# ---- stage_if ----
stage_if/clock_nets.png
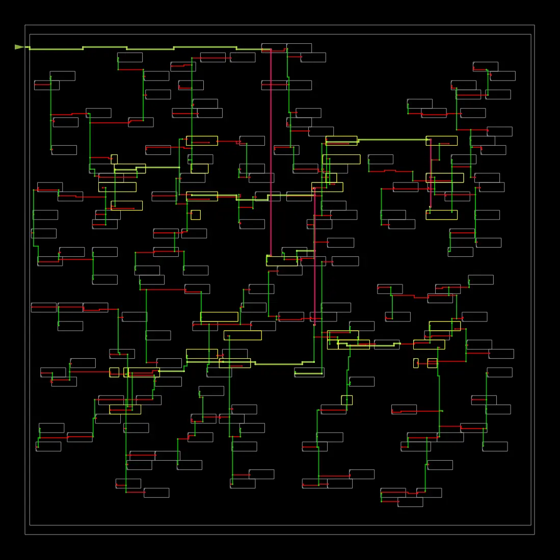

**config.mk**
```make
export PLATFORM = sky130hd
export DESIGN_NAME = stage_if
export DESIGN_NICKNAME = d
export VERILOG_FILES = /design/src/rtl/stage_if.sv
export SDC_FILE = /design/constraint.sdc
export NUM_CORES = 1
export LEC_CHECK = 0
export CAP_MARGIN = 10
export CORE_MARGIN = 1
export CORE_UTILIZATION = 35
export CTS_CLUSTER_SIZE = 40
export DETAILED_ROUTE_END_ITERATION = 7
export GPL_TIMING_DRIVEN = 0
export HOLD_SLACK_MARGIN = 0.06
export PLACE_DENSITY_LB_ADDON = 0.12
export SYNTH_ARGS = -nofsm -noshare
export SYNTH_HDL_FRONTEND = slang
export SYNTH_SLANG_ARGS = --single-unit
```
**constraint.sdc**
```tcl
create_clock -name clk -period 2.1 [get_ports clk]
set_input_delay 0.525 -clock clk [delete_from_list [all_inputs] [get_ports clk]]
set_output_delay 0.525 -clock clk [all_outputs]
set_load 0.03 [all_outputs]
```
**src/rtl/stage_if.sv**
```systemverilog
// Instruction-fetch stage: owns the PC, issues one request at a time to a
// variable-latency instruction memory and hands instructions to decode.
module stage_if #(
  parameter int unsigned           INST_WIDTH = 32,
  parameter int unsigned           PC_WIDTH   = 32,
  parameter logic [PC_WIDTH-1:0]   RESET_PC   = '0
) (
  input  logic                  clk,
  input  logic                  rst,
  input  logic                  PCSrc,
  input  logic [PC_WIDTH-1:0]   PCTarget,
  output logic                  imem_req,
  output logic [PC_WIDTH-1:0]   imem_addr,
  input  logic                  imem_rvalid,
  input  logic [INST_WIDTH-1:0] imem_rdata,
  output logic                  inst_valid,
  input  logic                  inst_ready,
  output logic [INST_WIDTH-1:0] Instruction,
  output logic [PC_WIDTH-1:0]   PC,
  output logic [PC_WIDTH-1:0]   PCPlus4
);

  localparam logic [1:0] IDLE  = 2'd0;
  localparam logic [1:0] FETCH = 2'd1;
  localparam logic [1:0] HOLD  = 2'd2;

  localparam logic [INST_WIDTH-1:0] NOP     = {{(INST_WIDTH-7){1'b0}}, 7'h13};
  localparam logic [PC_WIDTH-1:0]   PC_FOUR = {{(PC_WIDTH-3){1'b0}}, 3'd4};

  logic [1:0]            state_q, state_d;
  logic [PC_WIDTH-1:0]   fetch_pc_q, fetch_pc_d;
  logic                  kill_q, kill_d;
  logic                  req_q, req_d;
  logic [PC_WIDTH-1:0]   addr_q, addr_d;
  logic                  valid_q, valid_d;
  logic [INST_WIDTH-1:0] inst_q, inst_d;
  logic [PC_WIDTH-1:0]   pc_q, pc_d;
  logic [PC_WIDTH-1:0]   pc4_q, pc4_d;
  logic [PC_WIDTH-1:0]   target;
  logic                  unused_target_lsbs;

  assign target             = {PCTarget[PC_WIDTH-1:2], 2'b00};
  assign unused_target_lsbs = ^PCTarget[1:0];

  always_comb begin
    state_d    = state_q;
    fetch_pc_d = fetch_pc_q;
    kill_d     = kill_q;
    req_d      = req_q;
    addr_d     = addr_q;
    valid_d    = valid_q;
    inst_d     = inst_q;
    pc_d       = pc_q;
    pc4_d      = pc4_q;
    case (state_q)
      IDLE: begin
        state_d = FETCH;
        req_d   = 1'b1;
        addr_d  = fetch_pc_q;
      end
      FETCH: begin
        if (req_q) begin
          if (imem_rvalid) begin
            req_d = 1'b0;
            if (kill_q || PCSrc) begin
              // Stale response: drop it, idle the request for one cycle, refetch.
              kill_d = 1'b0;
              if (PCSrc) fetch_pc_d = target;
            end else begin
              inst_d  = imem_rdata;
              pc_d    = fetch_pc_q;
              pc4_d   = fetch_pc_q + PC_FOUR;
              valid_d = 1'b1;
              state_d = HOLD;
            end
          end else if (PCSrc) begin
            kill_d     = 1'b1;
            fetch_pc_d = target;
          end
        end else begin
          // Gap cycle after a discarded response; a redirect here needs no kill.
          if (PCSrc) fetch_pc_d = target;
          req_d  = 1'b1;
          addr_d = fetch_pc_d;
        end
      end
      HOLD: begin
        if (PCSrc) begin
          valid_d    = 1'b0;
          fetch_pc_d = target;
          state_d    = FETCH;
          req_d      = 1'b1;
          addr_d     = target;
        end else if (valid_q && inst_ready) begin
          valid_d    = 1'b0;
          fetch_pc_d = pc4_q;
          state_d    = FETCH;
          req_d      = 1'b1;
          addr_d     = pc4_q;
        end
      end
      default: begin
        state_d = IDLE;
        req_d   = 1'b0;
      end
    endcase
  end

  always_ff @(posedge clk) begin
    if (rst) begin
      state_q    <= IDLE;
      fetch_pc_q <= RESET_PC;
      kill_q     <= 1'b0;
      req_q      <= 1'b0;
      addr_q     <= RESET_PC;
      valid_q    <= 1'b0;
      inst_q     <= NOP;
      pc_q       <= RESET_PC;
      pc4_q      <= RESET_PC + PC_FOUR;
    end else begin
      state_q    <= state_d;
      fetch_pc_q <= fetch_pc_d;
      kill_q     <= kill_d;
      req_q      <= req_d;
      addr_q     <= addr_d;
      valid_q    <= valid_d;
      inst_q     <= inst_d;
      pc_q       <= pc_d;
      pc4_q      <= pc4_d;
    end
  end

  assign imem_req    = req_q;
  assign imem_addr   = addr_q;
  assign inst_valid  = valid_q;
  assign Instruction = inst_q;
  assign PC          = pc_q;
  assign PCPlus4     = pc4_q;

endmodule
```
# ---- fht_addr_gen ----
--- src/rtl/fht_pkg.sv ---
// rtl/fht_pkg.sv - shared defaults, FSM encoding and bit-reverse helper for the FHT address generator
package fht_pkg;

    localparam int N_POINT_DEF = 256;
    localparam int A_BIT_DEF   = 8;
    localparam int RD_LAT_DEF  = 1;
    localparam int BUT_LAT_DEF = 2;

    typedef enum logic [1:0] {
        ST_IDLE  = 2'd0,
        ST_RUN   = 2'd1,
        ST_DRAIN = 2'd2,
        ST_DONE  = 2'd3
    } fht_state_e;

    // Reverses the low w bits of v; bits at and above w come back as zero.
    function automatic logic [31:0] bitrev(input logic [31:0] v, input int w);
        logic [31:0] r;
        r = '0;
        for (int i = 0; i < 32; i++) begin
            if (i < w) begin
                r[i] = v[w - 1 - i];
            end
        end
        return r;
    endfunction

endpackage

--- src/rtl/fht_delay_line.sv ---
// rtl/fht_delay_line.sv - async-reset shift register aligning write side to butterfly outputs
module fht_delay_line #(
    parameter int WIDTH = 1,
    parameter int DEPTH = 1
) (
    input  logic             iCLK,
    input  logic             iRESET,
    input  logic [WIDTH-1:0] iDATA,
    output logic [WIDTH-1:0] oDATA
);

    logic [WIDTH-1:0] pipe [DEPTH];

    always_ff @(posedge iCLK or negedge iRESET) begin
        if (!iRESET) begin
            for (int i = 0; i < DEPTH; i++) begin
                pipe[i] <= '0;
            end
        end else begin
            pipe[0] <= iDATA;
            for (int i = 1; i < DEPTH; i++) begin
                pipe[i] <= pipe[i-1];
            end
        end
    end

    assign oDATA = pipe[DEPTH-1];

endmodule

--- src/rtl/fht_addr_gen.sv ---
// rtl/fht_addr_gen.sv - per-stage FHT read/twiddle/write address sequencer, one butterfly per clock
// Define FHT_BITREV_EN to bit-reverse the stage-0 read addresses (input reorder).
module fht_addr_gen
    import fht_pkg::*;
#(
    parameter int N_POINT = 16,
    parameter int A_BIT   = 4,
    parameter int RD_LAT  = RD_LAT_DEF,
    parameter int BUT_LAT = BUT_LAT_DEF,
    localparam int S_BIT  = $clog2(A_BIT)
) (
    input  logic             iCLK,
    input  logic             iRESET,
    input  logic             iSTART,
    input  logic [S_BIT-1:0] iSTAGE,
    output logic [A_BIT-1:0] oRD_ADDR_0,
    output logic [A_BIT-1:0] oRD_ADDR_1,
    output logic [A_BIT-1:0] oRD_ADDR_2,
    output logic [A_BIT-2:0] oROM_ADDR,
    output logic             oRD_EN,
    output logic             oRD_BANK,
    output logic [A_BIT-1:0] oWR_ADDR_0,
    output logic [A_BIT-1:0] oWR_ADDR_1,
    output logic             oWE,
    output logic             oRDY,
    output logic             oDONE
);

    localparam int HALF_N = N_POINT / 2;
    localparam int LAT    = RD_LAT + BUT_LAT;
    localparam int D_BIT  = $clog2(LAT + 1);
    localparam int DL_W   = 2 * A_BIT + 1;

    fht_state_e       state, state_n;
    logic [A_BIT-2:0] b;
    logic [S_BIT-1:0] s;
    logic [D_BIT-1:0] drain_cnt;
    logic             rd_en_q, done_q, bank_q;
    logic [A_BIT-1:0] rd0_q, rd1_q, rd2_q, wr0_q, wr1_q;
    logic [A_BIT-2:0] rom_q;

    logic [A_BIT-1:0] bb, half, jj, base, x0, x1, x2, rd0, rd1, rd2;
    logic [A_BIT-2:0] rom;
    logic [S_BIT:0]   s_ext, rom_sh;
    logic             use_rev;

    always_ff @(posedge iCLK or negedge iRESET) begin
        if (!iRESET) begin
            state <= ST_IDLE;
        end else begin
            state <= state_n;
        end
    end

    always_comb begin
        state_n = state;
        case (state)
            ST_IDLE:  if (iSTART) state_n = ST_RUN;
            ST_RUN:   if (b == (A_BIT-1)'(HALF_N - 1)) state_n = ST_DRAIN;
            ST_DRAIN: if (drain_cnt == D_BIT'(LAT - 1)) state_n = ST_DONE;
            ST_DONE:  state_n = ST_IDLE;
            default:  state_n = ST_IDLE;
        endcase
    end

    // Butterfly index math; everything wraps modulo 2^A_BIT.
    assign s_ext  = {1'b0, s};
    assign rom_sh = (S_BIT+1)'(A_BIT - 1) - s_ext;

    always_comb begin
        bb   = {1'b0, b};
        half = A_BIT'(1) << s;
        jj   = bb & (half - 1'b1);
        base = (bb >> s) << (s_ext + 1'b1);
        x0   = base + jj;
        x1   = base + half + jj;
        x2   = (jj == '0) ? base + half : base + (half << 1) - jj;
        rom  = (A_BIT-1)'(jj << rom_sh);
    end

`ifdef FHT_BITREV_EN
    assign use_rev = (s == '0);
`else
    assign use_rev = 1'b0;
`endif

    assign rd0 = use_rev ? A_BIT'(bitrev(32'(x0), A_BIT)) : x0;
    assign rd1 = use_rev ? A_BIT'(bitrev(32'(x1), A_BIT)) : x1;
    assign rd2 = use_rev ? A_BIT'(bitrev(32'(x2), A_BIT)) : x2;

    always_ff @(posedge iCLK or negedge iRESET) begin
        if (!iRESET) begin
            b         <= '0;
            s         <= '0;
            drain_cnt <= '0;
            rd_en_q   <= 1'b0;
            done_q    <= 1'b0;
            bank_q    <= 1'b0;
            rd0_q     <= '0;
            rd1_q     <= '0;
            rd2_q     <= '0;
            rom_q     <= '0;
            wr0_q     <= '0;
            wr1_q     <= '0;
        end else begin
            rd_en_q   <= (state == ST_RUN);
            done_q    <= (state == ST_DONE);
            drain_cnt <= (state == ST_DRAIN) ? drain_cnt + 1'b1 : '0;
            if (state == ST_IDLE && iSTART) begin
                s      <= iSTAGE;
                b      <= '0;
                bank_q <= iSTAGE[0];
            end
            if (state == ST_RUN) begin
                b     <= b + 1'b1;
                rd0_q <= rd0;
                rd1_q <= rd1;
                rd2_q <= rd2;
                rom_q <= rom;
                // Writes always use natural order, even when reads are bit-reversed.
                wr0_q <= x0;
                wr1_q <= x1;
            end
        end
    end

    fht_delay_line #(
        .WIDTH (DL_W),
        .DEPTH (LAT)
    ) u_delay (
        .iCLK   (iCLK),
        .iRESET (iRESET),
        .iDATA  ({rd_en_q, wr0_q, wr1_q}),
        .oDATA  ({oWE, oWR_ADDR_0, oWR_ADDR_1})
    );

    assign oRD_ADDR_0 = rd0_q;
    assign oRD_ADDR_1 = rd1_q;
    assign oRD_ADDR_2 = rd2_q;
    assign oROM_ADDR  = rom_q;
    assign oRD_EN     = rd_en_q;
    assign oRD_BANK   = bank_q;
    assign oDONE      = done_q;
    assign oRDY       = (state == ST_IDLE);

endmodule

--- config.mk ---
export PLATFORM = sky130hd
export DESIGN_NAME = fht_addr_gen
export DESIGN_NICKNAME = d
export VERILOG_FILES = /design/src/rtl/fht_pkg.sv /design/src/rtl/fht_delay_line.sv /design/src/rtl/fht_addr_gen.sv
export SDC_FILE = /design/constraint.sdc
export NUM_CORES = 1
export LEC_CHECK = 0
export CORE_UTILIZATION = 35
export DETAILED_ROUTE_END_ITERATION = 12
export DONT_BUFFER_PORTS = 1
export PLACE_DENSITY_LB_ADDON = 0.25
export SYNTH_ARGS = -nofsm -noshare
export SYNTH_HDL_FRONTEND = slang
export SYNTH_SLANG_ARGS = --single-unit
--- constraint.sdc ---
create_clock -name iCLK -period 4.2 [get_ports iCLK]
set_input_delay 1.26 -clock iCLK [delete_from_list [all_inputs] [get_ports iCLK]]
set_output_delay 1.26 -clock iCLK [all_outputs]
set_load 0.1 [all_outputs]

==> notes/layouts.md <==
Pictures saved along the way, in no particular order.

Signal metal coverage by tile.
picture 1
Scale: 4 px per um. The die is cut into 17 by 17 equal tiles; dark purple is low, yellow is high, scaled to the fullest tile. Values are wire area over tile area, all layers added.
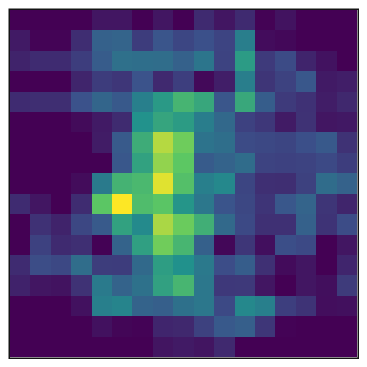
picture 2
Scale: 2 px per um. The die is cut into 30 by 30 equal tiles; dark purple is low, yellow is high, scaled to the fullest tile. Values are wire area over tile area, all layers added.
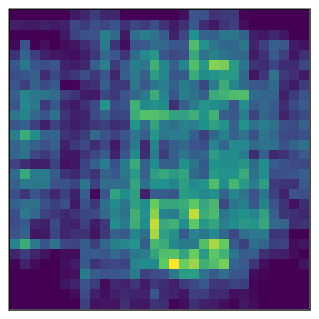
For fht_addr_gen, see picture 1.
For stage_if, see picture 2.

stage_if/sizing.png
Scale: 2 px per um.
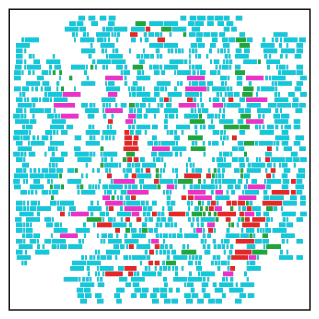
legend:
  x6 and larger:
    colour: magenta
    cells: 37
    share: 3.0%
  x1 and smaller:
    colour: cyan
    cells: 1061
    share: 86%
  x2:
    colour: green
    cells: 68
    share: 5.5%
  x3 and x4:
    colour: red
    cells: 66
    share: 5.4%
Final Worst Setup Slack: 0.0316 ns
final non-filler cell area: 11200 um^2

stage_if/class_map.png
Scale: 3 px per um.
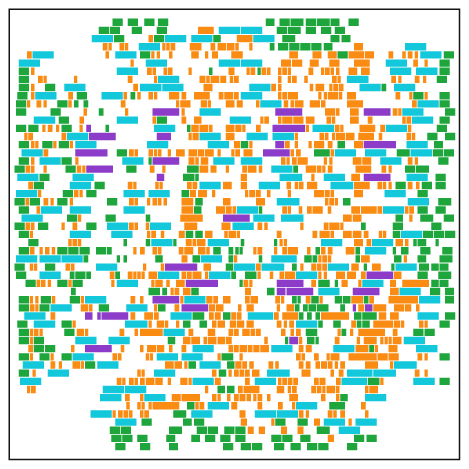
legend:
  remaining buffers and delay cells:
    colour: green
    cells: 313
    share_of_their_area: 25%
  sequential cells:
    colour: cyan
    cells: 163
    share_of_their_area: 30%
  remaining logic cells:
    colour: orange
    cells: 724
    share_of_their_area: 39%
  clock drivers and dummy loads:
    colour: purple
    cells: 32
    share_of_their_area: 6.0%
sequential cell area share: 29.4%
Final Core Density: 52.7%
Core Box Area: 21200 um^2

About stage_if/clock_nets.png:
CTS sink cnt: 163
clock latency (worst-skew pair): 0.43 ns
clock buffer count: 20

==> results.ini, stage_if <==
[status]
outcome=completed

[hold_path]
worstHoldEndpoint=Instruction[25]
min-delay-path-class=flip-flop to flip-flop

[global_routing]
grt_pass1_wl_um=42700
gr-usage-met3_pct=7.23
top_usage_layer=met2
met1_usage_pct=34.7
track_usage_pct=25.1

[synth]
ys_top_logic_family=AND-OR/OR-AND gates
async_reset_ff_share_pct=0
yosys.cell_types.count=58
synthCells=984
yosysTopAreaCellShare_pct=42.8
synthesis.nets=1059
ys_top_cells_by_count=nand2_1, dfxtp_1, a21oi_1
ys.warnings.count=0

[die]
initCoreUtil_pct=35.9

[sta]
tightest_slew_ns=0.779
holdWs_ns=0.454
fmax_mhz=483
relSlewSlack_pct=48.1

[clocking]
cts_tree=built
cts-root-buf=clkbuf_16
ctsHoldBuffers=0

[setup_path]
arrival_ns=1.54
startpoint=PCPlus4[3]
r2r_cells=6
end_kind=primary output
reg2reg_from=fetch_pc_q[3]

[layout]
area_growth_pct=46.7

[route]
drc=0
ant_nets=0
dr_wl_met3_um=2560
wl_um=27900

[placed_design]
dpl.hpwl_um=20100

==> stage_if: cells by family (layout without fill, tap and decap cells) <==
kind of cell | Yosys count | in the layout
adder cells (fa/ha/maj) | 6 | 6
buffers and inverters | 107 | 355
AND/OR/NAND/NOR | 391 | 391
multiplexers | 21 | 21
XOR/XNOR | 11 | 11
AND-OR/OR-AND | 285 | 285
flip-flops | 163 | 163
==> stage_if: area by class of cell <==
cell class	count	area, um^2
flip-flops and latches	163	3290
repair buffers	223	2190
clock inverters	12	204
fillers	2052	10000
plain buffers	90	533
clock buffers	20	447
well taps	275	344
inverters	10	37.5
multi-input cells	714	4150
==> stage_if: per-stage QoR <==
stage               setup WS, ns  area (um^2)  TNS, ns
finish                    0.0316        11200        0
global route             -0.0160        11200  -0.0583
CTS                      0.00255        11000        0
detailed placement         -1.19         9960  -150.71
global placement           -1.46         9960  -183.03
floorplan                -0.0240         7660   -0.113
==> stage_if: what timing repair did <==
action / 4_1_cts / 5_1_grt
setup endpoints to repair: 178 / 137
pin swaps: 7 / 11
setup buffers: 21 / 7
gates resized: 106 / 78
fht_addr_gen/class_map.png
Scale: 6 px per um.
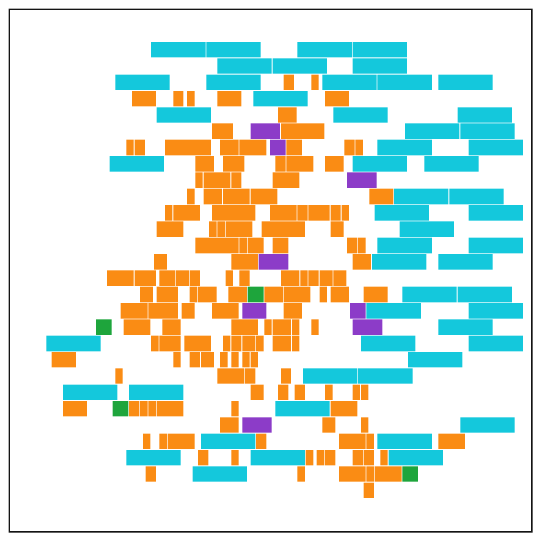
legend:
  remaining logic cells:
    colour: orange
    cells: 147
    share_of_their_area: 43%
  sequential cells:
    colour: cyan
    cells: 53
    share_of_their_area: 52%
  clock drivers and dummy loads:
    colour: purple
    cells: 8
    share_of_their_area: 3.7%
  remaining buffers and delay cells:
    colour: green
    cells: 4
    share_of_their_area: 1.2%

==> results.ini, fht_addr_gen <==
[status]
outcome=completed

[layout]
area_growth_pct=6.70

[route]
wl_per_cell_um=13.9
met1_length_um=2030
dr_wl_met3_um=200

[global_routing]
gr-usage-met3_pct=3.89
track_usage_pct=13.4
grtUsageMet2_pct=20.1

[synth]
async_reset_ff_share_pct=100
postSynthSeqShare_pct=52.6
edf_count=0
ys_cells=212

[clocking]
clkTransAtPathRegs_ns=0.10

[placed_design]
dp.cells=300

[sta]
fin_ws_ns=0.583
tightest_slew_ns=1.06
rsz0062_at_grt=no

[setup_path]
path_cells=inv_1 -> ha_1 -> nor2_1 -> o21ai_0 -> inv_1 -> ha_1 -> ha_1 -> fa_1 -> xnor2_1 -> xnor2_1 -> or3_1 -> a31oi_1 -> a22o_1

## fht_addr_gen: worst paths after layout
| path | cells after the start | slack [ns] | to |
|---|---|---|---|
| setup / recovery | 13 | 0.58 | oRD_ADDR_2[3] |
| hold / removal | 0 | 0.35 | u_delay.oDATA[6] |
| setup reg to reg | 13 | 0.58 | oRD_ADDR_2[3] |
| hold reg to reg | 0 | 0.35 | u_delay.oDATA[6] |
| max in group asynchronous | 0 | 3.49 | u_delay.pipe[24] |
| min in group asynchronous | 0 | 0.63 | drain_cnt[1] |
## fht_addr_gen: layout make-up
| cell class | count | area [um^2] | share of cell area, % |
|---|---|---|---|
| Clock buffer | 5 | 68.8 | 2.56 |
| Clock inverter | 3 | 26.3 | 0.977 |
| Inverter | 16 | 60.1 | 2.23 |
| Multi-Input combinational cell | 131 | 1060 | 39.3 |
| Sequential cell | 53 | 1330 | 49.3 |
| Tap cell | 96 | 120 | 4.47 |
| Timing Repair Buffer | 4 | 30.0 | 1.12 |

# ---- pool_relu_flat ----
pool_relu_flat/route_heat.png
Scale: 3 px per um. The die is cut into 23 by 23 equal tiles; dark purple is low, yellow is high, scaled to the fullest tile. Values are wire area over tile area, all layers added.
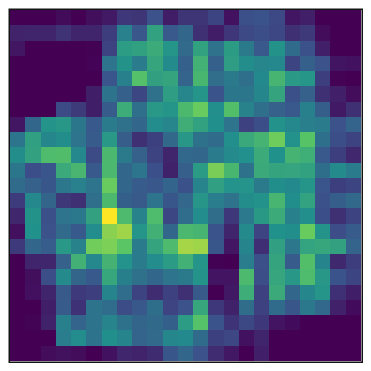

`config.mk`:
```
export PLATFORM = sky130hd
export DESIGN_NAME = pool_relu_flat
export DESIGN_NICKNAME = d
export VERILOG_FILES = /design/src/rtl/pool_relu_if.sv /design/src/rtl/pool_relu.sv /design/src/flat_wrapper.sv
export SDC_FILE = /design/constraint.sdc
export NUM_CORES = 1
export LEC_CHECK = 0
export CORE_UTILIZATION = 45
export CTS_BUF_LIST = sky130_fd_sc_hd__clkbuf_4 sky130_fd_sc_hd__clkbuf_8 sky130_fd_sc_hd__clkbuf_16
export DETAILED_ROUTE_END_ITERATION = 8
export PLACE_DENSITY = 0.7
export SLEW_MARGIN = 20
export SYNTH_ARGS = -nofsm -noshare
export SYNTH_HDL_FRONTEND = slang
export SYNTH_SLANG_ARGS = --single-unit
```
`constraint.sdc`:
```
create_clock -name clk -period 5.25 [get_ports clk]
set_input_delay 1.05 -clock clk [delete_from_list [all_inputs] [get_ports clk]]
set_output_delay 1.05 -clock clk [all_outputs]
set_load 0.01 [all_outputs]
```
`src/rtl/pool_relu_if.sv`:
```
`default_nettype none
// +----------------------------------------------------------------------+
// | pool_relu_if : DRAM read/write port bundle for the pool/ReLU stage    |
// | Rev 1.0                                                               |
// +----------------------------------------------------------------------+
interface pool_relu_if #(
  parameter int DATA_WIDTH = 32,
  parameter int ADDR_WIDTH = 18
);
  logic                  dram_valid;
  logic [DATA_WIDTH-1:0] data_in;
  logic [DATA_WIDTH-1:0] data_out;
  logic [ADDR_WIDTH-1:0] addr_in;
  logic [ADDR_WIDTH-1:0] addr_out;
  logic                  dram_en_rd;
  logic                  dram_en_wr;

  modport master (
    input  dram_valid, data_in,
    output data_out, addr_in, addr_out, dram_en_rd, dram_en_wr
  );

  modport slave (
    output dram_valid, data_in,
    input  data_out, addr_in, addr_out, dram_en_rd, dram_en_wr
  );
endinterface
`default_nettype wire

```
`src/rtl/pool_relu.sv`:
```
`default_nettype none
// +----------------------------------------------------------------------+
// | pool_relu : ReLU fused with 2x2/stride-2 max pooling over a DRAM map  |
// | Rev 1.0                                                               |
// +----------------------------------------------------------------------+
module pool_relu #(
  parameter int                    DATA_WIDTH = 32,
  parameter int                    ADDR_WIDTH = 18,
  parameter int                    MAP_WIDTH  = 24,
  parameter int                    MAP_HEIGHT = 24,
  parameter int                    NUM_CHNL   = 6,
  parameter logic [ADDR_WIDTH-1:0] SRC_BASE   = '0,
  parameter logic [ADDR_WIDTH-1:0] DST_BASE   = ADDR_WIDTH'(32'h10000)
) (
  input  logic        clk,
  input  logic        srst,
  input  logic        enable,
  output logic        done,
  pool_relu_if.master bus
);

  localparam int PH = MAP_HEIGHT / 2;
  localparam int PW = MAP_WIDTH / 2;
  localparam int CW = (NUM_CHNL > 1) ? $clog2(NUM_CHNL) : 1;
  localparam int RW = (PH > 1) ? $clog2(PH) : 1;
  localparam int QW = (PW > 1) ? $clog2(PW) : 1;

  localparam logic [2:0] S_IDLE    = 3'd0;
  localparam logic [2:0] S_RD_REQ  = 3'd1;
  localparam logic [2:0] S_RD_WAIT = 3'd2;
  localparam logic [2:0] S_WR      = 3'd3;
  localparam logic [2:0] S_DONE    = 3'd4;

  logic [2:0]            state_q, state_d;
  logic [CW-1:0]         c_q, c_d;
  logic [RW-1:0]         r_q, r_d;
  logic [QW-1:0]         q_q, q_d;
  logic [1:0]            k_q, k_d;
  logic [DATA_WIDTH-1:0] acc_q, acc_d;
  logic [ADDR_WIDTH-1:0] addr_in_q, addr_out_q;
  logic [DATA_WIDTH-1:0] data_out_q;
  logic                  rd_stb, wr_stb, fin;
  logic                  last_q, last_r, last_c;

  // Window k selects the pixel at row offset k[1], column offset k[0].
  function automatic logic [ADDR_WIDTH-1:0] f_rd_addr(
    input logic [CW-1:0] c, input logic [RW-1:0] r,
    input logic [QW-1:0] q, input logic [1:0] k);
    logic [31:0] y, x, sum;
    y   = 32'(r) * 32'd2 + 32'(k[1]);
    x   = 32'(q) * 32'd2 + 32'(k[0]);
    sum = 32'(SRC_BASE) + 32'(c) * 32'(MAP_HEIGHT * MAP_WIDTH)
        + y * 32'(MAP_WIDTH) + x;
    return ADDR_WIDTH'(sum);
  endfunction

  function automatic logic [ADDR_WIDTH-1:0] f_wr_addr(
    input logic [CW-1:0] c, input logic [RW-1:0] r, input logic [QW-1:0] q);
    logic [31:0] sum;
    sum = 32'(DST_BASE) + 32'(c) * 32'(PH * PW) + 32'(r) * 32'(PW) + 32'(q);
    return ADDR_WIDTH'(sum);
  endfunction

  assign last_q = (q_q == QW'(PW - 1));
  assign last_r = (r_q == RW'(PH - 1));
  assign last_c = (c_q == CW'(NUM_CHNL - 1));

  always_ff @(posedge clk) begin
    if (srst) begin
      state_q <= S_IDLE;
      c_q     <= '0;
      r_q     <= '0;
      q_q     <= '0;
      k_q     <= '0;
      acc_q   <= '0;
    end else begin
      state_q <= state_d;
      c_q     <= c_d;
      r_q     <= r_d;
      q_q     <= q_d;
      k_q     <= k_d;
      acc_q   <= acc_d;
    end
  end

  always_comb begin
    state_d = state_q;
    c_d     = c_q;
    r_d     = r_q;
    q_d     = q_q;
    k_d     = k_q;
    acc_d   = acc_q;
    case (state_q)
      S_IDLE: begin
        if (enable) begin
          state_d = S_RD_REQ;
          c_d     = '0;
          r_d     = '0;
          q_d     = '0;
          k_d     = '0;
          acc_d   = '0;
        end
      end
      S_RD_REQ: state_d = enable ? S_RD_WAIT : S_IDLE;
      S_RD_WAIT: begin
        if (!enable) begin
          state_d = S_IDLE;
        end else if (bus.dram_valid) begin
          // acc starts at zero per window, so negative pixels never win (ReLU).
          if ($signed(bus.data_in) > $signed(acc_q)) acc_d = bus.data_in;
          if (k_q == 2'd3) begin
            state_d = S_WR;
          end else begin
            k_d     = k_q + 2'd1;
            state_d = S_RD_REQ;
          end
        end
      end
      S_WR: begin
        k_d   = '0;
        acc_d = '0;
        if (!enable) begin
          state_d = S_IDLE;
        end else if (last_q && last_r && last_c) begin
          state_d = S_DONE;
        end else begin
          state_d = S_RD_REQ;
          if (!last_q) begin
            q_d = q_q + QW'(1);
          end else begin
            q_d = '0;
            if (!last_r) begin
              r_d = r_q + RW'(1);
            end else begin
              r_d = '0;
              c_d = c_q + CW'(1);
            end
          end
        end
      end
      S_DONE:  if (!enable) state_d = S_IDLE;
      default: state_d = S_IDLE;
    endcase
  end

  always_comb begin
    rd_stb = (state_q == S_RD_REQ);
    wr_stb = (state_q == S_WR);
    fin    = (state_q == S_DONE);
  end

  // Addresses/data are loaded on entry to the strobing state and held after.
  always_ff @(posedge clk) begin
    if (srst) begin
      addr_in_q  <= '0;
      addr_out_q <= '0;
      data_out_q <= '0;
    end else begin
      if (state_d == S_RD_REQ) addr_in_q <= f_rd_addr(c_d, r_d, q_d, k_d);
      if (state_d == S_WR) begin
        addr_out_q <= f_wr_addr(c_q, r_q, q_q);
        data_out_q <= acc_d;
      end
    end
  end

  assign bus.dram_en_rd = rd_stb;
  assign bus.dram_en_wr = wr_stb;
  assign bus.addr_in    = addr_in_q;
  assign bus.addr_out   = addr_out_q;
  assign bus.data_out   = data_out_q;
  assign done           = fin;

endmodule
`default_nettype wire

```
`src/flat_wrapper.sv`:
```
// flat-port wrapper written by rule: the top's interface ports become plain ports
module pool_relu_flat 
#(
  parameter int                    DATA_WIDTH = 32,
  parameter int                    ADDR_WIDTH = 18,
  parameter int                    MAP_WIDTH  = 24,
  parameter int                    MAP_HEIGHT = 24,
  parameter int                    NUM_CHNL   = 6,
  parameter logic [ADDR_WIDTH-1:0] SRC_BASE   = '0,
  parameter logic [ADDR_WIDTH-1:0] DST_BASE   = ADDR_WIDTH'(32'h10000)
)
  (clk, srst, enable, done, bus_dram_valid, bus_data_in, bus_data_out, bus_addr_in, bus_addr_out, bus_dram_en_rd, bus_dram_en_wr);
  pool_relu_if #(.DATA_WIDTH(DATA_WIDTH), .ADDR_WIDTH(ADDR_WIDTH)) bus_i ();
  input  logic clk;
  input  logic srst;
  input  logic enable;
  output logic done;
  input wire logic [$bits(bus_i.dram_valid)-1:0] bus_dram_valid;
  input wire logic [$bits(bus_i.data_in)-1:0] bus_data_in;
  output wire logic [$bits(bus_i.data_out)-1:0] bus_data_out;
  output wire logic [$bits(bus_i.addr_in)-1:0] bus_addr_in;
  output wire logic [$bits(bus_i.addr_out)-1:0] bus_addr_out;
  output wire logic [$bits(bus_i.dram_en_rd)-1:0] bus_dram_en_rd;
  output wire logic [$bits(bus_i.dram_en_wr)-1:0] bus_dram_en_wr;
  assign bus_i.dram_valid = bus_dram_valid;
  assign bus_i.data_in = bus_data_in;
  assign bus_data_out = bus_i.data_out;
  assign bus_addr_in = bus_i.addr_in;
  assign bus_addr_out = bus_i.addr_out;
  assign bus_dram_en_rd = bus_i.dram_en_rd;
  assign bus_dram_en_wr = bus_i.dram_en_wr;
  pool_relu #(.DATA_WIDTH(DATA_WIDTH), .ADDR_WIDTH(ADDR_WIDTH), .MAP_WIDTH(MAP_WIDTH), .MAP_HEIGHT(MAP_HEIGHT), .NUM_CHNL(NUM_CHNL), .SRC_BASE(SRC_BASE), .DST_BASE(DST_BASE)) u_core (.clk(clk), .srst(srst), .enable(enable), .done(done), .bus(bus_i));
endmodule
```
# ---- oddr_pattern_sequencer ----
==> src/rtl/oddr_pattern_sequencer.sv <==
// Frame sequencer for the ODDR test pin: preamble, data burst, gap, optional repeat.
// Produces registered per-cycle rising/falling-edge bits and the tristate enable.
module oddr_pattern_sequencer #(
    parameter int unsigned CNT_W           = 16,
    parameter int unsigned PREAMBLE_CYCLES = 4,
    parameter int unsigned PATTERN_W       = 8
) (
    input  logic                 clk,
    input  logic                 rst,
    input  logic                 enable,
    input  logic                 start,
    input  logic [1:0]           mode,
    input  logic [CNT_W-1:0]     burst_len,
    input  logic [CNT_W-1:0]     gap_len,
    input  logic                 repeat_en,
    input  logic [PATTERN_W-1:0] user_pattern,
    output logic                 oddr_d1,
    output logic                 oddr_d2,
    output logic                 oddr_oe,
    output logic                 busy,
    output logic                 done,
    output logic [CNT_W-1:0]     burst_count
);

    localparam logic [2:0] S_IDLE  = 3'd0;
    localparam logic [2:0] S_PRE   = 3'd1;
    localparam logic [2:0] S_BURST = 3'd2;
    localparam logic [2:0] S_GAP   = 3'd3;
    localparam logic [2:0] S_DONE  = 3'd4;

    logic [2:0]           state, state_n;
    logic [CNT_W-1:0]     cnt, cnt_n;
    logic [1:0]           mode_q;
    logic [CNT_W-1:0]     len_q, gap_q;
    logic                 rep_q;
    logic [PATTERN_W-1:0] pat_q;
    logic [6:0]           lfsr;
    logic                 take, bump, to_burst, end_burst, fire;
    logic                 prbs_b1, prbs_b2;
    logic                 d1_n, d2_n;

    // Two x^7+x^6+1 steps per cycle: first new bit, then second.
    assign prbs_b1 = lfsr[6] ^ lfsr[5];
    assign prbs_b2 = lfsr[5] ^ lfsr[4];
    assign fire    = (state_n == S_BURST);

    always_comb begin
        state_n   = state;
        cnt_n     = cnt;
        take      = 1'b0;
        bump      = 1'b0;
        to_burst  = 1'b0;
        end_burst = 1'b0;
        case (state)
            S_IDLE: begin
                if (start && enable) begin
                    take    = 1'b1;
                    state_n = S_PRE;
                    cnt_n   = CNT_W'(PREAMBLE_CYCLES - 1);
                end
            end
            S_PRE: begin
                if (cnt == '0) to_burst = 1'b1;
                else           cnt_n = cnt - CNT_W'(1);
            end
            S_BURST: begin
                if (cnt == '0) end_burst = 1'b1;
                else           cnt_n = cnt - CNT_W'(1);
            end
            S_GAP: begin
                if (cnt != '0)  cnt_n = cnt - CNT_W'(1);
                else if (rep_q) to_burst = 1'b1;
                else            state_n = S_DONE;
            end
            S_DONE:  state_n = S_IDLE;
            default: state_n = S_IDLE;
        endcase

        if (to_burst) begin
            if (len_q != '0) begin
                state_n = S_BURST;
                cnt_n   = len_q - CNT_W'(1);
            end else begin
                end_burst = 1'b1;
            end
        end

        // Zero-length burst with zero gap in repeat mode spends one gap cycle per
        // counted burst so the loop always advances in time.
        if (end_burst) begin
            bump = 1'b1;
            if (gap_q != '0) begin
                state_n = S_GAP;
                cnt_n   = gap_q - CNT_W'(1);
            end else if (rep_q && len_q != '0) begin
                state_n = S_BURST;
                cnt_n   = len_q - CNT_W'(1);
            end else if (rep_q) begin
                state_n = S_GAP;
                cnt_n   = '0;
            end else begin
                state_n = S_DONE;
            end
        end

        if (state != S_IDLE && !enable) begin
            state_n = S_IDLE;
            cnt_n   = '0;
            bump    = 1'b0;
        end
    end

    always_comb begin
        d1_n = 1'b0;
        d2_n = 1'b0;
        if (fire) begin
            case (mode_q)
                2'd0: d1_n = 1'b1;
                2'd1: begin
                    d1_n = prbs_b1;
                    d2_n = prbs_b2;
                end
                2'd2: begin
                    d1_n = pat_q[0];
                    d2_n = pat_q[1];
                end
                default: ;
            endcase
        end
    end

    always_ff @(posedge clk or posedge rst) begin
        if (rst) begin
            state       <= S_IDLE;
            cnt         <= '0;
            mode_q      <= 2'd0;
            len_q       <= '0;
            gap_q       <= '0;
            rep_q       <= 1'b0;
            pat_q       <= '0;
            lfsr        <= 7'h7F;
            burst_count <= '0;
        end else begin
            state <= state_n;
            cnt   <= cnt_n;
            if (take) begin
                mode_q      <= mode;
                len_q       <= burst_len;
                gap_q       <= gap_len;
                rep_q       <= repeat_en;
                pat_q       <= user_pattern;
                lfsr        <= 7'h7F;
                burst_count <= '0;
            end else begin
                if (fire) begin
                    lfsr  <= {lfsr[4:0], prbs_b1, prbs_b2};
                    // Rotating copy keeps the current bit pair at [1:0].
                    pat_q <= PATTERN_W'({pat_q[1:0], pat_q} >> 2);
                end
                if (bump) burst_count <= burst_count + CNT_W'(1);
            end
        end
    end

    always_ff @(posedge clk or posedge rst) begin
        if (rst) begin
            oddr_d1 <= 1'b0;
            oddr_d2 <= 1'b0;
            oddr_oe <= 1'b0;
            busy    <= 1'b0;
            done    <= 1'b0;
        end else begin
            oddr_d1 <= d1_n;
            oddr_d2 <= d2_n;
            oddr_oe <= (state_n == S_PRE) || (state_n == S_BURST) || (state_n == S_GAP);
            busy    <= (state_n != S_IDLE);
            done    <= (state_n == S_DONE);
        end
    end

endmodule

==> config.mk <==
export PLATFORM = sky130hd
export DESIGN_NAME = oddr_pattern_sequencer
export DESIGN_NICKNAME = d
export VERILOG_FILES = /design/src/rtl/oddr_pattern_sequencer.sv
export SDC_FILE = /design/constraint.sdc
export NUM_CORES = 1
export LEC_CHECK = 0
export ABC_AREA = 1
export ABC_CLOCK_PERIOD_IN_PS = 7800
export CAP_MARGIN = 30
export CELL_PAD_IN_SITES_DETAIL_PLACEMENT = 1
export CELL_PAD_IN_SITES_GLOBAL_PLACEMENT = 1
export CORE_UTILIZATION = 44
export CTS_CLUSTER_DIAMETER = 30
export DETAILED_ROUTE_END_ITERATION = 7
export PLACE_DENSITY_LB_ADDON = 0.1
export SKIP_CTS_REPAIR_TIMING = 1
export SYNTH_ARGS = -nofsm -noshare
export SYNTH_HDL_FRONTEND = slang
export SYNTH_SLANG_ARGS = --single-unit
==> constraint.sdc <==
create_clock -name clk -period 7.8 [get_ports clk]
set_clock_uncertainty 0.2 [all_clocks]
set_input_delay 0.78 -clock clk [delete_from_list [all_inputs] [get_ports clk]]
set_output_delay 0.78 -clock clk [all_outputs]
set_load 0.02 [all_outputs]
pool_relu_flat/sizing.png
Scale: 2 px per um.
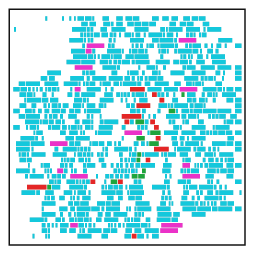
legend:
  x3 and x4:
    colour: red
    cells: 15
    share: 1.9%
  x1 and smaller:
    colour: cyan
    cells: 759
    share: 95%
  x6 and larger:
    colour: magenta
    cells: 15
    share: 1.9%
  x2:
    colour: green
    cells: 13
    share: 1.6%

About pool_relu_flat/route_heat.png:
tiles over half the peak: 22%
emptiest ninth of the die: north-west
nearly empty tiles: 13%

==> results.ini, pool_relu_flat <==
[status]
outcome=completed

[global_routing]
met1_usage_pct=29.6

[sta]
slew_violations=0
setup_viol=0
relSlewSlack_pct=28.8
holdWs_ns=0.454

[setup_path]
cpMaxStageDelayCell=clkdlybuf4s50_1
startpoint=enable
arrival_ns=4.93

[layout]
sh_seq_area_pct=28.7
signal_buffers=105
drive_above_1_share_pct=5.36
finalNetCount=893
nFillCells=1147

[placed_design]
routabilityCongestion=0.904

[clocking]
cts-root-buf=clkbuf_16

[synth]
synthCells=716

[route]
drt-initial-drc-count=346
top_layer=met4

[pool_relu_flat: worst min-delay path: cells and delay by family (launching register included)]
family | cells | cell delay (ns)
simple gates | 1 | 0.05
flops | 1 | 0.31
compound gates | 1 | 0.05
[pool_relu_flat: worst min-delay path by stage]
stage                                  end  cells past startpoint  slack [ns]                    from
finish              u_core.bus.addr_out[5]                      2        0.45  u_core.bus.addr_out[5]
global route        u_core.bus.addr_out[5]                      2        0.47  u_core.bus.addr_out[5]
CTS                 u_core.bus.addr_out[6]                      2        0.45  u_core.bus.addr_out[6]
detailed placement  u_core.bus.addr_out[6]                      2        0.44  u_core.bus.addr_out[6]
global placement    u_core.bus.data_out[2]                      2        0.44  u_core.bus.data_out[2]
floorplan           u_core.bus.addr_out[1]                      2        0.46           u_core.q_q[1]
[pool_relu_flat: stage by stage]
step	power (W)	worst slack (ns)	utilization [%]	instances	cell area, um^2
CTS	0.00168	0.571	57.4	974	7330
floorplan	0.000906	1.04	-	726	6000
global route	0.00173	0.212	57.4	974	7330
detailed placement	0.000967	0.194	55.0	958	7020
global placement	0.000964	0.420	55.0	958	7020
finish	0.00167	0.540	57.4	974	7330
oddr_pattern_sequencer/m3.png
Scale: 3 px per um. Cells faint in the background.
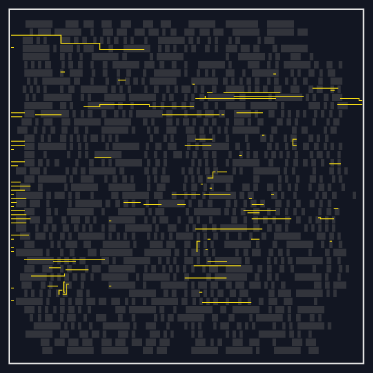
longest straight run: 26.7 um
main direction: horizontal
share of all routed wire: 3.1%
nets with wire on the layer: 66
Vias: 5780
GR Layer Usage met3: 3.20%
final WL: 18200 um

oddr_pattern_sequencer/route_heat.png
Scale: 3 px per um. The die is cut into 24 by 24 equal tiles; dark purple is low, yellow is high, scaled to the fullest tile. Values are wire area over tile area, all layers added.
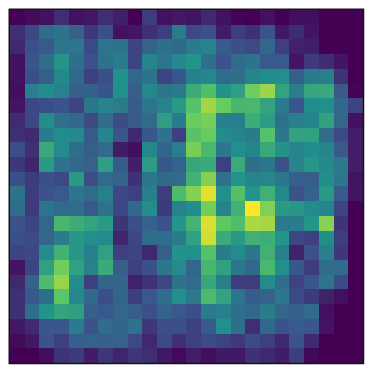
nearly empty tiles: 6.2%
emptiest ninth of the die: south-east
mean over tiles: 0.21
tiles over half the peak: 18%
densest ninth of the die: centre
fullest tile: 0.63
global-route usage over all layers: 27.5%
wire length per cell: 17.0 um

==> results.ini, oddr_pattern_sequencer <==
[sta]
relSlewSlack_pct=41.6
holdWs_ns=0.316

[status]
outcome=completed

[layout]
logic_area_um2=3170
ff_count=90
fin_util_pct=54.7
sh_seq_area_pct=32.2
dominant_cells=combinational gates

[clocking]
cts-root-buf=clkbuf_16
cts_sinks=90

[route]
wl_met2_um=9020
met1_length_um=8120

[setup_path]
cp.required_ns=7.84
slowest_delay_ns=0.60
end_kind=flip-flop
startpoint=enable
cp_common_cell=nand2_1
regToRegSetupSlack_ns=4.29

[placed_design]
dpl.hpwl_um=13500

[global_routing]
grt_pass1_wl_um=30700

[synth]
ys.warnings.count=0
ys_sh_aoi_pct=12.0
ys_cells=833
syn_area_um2=5870
synth_flop_count=90
ys_top_logic_family=simple AND/OR/NAND/NOR gates

[pwr]
power_density_nw_per_um2=366
combPwrFrac_pct=48.9
intPower_w=0.00137

[hold_path]
worstHoldPathCells=2

[die]
initCoreUtil_pct=45.8

[oddr_pattern_sequencer: worst register-to-register path: stages, from the launching register on]
cell	delay, ns
dfrtp_1	0.51
inv_2	0.17
nand2_1	0.14
nor2_4	0.10
buf_4	0.60
inv_2	0.65
nand3_1	0.24
nand2_1	0.07
nand2_1	0.10
nand3_4	0.18
nand2_8	0.19
nand2_2	0.11
nand2_1	0.10
nand2_1	0.06
[oddr_pattern_sequencer: cell families (layout without fill, tap and decap cells)]
family,Yosys count,count (layout)
xor gates and xnor gates,34,34
adders and majority gates,9,9
AOI/OAI and AO/OA,126,126
and+or+nand+nor,462,462
buffers and inverters,112,175
DFF,90,90
[oddr_pattern_sequencer: power by group through the flow]
| stage | logic [W] | clock network, W | registers, W |
|---|---|---|---|
| finish | 0.00126 | 0.000517 | 0.000797 |
| global route | 0.00141 | 0.000540 | 0.000819 |
| CTS | 0.00126 | 0.000521 | 0.000795 |
| detailed placement | 0.00124 | 0 | 0.000802 |
| global placement | 0.00117 | 0 | 0.000795 |
| floorplan | 0.000907 | 0 | 0.000769 |

# ---- cache_controller ----
cache_controller/route_heat.png
Scale: 1 px per um. The die is cut into 32 by 32 equal tiles; dark purple is low, yellow is high, scaled to the fullest tile. Values are wire area over tile area, all layers added.
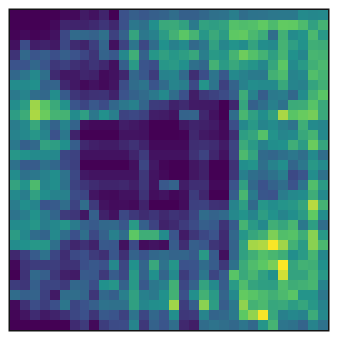

[src/rtl/cache_controller.sv]
// rtl/cache_controller.sv - GET/PUT/DELETE command front end for the memory_cell array
module cache_controller #(
  parameter int NUM_CELLS   = 8,
  parameter int KEY_WIDTH   = 8,
  parameter int VALUE_WIDTH = 64,
  parameter int IDX_W       = $clog2(NUM_CELLS),
  parameter int CNT_W       = $clog2(NUM_CELLS + 1)
) (
  input  logic                             clk,
  input  logic                             rst_n,
  input  logic                             cmd_valid,
  output logic                             cmd_ready,
  input  logic [1:0]                       cmd_op,
  input  logic [KEY_WIDTH-1:0]             cmd_key,
  input  logic [VALUE_WIDTH-1:0]           cmd_value,
  output logic                             rsp_valid,
  input  logic                             rsp_ready,
  output logic [1:0]                       rsp_status,
  output logic [VALUE_WIDTH-1:0]           rsp_value,
  output logic [NUM_CELLS-1:0]             cell_write_op,
  output logic [KEY_WIDTH-1:0]             cell_key_in,
  output logic [VALUE_WIDTH-1:0]           cell_value_in,
  input  logic [NUM_CELLS*KEY_WIDTH-1:0]   cell_key_out,
  input  logic [NUM_CELLS*VALUE_WIDTH-1:0] cell_value_out,
  input  logic [NUM_CELLS-1:0]             cell_used_out,
  output logic [CNT_W-1:0]                 used_count
);

  localparam logic [1:0] OP_GET = 2'b01;
  localparam logic [1:0] OP_PUT = 2'b10;
  localparam logic [1:0] OP_DEL = 2'b11;

  localparam logic [1:0] ST_OK   = 2'b00;
  localparam logic [1:0] ST_MISS = 2'b01;
  localparam logic [1:0] ST_FULL = 2'b10;
  localparam logic [1:0] ST_ERR  = 2'b11;

  localparam logic [NUM_CELLS-1:0] ONE_HOT_0 = NUM_CELLS'(1);

  typedef enum logic [1:0] {
    IDLE   = 2'd0,
    LOOKUP = 2'd1,
    WRITE  = 2'd2,
    RESP   = 2'd3
  } state_t;

  state_t                 state;
  logic [1:0]             op_q;
  logic [KEY_WIDTH-1:0]   key_q;
  logic [VALUE_WIDTH-1:0] value_q;

  logic                   hit_found;
  logic [IDX_W-1:0]       hit_idx;
  logic                   free_found;
  logic [IDX_W-1:0]       free_idx;
  logic [VALUE_WIDTH-1:0] hit_value;

  logic                   dec_write;
  logic [IDX_W-1:0]       dec_target;
  logic [KEY_WIDTH-1:0]   dec_key;
  logic [VALUE_WIDTH-1:0] dec_value;
  logic [1:0]             dec_status;
  logic [VALUE_WIDTH-1:0] dec_rsp_value;

  // Parallel search of all cells; descending scan leaves the lowest matching index
  always_comb begin
    hit_found  = 1'b0;
    hit_idx    = '0;
    free_found = 1'b0;
    free_idx   = '0;
    for (int i = NUM_CELLS - 1; i >= 0; i--) begin
      if (cell_used_out[i] && (cell_key_out[i*KEY_WIDTH +: KEY_WIDTH] == key_q)) begin
        hit_found = 1'b1;
        hit_idx   = IDX_W'(i);
      end
      if (!cell_used_out[i]) begin
        free_found = 1'b1;
        free_idx   = IDX_W'(i);
      end
    end
  end

  assign hit_value = cell_value_out[hit_idx*VALUE_WIDTH +: VALUE_WIDTH];

  // Lookup decision: the priority chain that picks status, response value and write target
  always_comb begin
    dec_write     = 1'b0;
    dec_target    = '0;
    dec_key       = '0;
    dec_value     = '0;
    dec_status    = ST_ERR;
    dec_rsp_value = '0;
    if ((key_q == '0) || (op_q == 2'b00)) begin
      dec_status = ST_ERR;
    end else if (op_q == OP_GET) begin
      if (hit_found) begin
        dec_status    = ST_OK;
        dec_rsp_value = hit_value;
      end else begin
        dec_status = ST_MISS;
      end
    end else if (op_q == OP_PUT) begin
      if (hit_found || free_found) begin
        dec_write  = 1'b1;
        dec_target = hit_found ? hit_idx : free_idx;
        dec_key    = key_q;
        dec_value  = value_q;
        dec_status = ST_OK;
      end else begin
        dec_status = ST_FULL;
      end
    end else if (op_q == OP_DEL) begin
      if (hit_found) begin
        // A delete is a write of the empty key with a cleared value
        dec_write  = 1'b1;
        dec_target = hit_idx;
        dec_status = ST_OK;
      end else begin
        dec_status = ST_MISS;
      end
    end
  end

  // Occupancy is a plain popcount of the cells' used flags
  always_comb begin
    used_count = '0;
    for (int i = 0; i < NUM_CELLS; i++) begin
      used_count = used_count + CNT_W'(cell_used_out[i]);
    end
  end

  // Command FSM with all handshake and cell-bus outputs registered
  always_ff @(posedge clk or negedge rst_n) begin
    if (!rst_n) begin
      state         <= IDLE;
      op_q          <= 2'b00;
      key_q         <= '0;
      value_q       <= '0;
      cmd_ready     <= 1'b1;
      rsp_valid     <= 1'b0;
      rsp_status    <= ST_OK;
      rsp_value     <= '0;
      cell_write_op <= '0;
      cell_key_in   <= '0;
      cell_value_in <= '0;
    end else begin
      case (state)
        IDLE: begin
          if (cmd_valid) begin
            op_q      <= cmd_op;
            key_q     <= cmd_key;
            value_q   <= cmd_value;
            cmd_ready <= 1'b0;
            state     <= LOOKUP;
          end
        end
        LOOKUP: begin
          rsp_status <= dec_status;
          rsp_value  <= dec_rsp_value;
          if (dec_write) begin
            cell_write_op <= ONE_HOT_0 << dec_target;
            cell_key_in   <= dec_key;
            cell_value_in <= dec_value;
            state         <= WRITE;
          end else begin
            rsp_valid <= 1'b1;
            state     <= RESP;
          end
        end
        WRITE: begin
          cell_write_op <= '0;
          cell_key_in   <= '0;
          cell_value_in <= '0;
          rsp_valid     <= 1'b1;
          state         <= RESP;
        end
        RESP: begin
          if (rsp_ready) begin
            rsp_valid  <= 1'b0;
            rsp_status <= ST_OK;
            rsp_value  <= '0;
            cmd_ready  <= 1'b1;
            state      <= IDLE;
          end
        end
        default: begin
          state <= IDLE;
        end
      endcase
    end
  end

endmodule

[config.mk]
export PLATFORM = sky130hd
export DESIGN_NAME = cache_controller
export DESIGN_NICKNAME = d
export VERILOG_FILES = /design/src/rtl/cache_controller.sv
export SDC_FILE = /design/constraint.sdc
export NUM_CORES = 1
export LEC_CHECK = 0
export ABC_AREA = 1
export CORE_AREA = 8 8 310 312
export DETAILED_ROUTE_END_ITERATION = 8
export DIE_AREA = 0 0 318 320
export PLACE_DENSITY = 0.37
export RECOVER_POWER = 100
export SLEW_MARGIN = 15
export SYNTH_ARGS = -nofsm -noshare
export SYNTH_HDL_FRONTEND = slang
export SYNTH_SLANG_ARGS = --single-unit
[constraint.sdc]
create_clock -name clk -period 5.8 [get_ports clk]
set_clock_uncertainty 0.15 [all_clocks]
set_input_delay 1.16 -clock clk [delete_from_list [all_inputs] [get_ports clk]]
set_output_delay 1.16 -clock clk [all_outputs]
set_load 0.05 [all_outputs]
# ---- idct_block_loader ----
==> src/rtl/idct_block_loader.sv <==
// Coefficient loader in front of the IDCT: collects 64 coefficients (raster or zigzag order)
// into a shadow buffer, publishes each complete block on x0..x63 and delays its valid tag.
module idct_block_loader #(
    parameter int WIDTH        = 16,
    parameter bit ZIGZAG       = 1'b1,
    parameter int IDCT_LATENCY = 29
) (
    input  logic                    clk,
    input  logic                    rst,
    input  logic signed [WIDTH-1:0] in_data,
    input  logic                    in_valid,
    input  logic                    in_last,
    output logic                    in_ready,
    output logic signed [WIDTH-1:0] x0,  x1,  x2,  x3,  x4,  x5,  x6,  x7,
    output logic signed [WIDTH-1:0] x8,  x9,  x10, x11, x12, x13, x14, x15,
    output logic signed [WIDTH-1:0] x16, x17, x18, x19, x20, x21, x22, x23,
    output logic signed [WIDTH-1:0] x24, x25, x26, x27, x28, x29, x30, x31,
    output logic signed [WIDTH-1:0] x32, x33, x34, x35, x36, x37, x38, x39,
    output logic signed [WIDTH-1:0] x40, x41, x42, x43, x44, x45, x46, x47,
    output logic signed [WIDTH-1:0] x48, x49, x50, x51, x52, x53, x54, x55,
    output logic signed [WIDTH-1:0] x56, x57, x58, x59, x60, x61, x62, x63,
    output logic                    blk_valid,
    output logic                    idct_out_valid,
    output logic                    err_len
);

    typedef logic signed [WIDTH-1:0] coef_t;

    // Stream position -> raster index for JPEG zigzag order.
    localparam logic [5:0] ZZ [64] = '{
        6'd0,  6'd1,  6'd8,  6'd16, 6'd9,  6'd2,  6'd3,  6'd10,
        6'd17, 6'd24, 6'd32, 6'd25, 6'd18, 6'd11, 6'd4,  6'd5,
        6'd12, 6'd19, 6'd26, 6'd33, 6'd40, 6'd48, 6'd41, 6'd34,
        6'd27, 6'd20, 6'd13, 6'd6,  6'd7,  6'd14, 6'd21, 6'd28,
        6'd35, 6'd42, 6'd49, 6'd56, 6'd57, 6'd50, 6'd43, 6'd36,
        6'd29, 6'd22, 6'd15, 6'd23, 6'd30, 6'd37, 6'd44, 6'd51,
        6'd58, 6'd59, 6'd52, 6'd45, 6'd38, 6'd31, 6'd39, 6'd46,
        6'd53, 6'd60, 6'd61, 6'd54, 6'd47, 6'd55, 6'd62, 6'd63
    };

    coef_t                   shadow_q [64];
    coef_t                   x_q [64];
    coef_t                   x_d [64];
    logic [5:0]              cnt_q, cnt_d;
    logic                    in_ready_q, in_ready_d;
    logic                    blk_valid_q, blk_valid_d;
    logic                    err_len_q, err_len_d;
    logic [IDCT_LATENCY-1:0] tag_q, tag_d;
    logic                    accept;
    logic [5:0]              dst;

    // NOTE: every always_comb output gets a default before any branch so no latch is inferred.
    always_comb begin
        accept      = in_valid && in_ready_q;
        dst         = ZIGZAG ? ZZ[cnt_q] : cnt_q;
        cnt_d       = cnt_q;
        x_d         = x_q;
        blk_valid_d = 1'b0;
        err_len_d   = 1'b0;
        in_ready_d  = 1'b1;
        tag_d       = {tag_q[IDCT_LATENCY-2:0], blk_valid_q};
        if (accept) begin
            if (cnt_q == 6'd63) begin
                // Final word bypasses the shadow so the block is published at this same edge.
                for (int i = 0; i < 64; i++) begin
                    x_d[i] = (6'(i) == dst) ? in_data : shadow_q[i];
                end
                blk_valid_d = 1'b1;
                err_len_d   = !in_last;
                cnt_d       = 6'd0;
            end else if (in_last) begin
                err_len_d = 1'b1;
                cnt_d     = 6'd0;
            end else begin
                cnt_d = cnt_q + 6'd1;
            end
        end
    end

    // NOTE: sequential state uses non-blocking assignments so all flops update from pre-edge values.
    always_ff @(posedge clk) begin
        if (rst) begin
            cnt_q       <= 6'd0;
            in_ready_q  <= 1'b0;
            blk_valid_q <= 1'b0;
            err_len_q   <= 1'b0;
            tag_q       <= '0;
            for (int i = 0; i < 64; i++) begin
                x_q[i] <= '0;
            end
        end else begin
            cnt_q       <= cnt_d;
            in_ready_q  <= in_ready_d;
            blk_valid_q <= blk_valid_d;
            err_len_q   <= err_len_d;
            tag_q       <= tag_d;
            x_q         <= x_d;
        end
    end

    // NOTE: the shadow buffer has no reset; every entry is rewritten before it can reach x_q.
    always_ff @(posedge clk) begin
        if (accept) begin
            shadow_q[dst] <= in_data;
        end
    end

    assign in_ready       = in_ready_q;
    assign blk_valid      = blk_valid_q;
    assign err_len        = err_len_q;
    assign idct_out_valid = tag_q[IDCT_LATENCY-1];

    assign x0  = x_q[0];  assign x1  = x_q[1];  assign x2  = x_q[2];  assign x3  = x_q[3];
    assign x4  = x_q[4];  assign x5  = x_q[5];  assign x6  = x_q[6];  assign x7  = x_q[7];
    assign x8  = x_q[8];  assign x9  = x_q[9];  assign x10 = x_q[10]; assign x11 = x_q[11];
    assign x12 = x_q[12]; assign x13 = x_q[13]; assign x14 = x_q[14]; assign x15 = x_q[15];
    assign x16 = x_q[16]; assign x17 = x_q[17]; assign x18 = x_q[18]; assign x19 = x_q[19];
    assign x20 = x_q[20]; assign x21 = x_q[21]; assign x22 = x_q[22]; assign x23 = x_q[23];
    assign x24 = x_q[24]; assign x25 = x_q[25]; assign x26 = x_q[26]; assign x27 = x_q[27];
    assign x28 = x_q[28]; assign x29 = x_q[29]; assign x30 = x_q[30]; assign x31 = x_q[31];
    assign x32 = x_q[32]; assign x33 = x_q[33]; assign x34 = x_q[34]; assign x35 = x_q[35];
    assign x36 = x_q[36]; assign x37 = x_q[37]; assign x38 = x_q[38]; assign x39 = x_q[39];
    assign x40 = x_q[40]; assign x41 = x_q[41]; assign x42 = x_q[42]; assign x43 = x_q[43];
    assign x44 = x_q[44]; assign x45 = x_q[45]; assign x46 = x_q[46]; assign x47 = x_q[47];
    assign x48 = x_q[48]; assign x49 = x_q[49]; assign x50 = x_q[50]; assign x51 = x_q[51];
    assign x52 = x_q[52]; assign x53 = x_q[53]; assign x54 = x_q[54]; assign x55 = x_q[55];
    assign x56 = x_q[56]; assign x57 = x_q[57]; assign x58 = x_q[58]; assign x59 = x_q[59];
    assign x60 = x_q[60]; assign x61 = x_q[61]; assign x62 = x_q[62]; assign x63 = x_q[63];

endmodule

==> config.mk <==
export PLATFORM = sky130hd
export DESIGN_NAME = idct_block_loader
export DESIGN_NICKNAME = d
export VERILOG_FILES = /design/src/rtl/idct_block_loader.sv
export SDC_FILE = /design/constraint.sdc
export NUM_CORES = 2
export LEC_CHECK = 0
export CORE_AREA = 2 2 414 416
export DETAILED_ROUTE_END_ITERATION = 8
export DIE_AREA = 0 0 416 418
export GPL_ROUTABILITY_DRIVEN = 0
export MAX_ROUTING_LAYER = met4
export SYNTH_ARGS = -nofsm -noshare
export SYNTH_HDL_FRONTEND = slang
export SYNTH_SLANG_ARGS = --single-unit
==> constraint.sdc <==
create_clock -name clk -period 6.4 [get_ports clk]
set_input_delay 1.28 -clock clk [delete_from_list [all_inputs] [get_ports clk]]
set_output_delay 1.28 -clock clk [all_outputs]
set_load 0.05 [all_outputs]
# ---- led_display_pattern_gen_param ----
<file path="src/rtl/led_display_pattern_gen_param.sv">
// led_display_pattern_gen_param
//   Test-pattern source for a HUB75-style LED panel. Emits one dual-half
//   (top/bottom) RGB row per valid/ready transfer, sweeping every row address
//   each frame. Mode changes and effect steps only take effect when row 0 is
//   loaded, so a frame is never torn between two patterns.
//
// Ports
//   clk_in           system clock
//   n_reset_in       asynchronous active-low reset
//   enable_in        1 = generate rows; 0 = stop after the current frame
//   mode_in          requested mode, sampled only when row 0 is loaded
//   row_out          {top_r,top_g,top_b,bot_r,bot_g,bot_b}, bit i = column i
//   row_valid_out    row_out / row_address_out valid
//   row_ready_in     downstream accepts the row
//   row_address_out  row index of row_out
//   frame_done_out   one-cycle pulse after the transfer of the last row
//   active_mode_out  mode currently being drawn
//   dbg_state_out    FSM state (0 IDLE, 1 LOAD, 2 PRESENT)
//
// Handshake: a row transfers on a rising clk_in edge where row_valid_out and
// row_ready_in are both 1. While row_valid_out is 1 and no transfer happens,
// row_out and row_address_out hold stable; valid never drops without a
// transfer (except on reset).
module led_display_pattern_gen_param #(
  parameter int SYS_CLK_FREQ      = 100_000_000,
  parameter bit SIMULATION        = 1'b0,
  parameter int NUM_COLS          = 64,
  parameter int NUM_ROWS          = 16,
  parameter int EFFECT_CYCLES     = 1_000_000,
  parameter int SIM_EFFECT_CYCLES = 1000,
  localparam int ADDR_W           = $clog2(NUM_ROWS)
) (
  input  logic                  clk_in,
  input  logic                  n_reset_in,
  input  logic                  enable_in,
  input  logic [3:0]            mode_in,
  output logic [6*NUM_COLS-1:0] row_out,
  output logic                  row_valid_out,
  input  logic                  row_ready_in,
  output logic [ADDR_W-1:0]     row_address_out,
  output logic                  frame_done_out,
  output logic [3:0]            active_mode_out,
  output logic [1:0]            dbg_state_out
);

  localparam int EFF    = SIMULATION ? SIM_EFFECT_CYCLES : EFFECT_CYCLES;
  localparam int TICK_W = (EFF > 1) ? $clog2(EFF) : 1;
  // Effect position must cover both the column sweep and the 2*NUM_ROWS line sweep.
  localparam int SPAN   = (NUM_COLS > 2*NUM_ROWS) ? NUM_COLS : 2*NUM_ROWS;
  localparam int POS_W  = $clog2(SPAN);

  localparam logic [POS_W-1:0]  H_MAX     = POS_W'(NUM_COLS - 1);
  localparam logic [POS_W-1:0]  V_MAX     = POS_W'(2*NUM_ROWS - 1);
  localparam logic [ADDR_W-1:0] LAST_ADDR = ADDR_W'(NUM_ROWS - 1);
  localparam logic [TICK_W-1:0] TICK_LAST = TICK_W'(EFF - 1);

  localparam logic [3:0] M_R       = 4'd1;
  localparam logic [3:0] M_G       = 4'd2;
  localparam logic [3:0] M_B       = 4'd3;
  localparam logic [3:0] M_RG      = 4'd4;
  localparam logic [3:0] M_GB      = 4'd5;
  localparam logic [3:0] M_RB      = 4'd6;
  localparam logic [3:0] M_SCAN_H  = 4'd7;
  localparam logic [3:0] M_SCAN_V  = 4'd8;
  localparam logic [3:0] M_CHECKER = 4'd9;
  localparam logic [3:0] M_WHITE   = 4'd10;

  if (NUM_COLS < 4 || NUM_ROWS < 2 || EFF < 2 || SYS_CLK_FREQ < 1) begin : g_bad_params
    $error("led_display_pattern_gen_param: illegal parameter set");
  end

  typedef enum logic [1:0] {
    S_IDLE    = 2'd0,
    S_LOAD    = 2'd1,
    S_PRESENT = 2'd2
  } state_t;

  state_t                state_q;
  logic [ADDR_W-1:0]     addr_q;
  logic [3:0]            active_mode_q;
  logic [POS_W-1:0]      pos_q;
  logic                  dir_q;      // 0 = counting up, 1 = counting down
  logic                  phase_q;
  logic                  pending_q;  // an effect tick is waiting for the next frame
  logic [TICK_W-1:0]     tick_q;
  logic [6*NUM_COLS-1:0] row_q;
  logic                  valid_q;
  logic                  frame_done_q;

  logic                  tick_wrap;
  logic                  frame_start;
  logic [TICK_W-1:0]     tick_d;
  logic                  pending_d;
  logic [3:0]            mode_d;
  logic [POS_W-1:0]      pos_d;
  logic [POS_W-1:0]      step_max;
  logic                  dir_d;
  logic                  phase_d;
  logic [6*NUM_COLS-1:0] row_d;

  // Frame-boundary update of mode and effect state. Applied only in the
  // row-0 LOAD cycle; the row is then built from these updated values.
  always_comb begin
    tick_wrap   = (tick_q == TICK_LAST);
    tick_d      = tick_wrap ? '0 : tick_q + 1'b1;
    frame_start = (state_q == S_LOAD) && (addr_q == '0);
    // A wrap in the same cycle as the row-0 LOAD survives into the next frame.
    pending_d   = tick_wrap | (pending_q & ~frame_start);
    mode_d      = active_mode_q;
    pos_d       = pos_q;
    dir_d       = dir_q;
    phase_d     = phase_q;
    step_max    = (active_mode_q == M_SCAN_H) ? H_MAX : V_MAX;
    if (frame_start) begin
      mode_d = mode_in;
      if (mode_in != active_mode_q) begin
        pos_d   = '0;
        dir_d   = 1'b0;
        phase_d = 1'b0;
      end else if (pending_q) begin
        if (active_mode_q == M_SCAN_H || active_mode_q == M_SCAN_V) begin
          if (!dir_q) begin
            if (pos_q == step_max) begin
              dir_d = 1'b1;
              pos_d = step_max - 1'b1;
            end else begin
              pos_d = pos_q + 1'b1;
            end
          end else begin
            if (pos_q == '0) begin
              dir_d = 1'b0;
              pos_d = POS_W'(1);
            end else begin
              pos_d = pos_q - 1'b1;
            end
          end
        end
        if (active_mode_q == M_CHECKER) phase_d = ~phase_q;
      end
    end
  end

  logic [NUM_COLS-1:0] tr, tg, tb, br, bg, bb;
  logic [NUM_COLS-1:0] full_c, scan_c, chk_c;
  logic                vline_top, vline_bot;

  always_comb begin
    full_c    = '1;
    scan_c    = {{(NUM_COLS-1){1'b0}}, 1'b1} << pos_d;
    chk_c     = '0;
    for (int i = 0; i < NUM_COLS; i++) begin
      chk_c[i] = ((i % 2) == 1) ^ addr_q[0] ^ phase_d;
    end
    vline_top = (int'(pos_d) < NUM_ROWS) && (int'(addr_q) == int'(pos_d));
    vline_bot = (int'(pos_d) >= NUM_ROWS) && (int'(addr_q) + NUM_ROWS == int'(pos_d));
    tr = '0; tg = '0; tb = '0; br = '0; bg = '0; bb = '0;
    case (mode_d)
      M_R:       begin tr = full_c; br = full_c; end
      M_G:       begin tg = full_c; bg = full_c; end
      M_B:       begin tb = full_c; bb = full_c; end
      M_RG:      begin tr = full_c; tg = full_c; br = full_c; bg = full_c; end
      M_GB:      begin tg = full_c; tb = full_c; bg = full_c; bb = full_c; end
      M_RB:      begin tr = full_c; tb = full_c; br = full_c; bb = full_c; end
      M_SCAN_H:  begin tr = scan_c; br = scan_c; end
      M_SCAN_V:  begin
        if (vline_top) tg = full_c;
        if (vline_bot) bg = full_c;
      end
      M_CHECKER: begin
        tr = chk_c; tg = chk_c; tb = chk_c;
        br = chk_c; bg = chk_c; bb = chk_c;
      end
      M_WHITE:   begin
        tr = full_c; tg = full_c; tb = full_c;
        br = full_c; bg = full_c; bb = full_c;
      end
      default:   ;
    endcase
    row_d = {tr, tg, tb, br, bg, bb};
  end

  always_ff @(posedge clk_in or negedge n_reset_in) begin
    if (!n_reset_in) begin
      state_q       <= S_IDLE;
      addr_q        <= '0;
      active_mode_q <= '0;
      pos_q         <= '0;
      dir_q         <= 1'b0;
      phase_q       <= 1'b0;
      pending_q     <= 1'b0;
      tick_q        <= '0;
      row_q         <= '0;
      valid_q       <= 1'b0;
      frame_done_q  <= 1'b0;
    end else begin
      tick_q       <= tick_d;
      pending_q    <= pending_d;
      frame_done_q <= 1'b0;
      case (state_q)
        S_IDLE: begin
          if (enable_in) state_q <= S_LOAD;
        end
        S_LOAD: begin
          active_mode_q <= mode_d;
          pos_q         <= pos_d;
          dir_q         <= dir_d;
          phase_q       <= phase_d;
          row_q         <= row_d;
          valid_q       <= 1'b1;
          state_q       <= S_PRESENT;
        end
        S_PRESENT: begin
          if (row_ready_in) begin
            valid_q <= 1'b0;
            if (addr_q == LAST_ADDR) begin
              addr_q       <= '0;
              frame_done_q <= 1'b1;
              state_q      <= enable_in ? S_LOAD : S_IDLE;
            end else begin
              addr_q  <= addr_q + 1'b1;
              state_q <= S_LOAD;
            end
          end
        end
        default: state_q <= S_IDLE;
      endcase
    end
  end

  assign row_out         = row_q;
  assign row_valid_out   = valid_q;
  assign row_address_out = addr_q;
  assign frame_done_out  = frame_done_q;
  assign active_mode_out = active_mode_q;
  assign dbg_state_out   = state_q;

endmodule
</file>
<file path="config.mk">
export PLATFORM = sky130hd
export DESIGN_NAME = led_display_pattern_gen_param
export DESIGN_NICKNAME = d
export VERILOG_FILES = /design/src/rtl/led_display_pattern_gen_param.sv
export SDC_FILE = /design/constraint.sdc
export NUM_CORES = 1
export LEC_CHECK = 0
export ABC_AREA = 1
export CORE_ASPECT_RATIO = 0.7
export CORE_UTILIZATION = 25
export DETAILED_ROUTE_END_ITERATION = 6
export PLACE_DENSITY = 0.56
export SLEW_MARGIN = 10
export SYNTH_ARGS = -nofsm -noshare
export SYNTH_HDL_FRONTEND = slang
export SYNTH_SLANG_ARGS = --single-unit
</file>
<file path="constraint.sdc">
create_clock -name clk_in -period 3.6 [get_ports clk_in]
set_input_delay 0.72 -clock clk_in [delete_from_list [all_inputs] [get_ports clk_in]]
set_output_delay 0.72 -clock clk_in [all_outputs]
set_load 0.01 [all_outputs]
</file>
# ---- link_test_initiator ----
## src/rtl/link_test_initiator.sv

```systemverilog
`default_nettype none
// ============================================================================
// link_test_initiator
// Writes a counter/LFSR8 byte pattern to the TX FIFO and checks its echo from
// the RX FIFO against an independently regenerated copy of the same pattern.
// Revision: 1.0
// ============================================================================
module link_test_initiator #(
  parameter int COUNT_WIDTH    = 32,
  parameter int TIMEOUT_CYCLES = 1000000
) (
  input  logic                   CLK,
  input  logic                   PORESET,
  input  logic                   START,
  input  logic [COUNT_WIDTH-1:0] LENGTH,
  input  logic                   MODE,
  input  logic [7:0]             SEED,
  output logic                   TX_WREN,
  output logic [7:0]             TX_WRDATA,
  input  logic                   TX_FULL,
  output logic                   RX_RDEN,
  input  logic [7:0]             RX_RDDATA,
  input  logic                   RX_EMPTY,
  output logic                   BUSY,
  output logic                   DONE,
  output logic                   TIMED_OUT,
  output logic [COUNT_WIDTH-1:0] TX_COUNT,
  output logic [COUNT_WIDTH-1:0] RX_COUNT,
  output logic [COUNT_WIDTH-1:0] ERR_COUNT
);

  localparam int IDLE_W = (TIMEOUT_CYCLES > 1) ? $clog2(TIMEOUT_CYCLES) : 1;
  localparam logic [IDLE_W:0] C_IDLE_LIMIT = (IDLE_W+1)'(TIMEOUT_CYCLES - 1);

  localparam logic [1:0] C_IDLE = 2'd0;
  localparam logic [1:0] C_RUN  = 2'd1;
  localparam logic [1:0] C_FIN  = 2'd2;

  logic [1:0]             state_q, state_d;
  logic [COUNT_WIDTH-1:0] length_q, length_d;
  logic                   mode_q, mode_d;
  logic [7:0]             tx_pat_q, tx_pat_d;
  logic [7:0]             exp_pat_q, exp_pat_d;
  logic [COUNT_WIDTH-1:0] tx_count_q, tx_count_d;
  logic [COUNT_WIDTH-1:0] rx_count_q, rx_count_d;
  logic [COUNT_WIDTH-1:0] err_count_q, err_count_d;
  logic [IDLE_W-1:0]      idle_q, idle_d;
  logic                   rd_pending_q, rd_pending_d;
  logic                   done_q, done_d;
  logic                   timed_out_q, timed_out_d;

  logic                   tx_wren;
  logic                   rx_rden;
  logic                   busy;
  logic [IDLE_W:0]        idle_inc;
  logic [7:0]             seed_eff;

  function automatic logic [7:0] pat_next(input logic m, input logic [7:0] q);
    return m ? {q[6:0], q[7] ^ q[5] ^ q[4] ^ q[3]} : q + 8'd1;
  endfunction

  function automatic logic [COUNT_WIDTH-1:0] sat_inc(input logic [COUNT_WIDTH-1:0] v);
    return (&v) ? v : v + 1'b1;
  endfunction

  always_ff @(posedge CLK or posedge PORESET) begin
    if (PORESET) begin
      state_q      <= C_IDLE;
      length_q     <= '0;
      mode_q       <= 1'b0;
      tx_pat_q     <= '0;
      exp_pat_q    <= '0;
      tx_count_q   <= '0;
      rx_count_q   <= '0;
      err_count_q  <= '0;
      idle_q       <= '0;
      rd_pending_q <= 1'b0;
      done_q       <= 1'b0;
      timed_out_q  <= 1'b0;
    end else begin
      state_q      <= state_d;
      length_q     <= length_d;
      mode_q       <= mode_d;
      tx_pat_q     <= tx_pat_d;
      exp_pat_q    <= exp_pat_d;
      tx_count_q   <= tx_count_d;
      rx_count_q   <= rx_count_d;
      err_count_q  <= err_count_d;
      idle_q       <= idle_d;
      rd_pending_q <= rd_pending_d;
      done_q       <= done_d;
      timed_out_q  <= timed_out_d;
    end
  end

  always_comb begin
    state_d      = state_q;
    length_d     = length_q;
    mode_d       = mode_q;
    tx_pat_d     = tx_pat_q;
    exp_pat_d    = exp_pat_q;
    tx_count_d   = tx_count_q;
    rx_count_d   = rx_count_q;
    err_count_d  = err_count_q;
    idle_d       = idle_q;
    rd_pending_d = rx_rden;
    done_d       = done_q;
    timed_out_d  = timed_out_q;
    idle_inc     = {1'b0, idle_q} + 1'b1;
    // An all-zero LFSR state would lock up, so seed 0 is promoted to 1.
    seed_eff     = (MODE && (SEED == 8'h00)) ? 8'h01 : SEED;

    if (START && (state_q != C_RUN)) begin
      length_d     = LENGTH;
      mode_d       = MODE;
      tx_pat_d     = seed_eff;
      exp_pat_d    = seed_eff;
      tx_count_d   = '0;
      rx_count_d   = '0;
      err_count_d  = '0;
      idle_d       = '0;
      rd_pending_d = 1'b0;
      timed_out_d  = 1'b0;
      if (LENGTH == '0) begin
        state_d = C_FIN;
        done_d  = 1'b1;
      end else begin
        state_d = C_RUN;
        done_d  = 1'b0;
      end
    end else if (state_q == C_RUN) begin
      if (tx_wren) begin
        tx_count_d = sat_inc(tx_count_q);
        tx_pat_d   = pat_next(mode_q, tx_pat_q);
      end
      if (rd_pending_q) begin
        rx_count_d = sat_inc(rx_count_q);
        exp_pat_d  = pat_next(mode_q, exp_pat_q);
        idle_d     = '0;
        if (RX_RDDATA != exp_pat_q) begin
          err_count_d = sat_inc(err_count_q);
        end
        if (sat_inc(rx_count_q) == length_q) begin
          state_d = C_FIN;
          done_d  = 1'b1;
        end
      end else if (idle_inc >= C_IDLE_LIMIT) begin
        state_d     = C_FIN;
        done_d      = 1'b1;
        timed_out_d = 1'b1;
      end else begin
        idle_d = idle_inc[IDLE_W-1:0];
      end
    end
  end

  always_comb begin
    busy    = (state_q == C_RUN);
    tx_wren = busy && !TX_FULL && (tx_count_q != length_q);
    rx_rden = busy && !RX_EMPTY && !rd_pending_q && (rx_count_q != length_q);
  end

  assign TX_WREN   = tx_wren;
  assign TX_WRDATA = tx_pat_q;
  assign RX_RDEN   = rx_rden;
  assign BUSY      = busy;
  assign DONE      = done_q;
  assign TIMED_OUT = timed_out_q;
  assign TX_COUNT  = tx_count_q;
  assign RX_COUNT  = rx_count_q;
  assign ERR_COUNT = err_count_q;

endmodule
`default_nettype wire

```

## config.mk

```make
export PLATFORM = sky130hd
export DESIGN_NAME = link_test_initiator
export DESIGN_NICKNAME = d
export VERILOG_FILES = /design/src/rtl/link_test_initiator.sv
export SDC_FILE = /design/constraint.sdc
export NUM_CORES = 1
export LEC_CHECK = 0
export ABC_AREA = 1
export CORE_MARGIN = 8
export CORE_UTILIZATION = 40
export DETAILED_ROUTE_END_ITERATION = 12
export PLACE_DENSITY = 0.71
export SLEW_MARGIN = 0
export SYNTH_ARGS = -nofsm -noshare
export SYNTH_HDL_FRONTEND = slang
export SYNTH_SLANG_ARGS = --single-unit
```

## constraint.sdc

```tcl
create_clock -name CLK -period 13.9 [get_ports CLK]
set_clock_uncertainty 0.05 [all_clocks]
set_input_delay 2.78 -clock CLK [delete_from_list [all_inputs] [get_ports CLK]]
set_output_delay 2.78 -clock CLK [all_outputs]
set_load 0.01 [all_outputs]
```


==> layout pictures side by side <==
Metal 3.
(a)
Scale: 2 px per um. Cells faint in the background.
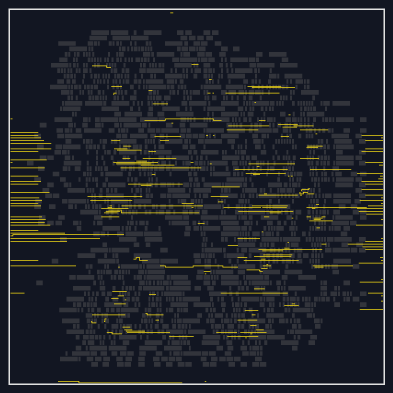
(b)
Scale: 1.5 px per um. Cells faint in the background.
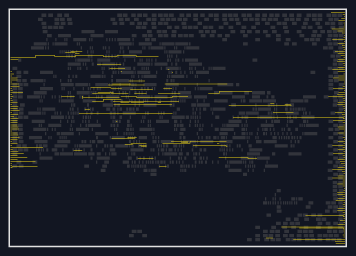
(c)
Scale: 1 px per um. Cells faint in the background.
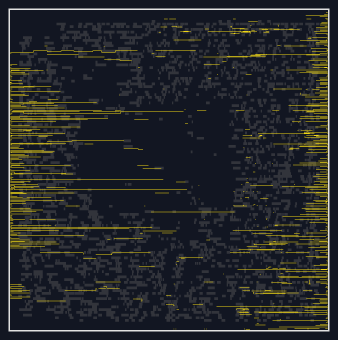
(d)
Scale: 1 px per um. Cells faint in the background.
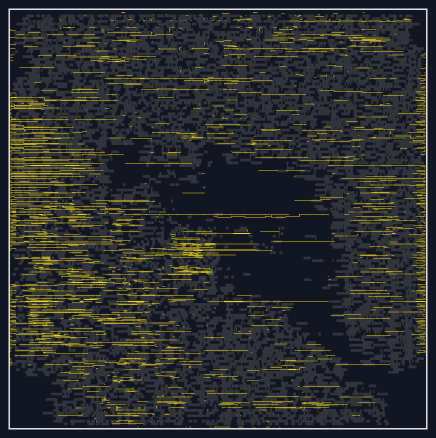
(a) -> link_test_initiator
(d) -> idct_block_loader
(c) -> cache_controller
(b) -> led_display_pattern_gen_param
The one with the largest die is (d).

Key to (d):
wire length on this layer: 19100 um
main direction: horizontal

link_test_initiator/sizing.png
Scale: 1.5 px per um.
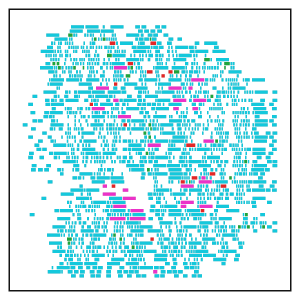
legend:
  x3 and x4:
    colour: red
    cells: 17
    share: 0.92%
  x1 and smaller:
    colour: cyan
    cells: 1764
    share: 96%
  x6 and larger:
    colour: magenta
    cells: 29
    share: 1.6%
  x2:
    colour: green
    cells: 36
    share: 2.0%
Repair and plain buffers: 166
P&R area growth vs syn: 21.7%
final non-filler cell area: 14200 um^2
Final Worst Setup Slack: 6.85 ns

link_test_initiator/route_heat.png
Scale: 2 px per um. The die is cut into 37 by 37 equal tiles; dark purple is low, yellow is high, scaled to the fullest tile. Values are wire area over tile area, all layers added.
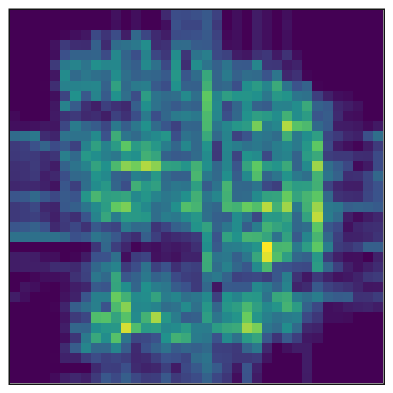
nearly empty tiles: 19%
fullest tile: 0.64
emptiest ninth of the die: north-east
wire length per cell: 16.5 um
global-route usage over all layers: 20.8%
Vias: 11800
final WL: 36700 um

==> results.ini, link_test_initiator <==
[status]
outcome=completed

[synth]
synthCells=1698
avgSynthCellArea_um2=6.87
synth_flop_count=169
mux_share_pct=1.15
ys_top_logic_family=simple AND/OR/NAND/NOR gates
ys_sh_aoi_pct=9.27
ys_sh_xor_pct=8.11
ys_top_cells_by_count=nand2_1, inv_1, dfrtp_1, nor2_1, o21ai_0
ys.warnings.count=0
ys_cells=1698

[placed_design]
io_buffers=162
dpl_cell_area_um2=13600

[die]
boundaryPins=163
initCoreUtil_pct=40.6
chipArea_um2=34900
die_h_um=187
num_rows=62
nWellTaps=384

[clocking]
ctsHoldBuffers=0
clockBufferDepth=2
cts_sinks=169
insertion_delay_ns=0.44
cts-root-buf=clkbuf_16

[sta]
tns_ns=0
tightest_slew_ns=1.22
setup_viol=0
min_period_over_period_pct=50.7
hold_viol_final=0
rsz0062_at_grt=no

[route]
ant_nets=0
routed_via_density=5.27
first_pass_iters=5
drt-initial-drc-count=997

[layout]
ff_count=169
sh_seq_area_pct=29.8
multi_input_comb_cells=1281
seq_area_um2=4230
buffer_area_share_pct=11.6
nClkBuffers=17
diodes=1
stdcell_count=2231
fin_util_pct=49.4
final-clk-cell-share_pct=4.29
logic_area_um2=6470

[setup_path]
start_kind=primary input
endpoint=TX_WREN
arrival_ns=4.22
startpoint=TX_FULL
worstSetupPathType=primary input to primary output
cp.required_ns=11.07

[flow_run]
tool_warnings=27

[pwr]
leakage_nw=6.06
power_density_nw_per_um2=149
totalPowerFinal_w=0.00211

[hold_path]
worstHoldEndpoint=state_q[0]
min-delay-path-class=flip-flop to flip-flop

-- link_test_initiator: routing by layer --
layer | vias to the layer above | wire length, um | share of wire [%] | GRT usage [%]
met3 | 51 | 2250 | 6.1 | 4.10
met2 | 349 | 17300 | 47 | 34.4
met5 | - | 0 | 0 | 0
met1 | 5562 | 16500 | 45 | 27.4
li1 | 5802 | - | - | -
met4 | 0 | 679 | 1.8 | 5.68
-- link_test_initiator: power by group --
| group | internal, W | leakage [nW] | switching, W |
|---|---|---|---|
| registers | 0.000597 | 2.26 | 0.000194 |
| logic | 0.000331 | 3.50 | 0.000494 |
| clock network | 0.000273 | 0.290 | 0.000226 |
| total | 0.00120 | 6.06 | 0.000914 |
-- link_test_initiator: sequential cells by signal, summed over array words and instances (netlist names), 2 cells and up --
register	count
ERR_COUNT	32
TX_WRDATA	8
RX_COUNT	32
state_q	2
exp_pat_q	8
TX_COUNT	32
idle_q	20
length_q	32
-- link_test_initiator: worst max-delay path, stage by stage --
cell	delay, ns
clkdlybuf4s50_1	0.41
nor2_1	0.20
nand2_1	0.14
inv_1	0.14
clkdlybuf4s50_1	0.56
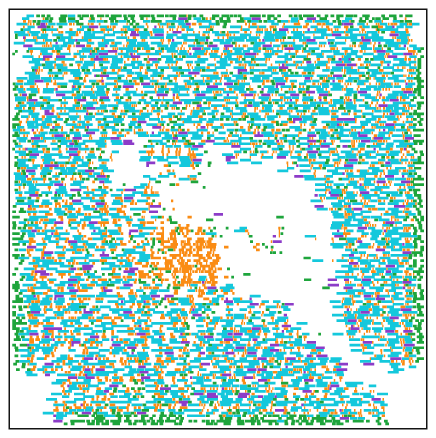
idct_block_loader/class_map.png
Scale: 1 px per um.
legend:
  remaining logic cells:
    colour: orange
    cells: 3461
    share_of_their_area: 20%
  clock drivers and dummy loads:
    colour: purple
    cells: 394
    share_of_their_area: 7.8%
  remaining buffers and delay cells:
    colour: green
    cells: 1198
    share_of_their_area: 13%
  sequential cells:
    colour: cyan
    cells: 2086
    share_of_their_area: 59%

==> results.ini, idct_block_loader <==
[status]
outcome=completed

[sta]
tns_ns=0
fin_ws_ns=1.32
rsz0062_at_grt=no
fmax_mhz=197
setup_viol=0
min_period_over_period_pct=79.4
holdWs_ns=0.402

[layout]
finalNetCount=6993
seq_area_um2=52000
nFillCells=14300
fin_util_pct=54.0
area_growth_pct=27.8
drive_above_1_share_pct=8.12
biggestRegsByFlops=shadow_q x1024, tag_q x29
buffer_area_share_pct=12.9
stdcell_count=9363
signal_buffers=1198
dominant_cells=sequential cells
lay_top_count=nand2_1
nNonClkInverters=9
diodes=6
final-clk-cell-share_pct=7.60

[synth]
simple_gate_share_pct=10.3
synthFlopType=dfxtp_1
yosys.cell_types.count=69
postSynthSeqShare_pct=72.8
ys_sh_xor_pct=0.0736
synth_chip_area_um2=71400
ys_top_logic_family=AND-OR/OR-AND gates
synth_flop_count=2086
syn_area_um2=71400

[placed_design]
io_buffers=1047
dp.cells=8962
pre_cts_ws_ns=1.40

[pwr]
power_density_nw_per_um2=294
ir_worst_vdd_uv=274
leakage_nw=28.6

[setup_path]
path_cells=inv_1 -> ha_1 -> nor2b_1 -> a211o_1 -> a221o_1 -> a21oi_2 -> nand3_1 -> nor2_2
critPathMaxFanout=23
cp.required_ns=6.88

[route]
routed-via-count=52700
ant_nets=0
routed_via_density=5.63
first_pass_iters=6

[global_routing]
antenna_found_initial=18
grt_max_degree=227
grt_pass1_vias=49400
grt_pass1_wl_um=363000

[clocking]
cts_post_setup_buffers_inserted=0
clockBufferDepth=3
clkTransAtPathRegs_ns=0.07
cts_resized=0
cts-root-buf=clkbuf_16
cts_tree=built
cts_buffers=208

[die]
initCoreUtil_pct=42.2

[hold_path]
min-delay-path-class=flip-flop to flip-flop

idct_block_loader: final timing paths:
kind / start / to / slack, ns / depth (start not counted)
max: cnt_q[0] / shadow_q[34][5] / 1.32 / 8
min: tag_q[7] / tag_q[8] / 0.40 / 1
max reg2reg: cnt_q[0] / shadow_q[34][5] / 1.32 / 8
min reg2reg: tag_q[7] / tag_q[8] / 0.40 / 1
idct_block_loader: routing by layer:
layer / part of all wire (%) / up-vias / global-route usage, %
met5: 0 / - / -
met4: 6.1 / 0 / 16.6
met3: 7.4 / 547 / 6.03
met2: 48 / 2390 / 46.6
met1: 39 / 26500 / 35.7
li1: - / 23300 / -
idct_block_loader: where the power goes:
| part | internal (W) | switching, W |
|---|---|---|
| Sequential | 0.0140 | 0.00000633 |
| Clock | 0.00706 | 0.00527 |
| Combinational | 0.0000563 | 0.000442 |
| Total | 0.0211 | 0.00572 |
idct_block_loader: synthesized netlist by cell type (all sizes together), types with 18 or more instances:
master and n:
a211oi 313, nand4 28, o21ai 256, nor2 122
a21oi 799, a31oi 19, nor3 24, dfxtp 1062
nand2 1554, buf 126, ha 18, edfxtp 1024
a311oi 121, clkbuf 353, o311a 28, nor2b 42
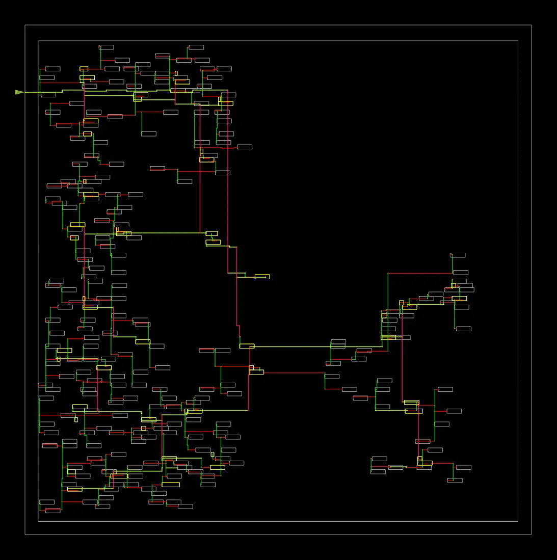
cache_controller/clock_nets.png
Power Clock: 0.00185 W
CTS sink cnt: 224
Inserted Clock Buffers: 29
clock latency (worst-skew pair): 0.59 ns
flop count: 224

cache_controller/class_map.png
Scale: 1.5 px per um.
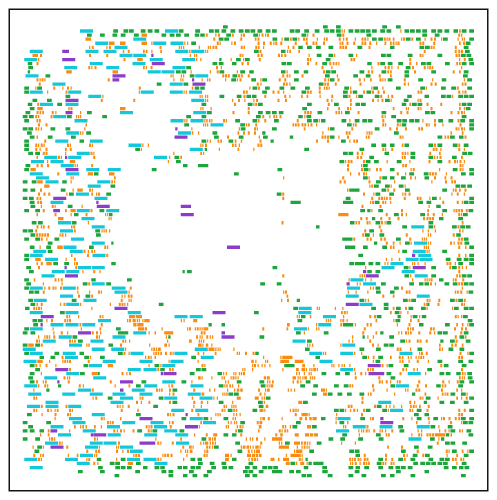
legend:
  remaining buffers and delay cells:
    colour: green
    cells: 853
    share_of_their_area: 36%
  remaining logic cells:
    colour: orange
    cells: 1884
    share_of_their_area: 37%
  clock drivers and dummy loads:
    colour: purple
    cells: 54
    share_of_their_area: 4.0%
  sequential cells:
    colour: cyan
    cells: 224
    share_of_their_area: 23%
sequential cell area share: 22.0%
final non-filler cell area: 25500 um^2
row cnt: 111
Core Box Area: 91000 um^2
Final Core Density: 28.0%

Notes on cache_controller/route_heat.png above:
nearly empty tiles: 5.1%
mean over tiles: 0.18
fullest tile: 0.52
emptiest ninth of the die: centre
tiles over half the peak: 26%

==> results.ini, cache_controller <==
[pwr]
power_density_nw_per_um2=314
ir_worst_vdd_uv=196

[layout]
nFillCells=9954
final-clk-cell-share_pct=3.79
logic_area_um2=8460
biggestRegsByFlops=cell_value_in x64, rsp_value x64, value_q x64

[clocking]
clockBufferDepth=3
ctsHoldBuffers=0

[sta]
fin_ws_ns=0.130
min_period_ns=5.67
slew_violations=364
tightest_slew_ns=3.40
setup_viol=0

[synth]
mux_share_pct=2.03
ys_cells=2297
syn_area_um2=15500
ys_sh_adder_pct=1.08
ys.warnings.count=0

[global_routing]
grt_pass1_vias=19900
track_usage_pct=21.0

[flow_run]
max-cap-violations=8
tool_warnings=41

[die]
nWellTaps=1186
fp.dieW_um=318

[setup_path]
slowest_delay_ns=0.58
arrival_ns=4.36
endpoint=used_count[2]
reg2reg_from=key_q[4]

[route]
routed-via-count=19400
routed_via_density=4.60
ant_nets=0

[status]
outcome=finished with violations
violations=capacitance limit, slew limit

[hold_path]
worstHoldPathCells=2

[placed_design]
dpl_cell_area_um2=24600
dp.cells=4147

cache_controller: worst reg2reg max path: stages, from the launching register on:
cell	delay [ns]
dfrtp_1	0.65
inv_2	0.22
or2_2	0.32
nand4_1	0.08
nand3b_1	0.23
nand2_1	0.10
nor2_2	0.21
inv_1	0.07
nand2_1	0.10
clkinvlp_2	1.22
clkbuf_2	0.89
nand3_1	0.40
nand2_1	0.19
nand2_1	0.10
nand2_1	0.05
cache_controller: cells by family after synthesis:
| family | after synthesis |
|---|---|
| AND/OR/NAND/NOR | 1636 |
| buffers and inverters | 290 |
| flip-flops | 224 |
| AND-OR/OR-AND | 91 |
| multiplexers | 28 |
| XOR/XNOR | 17 |
| adder cells (fa/ha/maj) | 11 |
cache_controller: per-layer routing:
metal	part of all wire (%)	up-vias	global-route usage (%)	wire length, um
met3	7.8	140	6.06	8880
met5	0.15	-	0	168
met1	40	9395	24.7	45400
met4	2.4	26	4.93	2680
li1	-	9082	-	-
met2	50	785	37.5	56100
cache_controller: power breakdown:
group	leakage, nW	internal [W]	switching [W]
logic	8.63	0.00132	0.00253
clock network	0.459	0.00108	0.000772
registers	2.88	0.00199	0.000306
total	12.0	0.00439	0.00361
led_display_pattern_gen_param/class_map.png
Scale: 2 px per um.
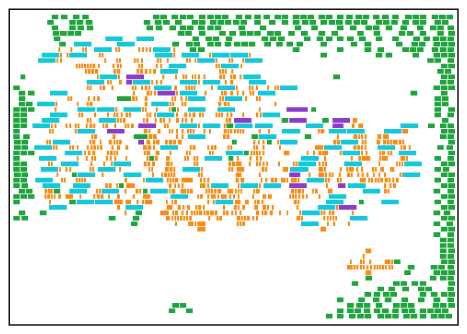
legend:
  clock drivers and dummy loads:
    colour: purple
    cells: 15
    share_of_their_area: 3.0%
  sequential cells:
    colour: cyan
    cells: 111
    share_of_their_area: 26%
  remaining buffers and delay cells:
    colour: green
    cells: 416
    share_of_their_area: 40%
  remaining logic cells:
    colour: orange
    cells: 733
    share_of_their_area: 31%
Core Box Area: 33700 um^2
Final Core Density: 32.9%
final non-filler cell area: 11100 um^2
sequential cell area share: 25.1%

led_display_pattern_gen_param/route_heat.png
Scale: 1.5 px per um. The die is cut into 22 by 16 equal tiles; dark purple is low, yellow is high, scaled to the fullest tile. Values are wire area over tile area, all layers added.
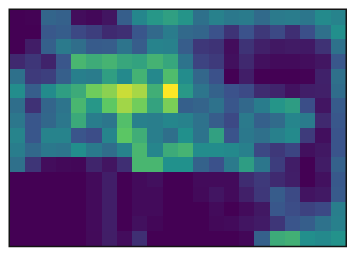
emptiest ninth of the die: south-west
nearly empty tiles: 17%
mean over tiles: 0.12
tiles over half the peak: 13%
global-route usage over all layers: 14.0%
Vias: 7278

==> results.ini, led_display_pattern_gen_param <==
[setup_path]
reg2reg_from=row_address_out[0]
startpoint=row_address_out[0]
critPathMaxFanout=32
slowest_delay_ns=0.45
path_cells=inv_1 -> ha_1 -> inv_1 -> nor2_1 -> nand2_4 -> o21ai_2 -> inv_2 -> nand2_2 -> nand2_1 -> nand2_1 -> o21ai_1 -> nor2_1 -> nand2_1 -> inv_2 -> nand2_1 -> nand2_1 -> nand2_1

[die]
chipArea_um2=35200

[pwr]
ir_worst_vdd_uv=334

[synth]
ys_sh_xor_pct=1.02
yosys.cell_types.count=40
avgSynthCellArea_um2=7.19
simple_gate_share_pct=29.2

[layout]
buffer_area_share_pct=37.5
sh_comb_area_pct=26.7
logic_area_um2=2960
signal_buffers=416
ff_count=111
multi_input_comb_cells=653

[sta]
fin_ws_ns=0.639
relSlewSlack_pct=18.5

[placed_design]
io_buffers=403
dpl_cell_area_um2=10800
dpl.hpwl_um=19400

[clocking]
ctsHoldBuffers=0
clockBufferDepth=2

[route]
ant_nets=0
first_pass_iters=5

[hold_path]
min-delay-path-class=primary input to asynchronous set/reset pin

[status]
outcome=completed

==> led_display_pattern_gen_param: worst reg2reg max path: stages, from the launching register on <==
cell,delay [ns]
dfrtp_1,0.38
inv_1,0.17
ha_1,0.20
inv_1,0.04
nor2_1,0.16
nand2_4,0.17
o21ai_2,0.35
inv_2,0.07
nand2_2,0.10
nand2_1,0.06
nand2_1,0.07
o21ai_1,0.07
nor2_1,0.14
nand2_1,0.09
inv_2,0.45
nand2_1,0.16
nand2_1,0.08
nand2_1,0.07
==> led_display_pattern_gen_param: report_power, final <==
group / total, W / internal, W / leakage, nW / switching (W)
combinational: 0.00759 / 0.00381 / 3.59 / 0.00378
clock: 0.00109 / 0.000558 / 0.154 / 0.000530
sequential: 0.00219 / 0.00164 / 1.43 / 0.000550
total: 0.0109 / 0.00601 / 5.18 / 0.00486
==> led_display_pattern_gen_param: metal layers <==
layer	GRT usage, %	share of wire [%]
met5	0	0.050
met4	1.76	0.56
met1	20.3	49
met2	21.3	45
met3	3.21	6.1
==> led_display_pattern_gen_param: sequential cells by signal, indices dropped and copies added, names as in the netlist, 2 cells and up <==
signal / cells
dbg_state_out: 2
row_address_out: 4
tick_q: 20
active_mode_out: 4
pos_q: 6
row_out: 70

# ---- ram_arbiter ----
ram_arbiter/sizing.png
Scale: 3 px per um.
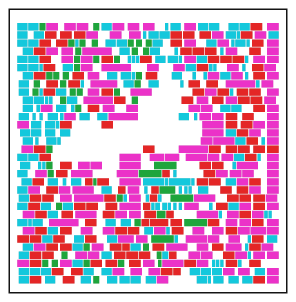

===== src/rtl/ram_arbiter.sv =====
// ram_arbiter: core-priority arbiter for the shared data RAM with host starvation guard and range screening
module ram_arbiter #(
    parameter int ADDRWIDTH = 10,
    parameter int DATAWIDTH = 32,
    parameter int RAMDEPTH  = 1024,
    parameter int MAXWAIT   = 4
) (
    input  logic                 clock,
    input  logic                 reset,
    input  logic                 core_req,
    input  logic                 core_we,
    input  logic [ADDRWIDTH-1:0] core_addr,
    input  logic [DATAWIDTH-1:0] core_wdata,
    output logic                 core_gnt,
    output logic                 core_rvalid,
    output logic [DATAWIDTH-1:0] core_rdata,
    input  logic                 host_req,
    input  logic                 host_we,
    input  logic [ADDRWIDTH-1:0] host_addr,
    input  logic [DATAWIDTH-1:0] host_wdata,
    output logic                 host_gnt,
    output logic                 host_rvalid,
    output logic [DATAWIDTH-1:0] host_rdata,
    output logic                 ram_en,
    output logic                 ram_we,
    output logic [ADDRWIDTH-1:0] ram_addr,
    output logic [DATAWIDTH-1:0] ram_wdata,
    input  logic [DATAWIDTH-1:0] ram_rdata,
    output logic                 addr_err
);
    localparam int CW = $clog2(MAXWAIT + 1);
    typedef enum logic {PRIO_CORE, PRIO_HOST} state_t;
    state_t state, state_nx;
    logic [CW-1:0] cnt, cnt_nx;
    logic gnt, in_range, rd_pend, rd_tag, rd_inr;
    always_comb begin
        core_gnt = !reset && core_req && (!host_req || state == PRIO_CORE);
        host_gnt = !reset && host_req && !core_gnt;
        gnt = core_gnt || host_gnt;
        ram_addr = core_gnt ? core_addr : host_gnt ? host_addr : '0;
        ram_we = core_gnt ? core_we : host_gnt && host_we;
        ram_wdata = core_gnt ? core_wdata : host_gnt ? host_wdata : '0;
        in_range = 32'(ram_addr) < RAMDEPTH;
        ram_en = gnt && in_range;
        cnt_nx = (host_req && !host_gnt) ? cnt + 1'b1 : '0;
        state_nx = state == PRIO_CORE ? (cnt_nx == CW'(MAXWAIT) ? PRIO_HOST : PRIO_CORE)
                                      : (host_gnt ? PRIO_CORE : PRIO_HOST);
        // reset suppresses a read return that is still in flight
        core_rvalid = !reset && rd_pend && !rd_tag;
        host_rvalid = !reset && rd_pend && rd_tag;
        core_rdata = core_rvalid && rd_inr ? ram_rdata : '0;
        host_rdata = host_rvalid && rd_inr ? ram_rdata : '0;
    end
    always_ff @(posedge clock) begin
        if (reset) begin
            state <= PRIO_CORE;
            cnt <= '0;
            rd_pend <= 1'b0;
            rd_tag <= 1'b0;
            rd_inr <= 1'b0;
            addr_err <= 1'b0;
        end else begin
            state <= state_nx;
            cnt <= cnt_nx;
            rd_pend <= gnt && !ram_we;
            rd_tag <= host_gnt;
            rd_inr <= in_range;
            if (gnt && !in_range) addr_err <= 1'b1;
        end
    end
endmodule


===== config.mk =====
export PLATFORM = sky130hd
export DESIGN_NAME = ram_arbiter
export DESIGN_NICKNAME = d
export VERILOG_FILES = /design/src/rtl/ram_arbiter.sv
export SDC_FILE = /design/constraint.sdc
export NUM_CORES = 1
export LEC_CHECK = 0
export ABC_AREA = 1
export CAP_MARGIN = 10
export CORE_AREA = 2 2 90 92
export DETAILED_ROUTE_END_ITERATION = 6
export DIE_AREA = 0 0 92 94
export PLACE_DENSITY = 0.75
export SETUP_SLACK_MARGIN = 0.3
export SLEW_MARGIN = 5
export SYNTH_ARGS = -nofsm -noshare
export SYNTH_HDL_FRONTEND = slang
export SYNTH_SLANG_ARGS = --single-unit

===== constraint.sdc =====
create_clock -name clock -period 1.5 [get_ports clock]
set_input_delay 0.3 -clock clock [delete_from_list [all_inputs] [get_ports clock]]
set_output_delay 0.3 -clock clock [all_outputs]
set_load 0.02 [all_outputs]

# ---- shift_seq_unit ----
[config.mk]
export PLATFORM = sky130hd
export DESIGN_NAME = shift_seq_unit
export DESIGN_NICKNAME = d
export VERILOG_FILES = /design/src/rtl/shift_seq_pkg.sv /design/src/rtl/shift_step.sv /design/src/rtl/shift_seq_unit.sv
export SDC_FILE = /design/constraint.sdc
export NUM_CORES = 1
export LEC_CHECK = 0
export CORE_ASPECT_RATIO = 1.4
export CORE_MARGIN = 1
export CORE_UTILIZATION = 35
export CTS_BUF_LIST = sky130_fd_sc_hd__clkbuf_8
export CTS_CLUSTER_DIAMETER = 60
export DETAILED_ROUTE_END_ITERATION = 8
export GPL_ROUTABILITY_DRIVEN = 0
export PLACE_DENSITY = 0.63
export SYNTH_ARGS = -nofsm -noshare
export SYNTH_HDL_FRONTEND = slang
export SYNTH_SLANG_ARGS = --single-unit
export TNS_END_PERCENT = 100
[constraint.sdc]
create_clock -name clk -period 1.57 [get_ports clk]
set_input_delay 0.314 -clock clk [delete_from_list [all_inputs] [get_ports clk]]
set_output_delay 0.314 -clock clk [all_outputs]
set_load 0.02 [all_outputs]
[src/rtl/shift_seq_pkg.sv]
// rtl/shift_seq_pkg.sv - op encodings and FSM state type for the sequential shift engine.
package shift_seq_pkg;

  localparam logic [1:0] OP_LSL = 2'b00;
  localparam logic [1:0] OP_LSR = 2'b01;
  localparam logic [1:0] OP_ASR = 2'b10;
  localparam logic [1:0] OP_ROR = 2'b11;

  typedef enum logic [1:0] {
    IDLE  = 2'b00,
    SHIFT = 2'b01,
    DONE  = 2'b10
  } state_t;

endpackage

[src/rtl/shift_step.sv]
// rtl/shift_step.sv - combinational single-bit shift/rotate step.
// ROR is built only when SHIFT_SEQ_ROTATE_EN is defined; otherwise op=11 behaves as LSR.
module shift_step
  import shift_seq_pkg::*;
#(
  parameter int WIDTH = 8
) (
  input  logic [1:0]       op,
  input  logic [WIDTH-1:0] word,
  output logic [WIDTH-1:0] next_word,
  output logic             carry
);

  always_comb begin
    // LSR is the fallback for any op not decoded below.
    next_word = {1'b0, word[WIDTH-1:1]};
    carry     = word[0];
    case (op)
      OP_LSL: begin
        next_word = {word[WIDTH-2:0], 1'b0};
        carry     = word[WIDTH-1];
      end
      OP_ASR: begin
        next_word = {word[WIDTH-1], word[WIDTH-1:1]};
        carry     = word[0];
      end
`ifdef SHIFT_SEQ_ROTATE_EN
      OP_ROR: begin
        next_word = {word[0], word[WIDTH-1:1]};
        carry     = word[0];
      end
`endif
      default: begin
        next_word = {1'b0, word[WIDTH-1:1]};
        carry     = word[0];
      end
    endcase
  end

endmodule

[src/rtl/shift_seq_unit.sv]
// rtl/shift_seq_unit.sv - multi-cycle shift engine, one bit per clock under start/done handshake.
// SHIFT_SEQ_ROTATE_EN enables ROR for op=11 (otherwise decoded as LSR).
module shift_seq_unit
  import shift_seq_pkg::*;
#(
  parameter int WIDTH = 8,
  parameter int AMT_W = 3
) (
  input  logic             clk,
  input  logic             rst,
  input  logic             start,
  input  logic [1:0]       op,
  input  logic [AMT_W-1:0] amt,
  input  logic [WIDTH-1:0] a,
  output logic             busy,
  output logic             done,
  output logic [WIDTH-1:0] y,
  output logic             carry_out
);

  state_t           state;
  state_t           state_n;
  logic [AMT_W-1:0] counter;
  logic [1:0]       op_q;
  logic [WIDTH-1:0] step_word;
  logic             step_carry;

  shift_step #(.WIDTH(WIDTH)) u_step (
    .op        (op_q),
    .word      (y),
    .next_word (step_word),
    .carry     (step_carry)
  );

  always_ff @(posedge clk or posedge rst) begin
    if (rst) begin
      state <= IDLE;
    end else begin
      state <= state_n;
    end
  end

  always_comb begin
    state_n = state;
    case (state)
      IDLE:    if (start) state_n = (amt == '0) ? DONE : SHIFT;
      SHIFT:   if (counter == AMT_W'(1)) state_n = DONE;
      DONE:    state_n = IDLE;
      default: state_n = IDLE;
    endcase
  end

  always_ff @(posedge clk or posedge rst) begin
    if (rst) begin
      y         <= '0;
      carry_out <= 1'b0;
      counter   <= '0;
      op_q      <= OP_LSL;
    end else if (state == IDLE && start) begin
      y         <= a;
      carry_out <= 1'b0;
      counter   <= amt;
      op_q      <= op;
    end else if (state == SHIFT) begin
      y         <= step_word;
      carry_out <= step_carry;
      counter   <= counter - AMT_W'(1);
    end
  end

  // Both flags decode the state register only, so no input reaches an output combinationally.
  assign busy = (state != IDLE);
  assign done = (state == DONE);

endmodule
# ---- bcd_dial_counter_flat ----
**config.mk**
```make
export PLATFORM = sky130hd
export DESIGN_NAME = bcd_dial_counter_flat
export DESIGN_NICKNAME = d
export VERILOG_FILES = /design/src/rtl/bcd_dial_counter_if.sv /design/src/rtl/bcd_dial_counter.sv /design/src/flat_wrapper.sv
export SDC_FILE = /design/constraint.sdc
export NUM_CORES = 1
export LEC_CHECK = 0
export ABC_AREA = 1
export CAP_MARGIN = 40
export CORE_MARGIN = 4
export CORE_UTILIZATION = 50
export DETAILED_ROUTE_END_ITERATION = 16
export PLACE_DENSITY = 0.87
export SETUP_SLACK_MARGIN = 0.4
export SKIP_LAST_GASP = 1
export SLEW_MARGIN = 20
export SYNTH_ARGS = -nofsm -noshare
export SYNTH_HDL_FRONTEND = slang
export SYNTH_SLANG_ARGS = --single-unit
```
**constraint.sdc**
```tcl
create_clock -name clk -period 1.8 [get_ports clk]
set_input_delay 0.18 -clock clk [delete_from_list [all_inputs] [get_ports clk]]
set_output_delay 0.18 -clock clk [all_outputs]
set_load 0.03 [all_outputs]
```
**src/rtl/bcd_dial_counter_if.sv**
```systemverilog
// Control/status bundle for the BCD dial counter: step, clear and load controls in,
// BCD position and event pulses out.
interface bcd_dial_counter_if #(
  parameter int DIGITS = 2
);
  logic                  up;
  logic                  cnten1;
  logic                  cnten2;
  logic                  clrCount;
  logic                  load;
  logic [4*DIGITS-1:0]   load_val;
  logic [4*DIGITS-1:0]   bcd;
  logic                  wrap;
  logic                  dir_chg;
  logic                  load_err;
  logic                  at_zero;

  modport master (
    output up, cnten1, cnten2, clrCount, load, load_val,
    input  bcd, wrap, dir_chg, load_err, at_zero
  );

  modport slave (
    input  up, cnten1, cnten2, clrCount, load, load_val,
    output bcd, wrap, dir_chg, load_err, at_zero
  );
endinterface

```
**src/rtl/bcd_dial_counter.sv**
```systemverilog
// Wrapping BCD dial position counter with validated load, wrap and direction-change pulses.
// Priority each cycle: clear, then load, then step.
module bcd_dial_counter #(
  parameter int DIGITS  = 2,
  parameter int MAX_VAL = 31
) (
  input  logic              clk,
  input  logic              rst,
  bcd_dial_counter_if.slave dial
);

  localparam int W = 4 * DIGITS;

  function automatic logic [W-1:0] to_bcd(input int n);
    logic [W-1:0] r;
    int           t;
    r = '0;
    t = n;
    for (int i = 0; i < DIGITS; i++) begin
      r[4*i +: 4] = 4'(t % 10);
      t = t / 10;
    end
    return r;
  endfunction

  // With valid digits, BCD ordering matches plain binary ordering, so one compare suffices.
  localparam logic [W-1:0] MAX_BCD = to_bcd(MAX_VAL);

  logic [W-1:0] cnt;
  logic [W-1:0] inc_val;
  logic [W-1:0] dec_val;
  logic         load_ok;
  logic         step;
  logic         last_up;
  logic         dir_valid;
  logic         wrap_q;
  logic         dir_chg_q;
  logic         load_err_q;

  always_comb begin
    logic carry;
    inc_val = cnt;
    carry   = 1'b1;
    for (int i = 0; i < DIGITS; i++) begin
      if (carry) begin
        if (cnt[4*i +: 4] == 4'd9) begin
          inc_val[4*i +: 4] = 4'd0;
        end else begin
          inc_val[4*i +: 4] = cnt[4*i +: 4] + 4'd1;
          carry             = 1'b0;
        end
      end
    end
  end

  always_comb begin
    logic borrow;
    dec_val = cnt;
    borrow  = 1'b1;
    for (int i = 0; i < DIGITS; i++) begin
      if (borrow) begin
        if (cnt[4*i +: 4] == 4'd0) begin
          dec_val[4*i +: 4] = 4'd9;
        end else begin
          dec_val[4*i +: 4] = cnt[4*i +: 4] - 4'd1;
          borrow            = 1'b0;
        end
      end
    end
  end

  always_comb begin
    load_ok = (dial.load_val <= MAX_BCD);
    for (int i = 0; i < DIGITS; i++) begin
      if (dial.load_val[4*i +: 4] > 4'd9) load_ok = 1'b0;
    end
  end

  assign step = !dial.cnten1 && !dial.cnten2;

  always_ff @(posedge clk or posedge rst) begin
    if (rst) begin
      cnt        <= '0;
      last_up    <= 1'b1;
      dir_valid  <= 1'b0;
      wrap_q     <= 1'b0;
      dir_chg_q  <= 1'b0;
      load_err_q <= 1'b0;
    end else begin
      wrap_q     <= 1'b0;
      dir_chg_q  <= 1'b0;
      load_err_q <= 1'b0;
      if (dial.clrCount) begin
        cnt       <= '0;
        dir_valid <= 1'b0;
      end else if (dial.load) begin
        if (load_ok) begin
          cnt       <= dial.load_val;
          dir_valid <= 1'b0;
        end else begin
          load_err_q <= 1'b1;
        end
      end else if (step) begin
        if (dial.up) begin
          if (cnt == MAX_BCD) begin
            cnt    <= '0;
            wrap_q <= 1'b1;
          end else begin
            cnt <= inc_val;
          end
        end else begin
          if (cnt == '0) begin
            cnt    <= MAX_BCD;
            wrap_q <= 1'b1;
          end else begin
            cnt <= dec_val;
          end
        end
        dir_chg_q <= dir_valid && (dial.up != last_up);
        last_up   <= dial.up;
        dir_valid <= 1'b1;
      end
    end
  end

  assign dial.bcd      = cnt;
  assign dial.wrap     = wrap_q;
  assign dial.dir_chg  = dir_chg_q;
  assign dial.load_err = load_err_q;
  assign dial.at_zero  = (cnt == '0);

endmodule
```
**src/flat_wrapper.sv**
```systemverilog
// flat-port wrapper written by rule: the top's interface ports become plain ports
module bcd_dial_counter_flat 
#(
  parameter int DIGITS  = 2,
  parameter int MAX_VAL = 31
)
  (clk, rst, dial_up, dial_cnten1, dial_cnten2, dial_clrCount, dial_load, dial_load_val, dial_bcd, dial_wrap, dial_dir_chg, dial_load_err, dial_at_zero);
  bcd_dial_counter_if #(.DIGITS(DIGITS)) dial_i ();
  input  logic clk;
  input  logic rst;
  input wire logic [$bits(dial_i.up)-1:0] dial_up;
  input wire logic [$bits(dial_i.cnten1)-1:0] dial_cnten1;
  input wire logic [$bits(dial_i.cnten2)-1:0] dial_cnten2;
  input wire logic [$bits(dial_i.clrCount)-1:0] dial_clrCount;
  input wire logic [$bits(dial_i.load)-1:0] dial_load;
  input wire logic [$bits(dial_i.load_val)-1:0] dial_load_val;
  output wire logic [$bits(dial_i.bcd)-1:0] dial_bcd;
  output wire logic [$bits(dial_i.wrap)-1:0] dial_wrap;
  output wire logic [$bits(dial_i.dir_chg)-1:0] dial_dir_chg;
  output wire logic [$bits(dial_i.load_err)-1:0] dial_load_err;
  output wire logic [$bits(dial_i.at_zero)-1:0] dial_at_zero;
  assign dial_i.up = dial_up;
  assign dial_i.cnten1 = dial_cnten1;
  assign dial_i.cnten2 = dial_cnten2;
  assign dial_i.clrCount = dial_clrCount;
  assign dial_i.load = dial_load;
  assign dial_i.load_val = dial_load_val;
  assign dial_bcd = dial_i.bcd;
  assign dial_wrap = dial_i.wrap;
  assign dial_dir_chg = dial_i.dir_chg;
  assign dial_load_err = dial_i.load_err;
  assign dial_at_zero = dial_i.at_zero;
  bcd_dial_counter #(.DIGITS(DIGITS), .MAX_VAL(MAX_VAL)) u_core (.clk(clk), .rst(rst), .dial(dial_i));
endmodule
```
bcd_dial_counter_flat/class_map.png
Scale: 8 px per um.
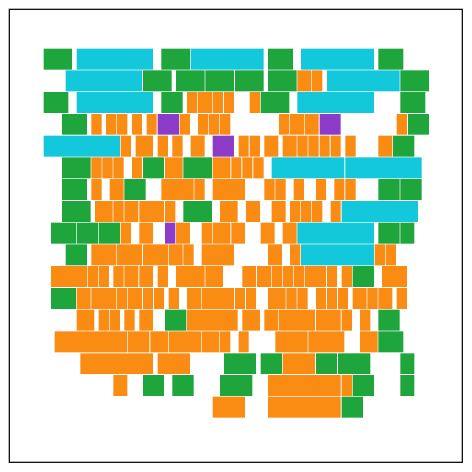
legend:
  sequential cells:
    colour: cyan
    cells: 13
    share_of_their_area: 20%
  remaining logic cells:
    colour: orange
    cells: 154
    share_of_their_area: 54%
  remaining buffers and delay cells:
    colour: green
    cells: 48
    share_of_their_area: 25%
  clock drivers and dummy loads:
    colour: purple
    cells: 4
    share_of_their_area: 1.6%

==> results.ini, bcd_dial_counter_flat <==
[placed_design]
io_buffers=26
routabilityCongestion=0.927
dpl.hpwl_um=2290

[clocking]
cts_tree=built
ctsHoldBuffers=0
cts_sinks=13
htree_levels=1
insertion_delay_ns=0.28
cts-root-buf=clkbuf_4

[sta]
finalClockSkew_ns=0.0131
tightest_slew_ns=0.468
tns_ns=0
fin_ws_ns=0.333
min_period_ns=1.47

[pwr]
totalPowerFinal_w=0.00131
seq_cell_power_w=0.000390
intPower_w=0.000750
clock_power_w=0.000184
top_power_group=combinational logic
switchingPower_w=0.000564
clock_power_share_pct=14.0
comb_power_w=0.000739

[route]
drc=0
first_pass_iters=4
drt-initial-drc-count=60
wl_met2_um=1740
wl_per_cell_um=13.1
dr_wl_met3_um=179
met1_length_um=1290

[setup_path]
critPathMaxFanout=5
cpLargestDelayFamily=flip-flops
cpMaxStageDelayCell=dfrtp_2
r2r_cells=10
slowest_delay_ns=0.45
start_kind=flip-flop
endpoint=dial_at_zero
cp.required_ns=1.62
critical_path_depth=5

[synth]
ys_sh_xor_pct=2.99
avgSynthCellArea_um2=6.86
ys_top_logic_family=simple AND/OR/NAND/NOR gates
synthesis.nets=193
synthFlopType=dfrtp_1
ys_top_cells_by_area=dfrtp_1, nand2_1, nand3_1, ha_1, inv_1
synth_area_leader_cell=dfrtp_1
postSynthSeqShare_pct=27.8

[global_routing]
track_usage_pct=20.9
grt_max_degree=14

[die]
core_um2=2230
boundaryPins=27
die_h_um=56.5
chipArea_um2=3190
fp.dieW_um=56.5

[flow_run]
tool_warnings=34

[layout]
diodes=0
seq_area_um2=335

[status]
outcome=completed

-- bcd_dial_counter_flat: layer usage --
| layer | track usage (%) | vias up |
|---|---|---|
| li1 | - | 637 |
| met1 | 24.3 | 616 |
| met2 | 39.4 | 48 |
| met3 | 4.37 | 4 |
| met4 | 3.39 | 0 |
| met5 | 0 | - |
-- bcd_dial_counter_flat: sequential cells by signal (all words and copies together) (netlist names) --
signal                flops
u_core.dial.bcd           8
u_core.dial.dir_chg       1
u_core.dial.load_err      1
u_core.dial.wrap          1
u_core.dir_valid          1
u_core.last_up            1
-- bcd_dial_counter_flat: stage by stage --
step | instance area (um^2) | hold WS, ns | instances
2_1_floorplan | 1240 | 0.0558 | 171
6_report | 1700 | 0.211 | 247
3_5_place_dp | 1510 | 0.486 | 223
5_1_grt | 1700 | 0.261 | 247
3_3_place_gp | 1510 | 0.480 | 223
4_1_cts | 1650 | 0.233 | 242
-- bcd_dial_counter_flat: final cells by class --
class                   count  area share [%]
clock buffers               4            1.55
inverters                  24            5.76
multi-input cells         130            46.8
flip-flops and latches     13            19.8
well taps                  28            2.07
repair buffers             48            24.1
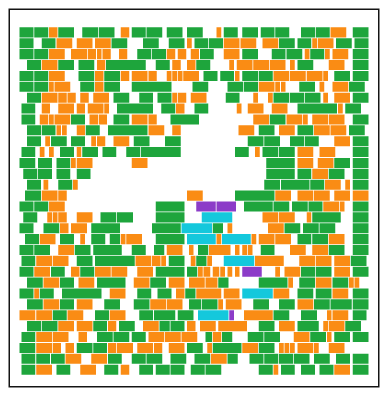
ram_arbiter/class_map.png
Scale: 4 px per um.
legend:
  clock drivers and dummy loads:
    colour: purple
    cells: 4
    share_of_their_area: 0.80%
  sequential cells:
    colour: cyan
    cells: 7
    share_of_their_area: 2.6%
  remaining buffers and delay cells:
    colour: green
    cells: 281
    share_of_their_area: 58%
  remaining logic cells:
    colour: orange
    cells: 261
    share_of_their_area: 39%

## Picture notes: ram_arbiter/sizing.png
legend:
  x1 and smaller:
    colour: cyan
    cells: 196
    share: 35%
  x2:
    colour: green
    cells: 53
    share: 9.6%
  x6 and larger:
    colour: magenta
    cells: 158
    share: 29%
  x3 and x4:
    colour: red
    cells: 146
    share: 26%
final non-filler cell area: 5770 um^2
Repair and plain buffers: 281
Final Worst Setup Slack: -0.229 ns
P&R area growth vs syn: 360%

==> results.ini, ram_arbiter <==
[setup_path]
reg2reg_from=state
critical_path_depth=9
startpoint=state
slowest_delay_ns=0.33
critPathMaxFanout=7
worstSetupPathType=flip-flop to primary output
end_kind=primary output
start_kind=flip-flop
regToRegSetupSlack_ns=0.24

[hold_path]
worstHoldEndpoint=rd_inr
hp-start=reset
worstHoldPathCells=3
min-delay-path-class=primary input to flip-flop

[clocking]
htree_levels=1
cts_post_setup_buffers_inserted=8
cts_tree=built
cts_buffers=3
ctsHoldBuffers=0

[status]
outcome=finished with violations
violations=setup timing

[sta]
setup_viol=109
finalClockSkew_ns=0.00296
tns_ns=-13.66
slew_violations=0
fmax_mhz=578
fin_ws_ns=-0.229

[synth]
edf_count=0
postSynthSeqShare_pct=11.2
synth_chip_area_um2=1250
ys_top_cells_by_area=nand2_1, nor2_1, inv_1, dfxtp_1, buf_4
synthFlopType=dfxtp_1
ys.warnings.count=0
syn_area_um2=1250
synth_area_leader_cell=nand2_1
yosysTopAreaCellShare_pct=41.3

[global_routing]
gr-usage-met3_pct=3.93
grt_pass1_wl_um=14500
grt_max_degree=15

[layout]
mostFrequentLayoutCells=buf_6, clkdlybuf4s50_1, nor2_4, nand2_4, nand2_2
lay_top_count=buf_6
final-clk-cell-share_pct=0.780
drive_above_1_share_pct=64.6
nClkBuffers=4
fin_util_pct=75.9
sh_seq_area_pct=2.54
buffer_area_share_pct=56.5

[route]
routed_via_density=4.22
wl_per_cell_um=14.6
first_pass_iters=4
dr_wl_met3_um=704
routed-via-count=2761
wl_um=9570
ant_nets=0

[pwr]
power_density_nw_per_um2=325
totalPowerFinal_w=0.00188
ir_worst_vdd_uv=255
leakage_nw=2.77

[die]
boundaryPins=235
fp.dieW_um=92

[flow_run]
max-cap-violations=0
tool_warnings=29

[placed_design]
io_buffers=233
dpl.hpwl_um=7000

-- ram_arbiter: logic make-up after synthesis --
logic type	synth area share, %
AND-OR/OR-AND	0.399
adder cells (fa/ha/maj)	0.998
buffers and inverters	21.3
flip-flops	11.2
other	0.299
AND/OR/NAND/NOR	65.9
-- ram_arbiter: where the power goes --
part	switching, W	internal [W]
logic	0.000644	0.000770
registers	0.00000951	0.000195
clock network	0.0000740	0.000183
total	0.000728	0.00115
-- ram_arbiter: through the flow --
stage                     instance area, um^2  hold slack, ns  setup slack [ns]  cells
final                                    5770           0.349            -0.229    655
after global routing                     5770           0.343            -0.293    655
after CTS                                5610           0.344            -0.235    650
after detailed placement                 4820           0.464             -1.05    630
after global placement                   4820           0.441             -1.04    630
after floorplan                          2250           0.370             0.173    283
-- ram_arbiter: registers in the layout (all words and copies together), names as in the netlist --
| name | count |
|---|---|
| cnt | 3 |
| rd_inr | 1 |
| rd_pend | 1 |
| rd_tag | 1 |
| state | 1 |
-- ram_arbiter: cells in the mapped netlist (2+ instances only) --
library cell  number
nand2_1          138
nor2_1            70
inv_1             40
buf_4             11
dfxtp_1            7
buf_2              4
inv_2              2
nand3_1            2
shift_seq_unit/class_map.png
Scale: 8 px per um.
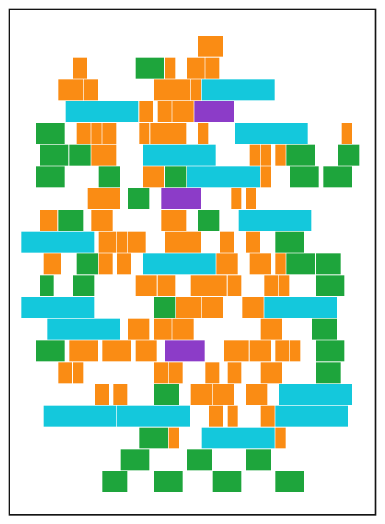
legend:
  sequential cells:
    colour: cyan
    cells: 16
    share_of_their_area: 32%
  remaining logic cells:
    colour: orange
    cells: 80
    share_of_their_area: 40%
  clock-net drivers:
    colour: purple
    cells: 3
    share_of_their_area: 3.3%
  remaining buffers and delay cells:
    colour: green
    cells: 35
    share_of_their_area: 25%

==> results.ini, shift_seq_unit <==
[synth]
syn_area_um2=931
ys_sh_adder_pct=2.69
synthCells=102
ys_sh_xor_pct=0.941
synth_chip_area_um2=931

[die]
num_rows=21
nWellTaps=34

[layout]
seq_area_um2=400
logic_area_um2=480

[status]
outcome=completed

[sta]
min_period_over_period_pct=98.1
slew_violations=0

[setup_path]
worstSetupPathType=flip-flop to primary output
critical_path_depth=1

[placed_design]
pre_cts_ws_ns=-0.134
dp.cells=165

[pwr]
power_density_nw_per_um2=1970

[route]
met1_length_um=971

[clocking]
clockBufferDepth=2

[global_routing]
antenna_found_initial=0

## shift_seq_unit: power breakdown
| group | internal (W) | leakage [nW] | switching (W) |
|---|---|---|---|
| Combinational | 0.000656 | 0.355 | 0.000755 |
| Sequential | 0.000618 | 0.195 | 0.000217 |
| Clock | 0.000170 | 0.0216 | 0.000136 |
## shift_seq_unit: routing by layer
| metal | GRT usage [%] | vias up |
|---|---|---|
| li1 | - | 428 |
| met1 | 21.6 | 399 |
| met2 | 26.6 | 26 |
| met3 | 3.18 | 4 |
| met5 | 0 | - |
| met4 | 7.95 | 0 |
## shift_seq_unit: synthesized netlist by cell type, types with 2 or more instances
master / number / share of area, %
nor2b_1: 2 / 1.3
dfrtp_1: 16 / 43
a211oi_1: 6 / 4.8
o21ai_0: 4 / 2.2
a21oi_1: 5 / 2.7
o21a_1: 7 / 5.6
nand3b_1: 2 / 1.6
inv_1: 4 / 1.6
buf_2: 4 / 2.2
mux2i_1: 2 / 2.2
ha_1: 2 / 2.7
nand2_1: 16 / 6.5
o21ai_1: 12 / 6.5
## shift_seq_unit: flip-flops by register name (all words and copies together) (netlist names)
| register | cells |
|---|---|
| carry_out | 1 |
| y | 8 |
| state | 2 |
| op_q | 2 |
| counter | 3 |

==> notes/layouts.md <==
Pictures saved along the way, in no particular order.

Signal metal coverage by tile.
Plate I
Scale: 6 px per um. The die is cut into 11 by 11 equal tiles; dark purple is low, yellow is high, scaled to the fullest tile. Values are wire area over tile area, all layers added.
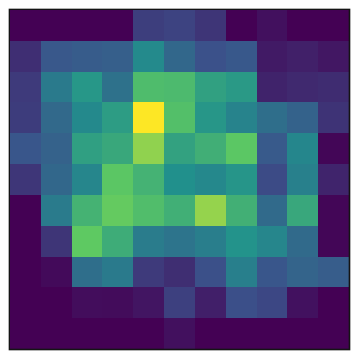
Plate II
Scale: 4 px per um. The die is cut into 18 by 19 equal tiles; dark purple is low, yellow is high, scaled to the fullest tile. Values are wire area over tile area, all layers added.
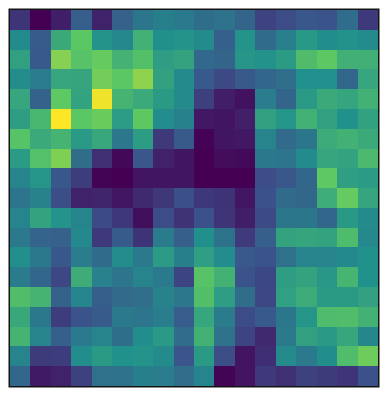
Plate III
Scale: 6 px per um. The die is cut into 9 by 13 equal tiles; dark purple is low, yellow is high, scaled to the fullest tile. Values are wire area over tile area, all layers added.
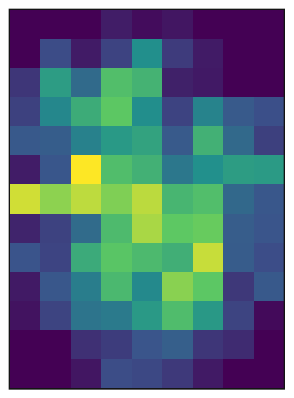
The one with the largest die is Plate II.
bcd_dial_counter_flat -> Plate I
shift_seq_unit -> Plate III
ram_arbiter -> Plate II



==> gallery <==
The clock network.
image #1
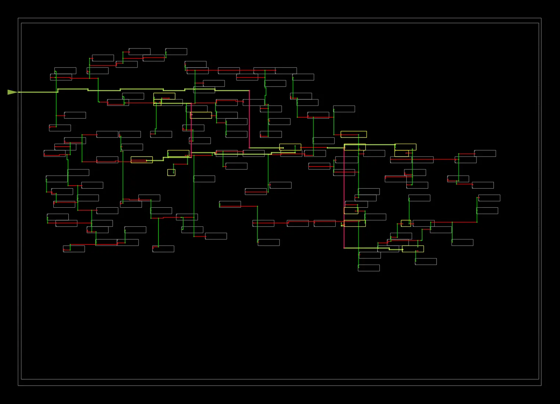
image #2
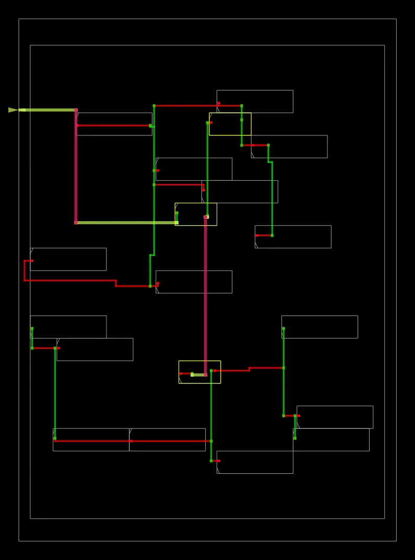
image #3
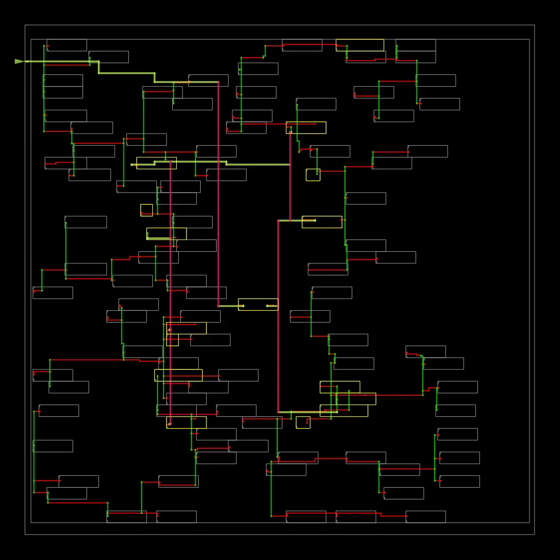
image #4
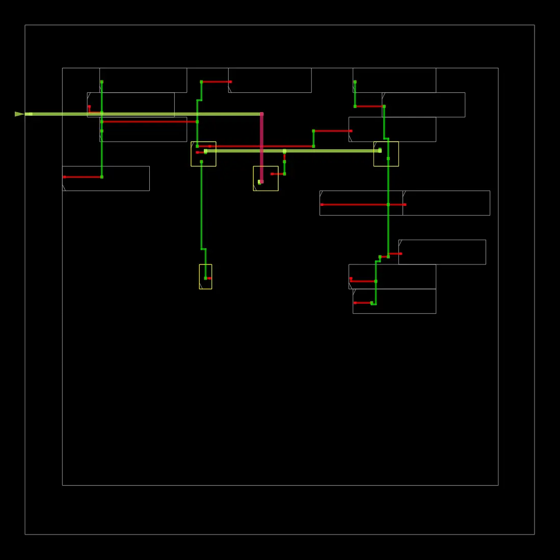
image #5
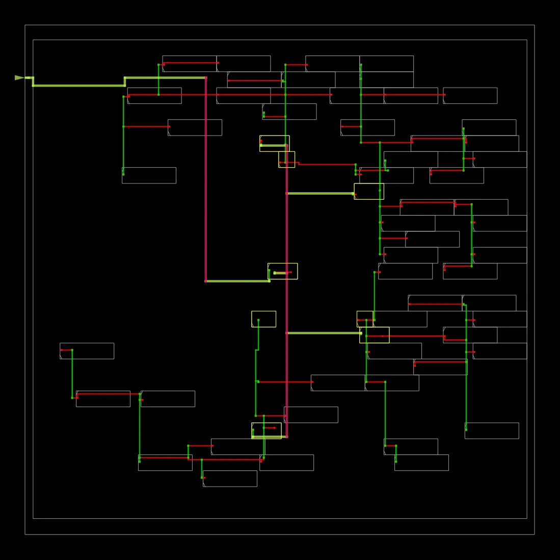
image #6
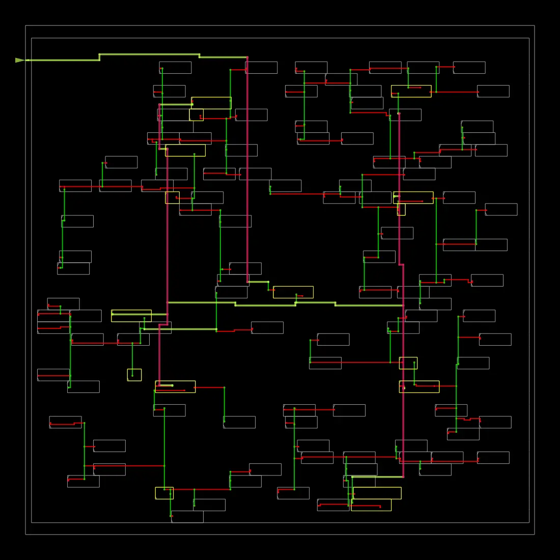
- bcd_dial_counter_flat = image #4
- pool_relu_flat = image #6
- fht_addr_gen = image #5
- led_display_pattern_gen_param = image #1
- oddr_pattern_sequencer = image #3
- shift_seq_unit = image #2


==> screenshots <==
The clock network.
panel A
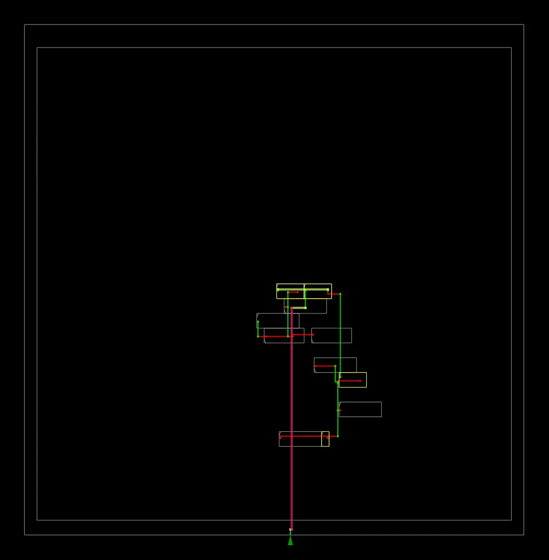
panel B
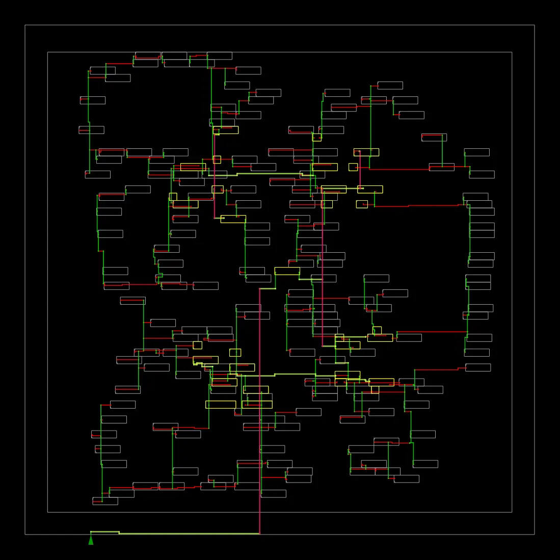
panel C
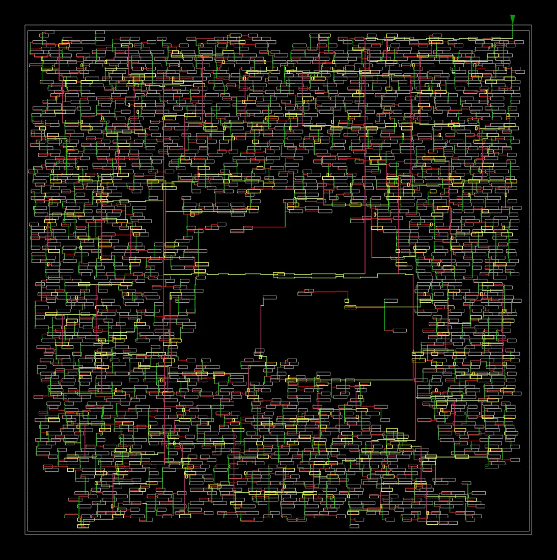
panel B -> link_test_initiator
panel A -> ram_arbiter
panel C -> idct_block_loader
The one with the fewest clock buffers is panel A.
The one with the most sequential cells is panel C.

Power and IR drop assume default switching activity.
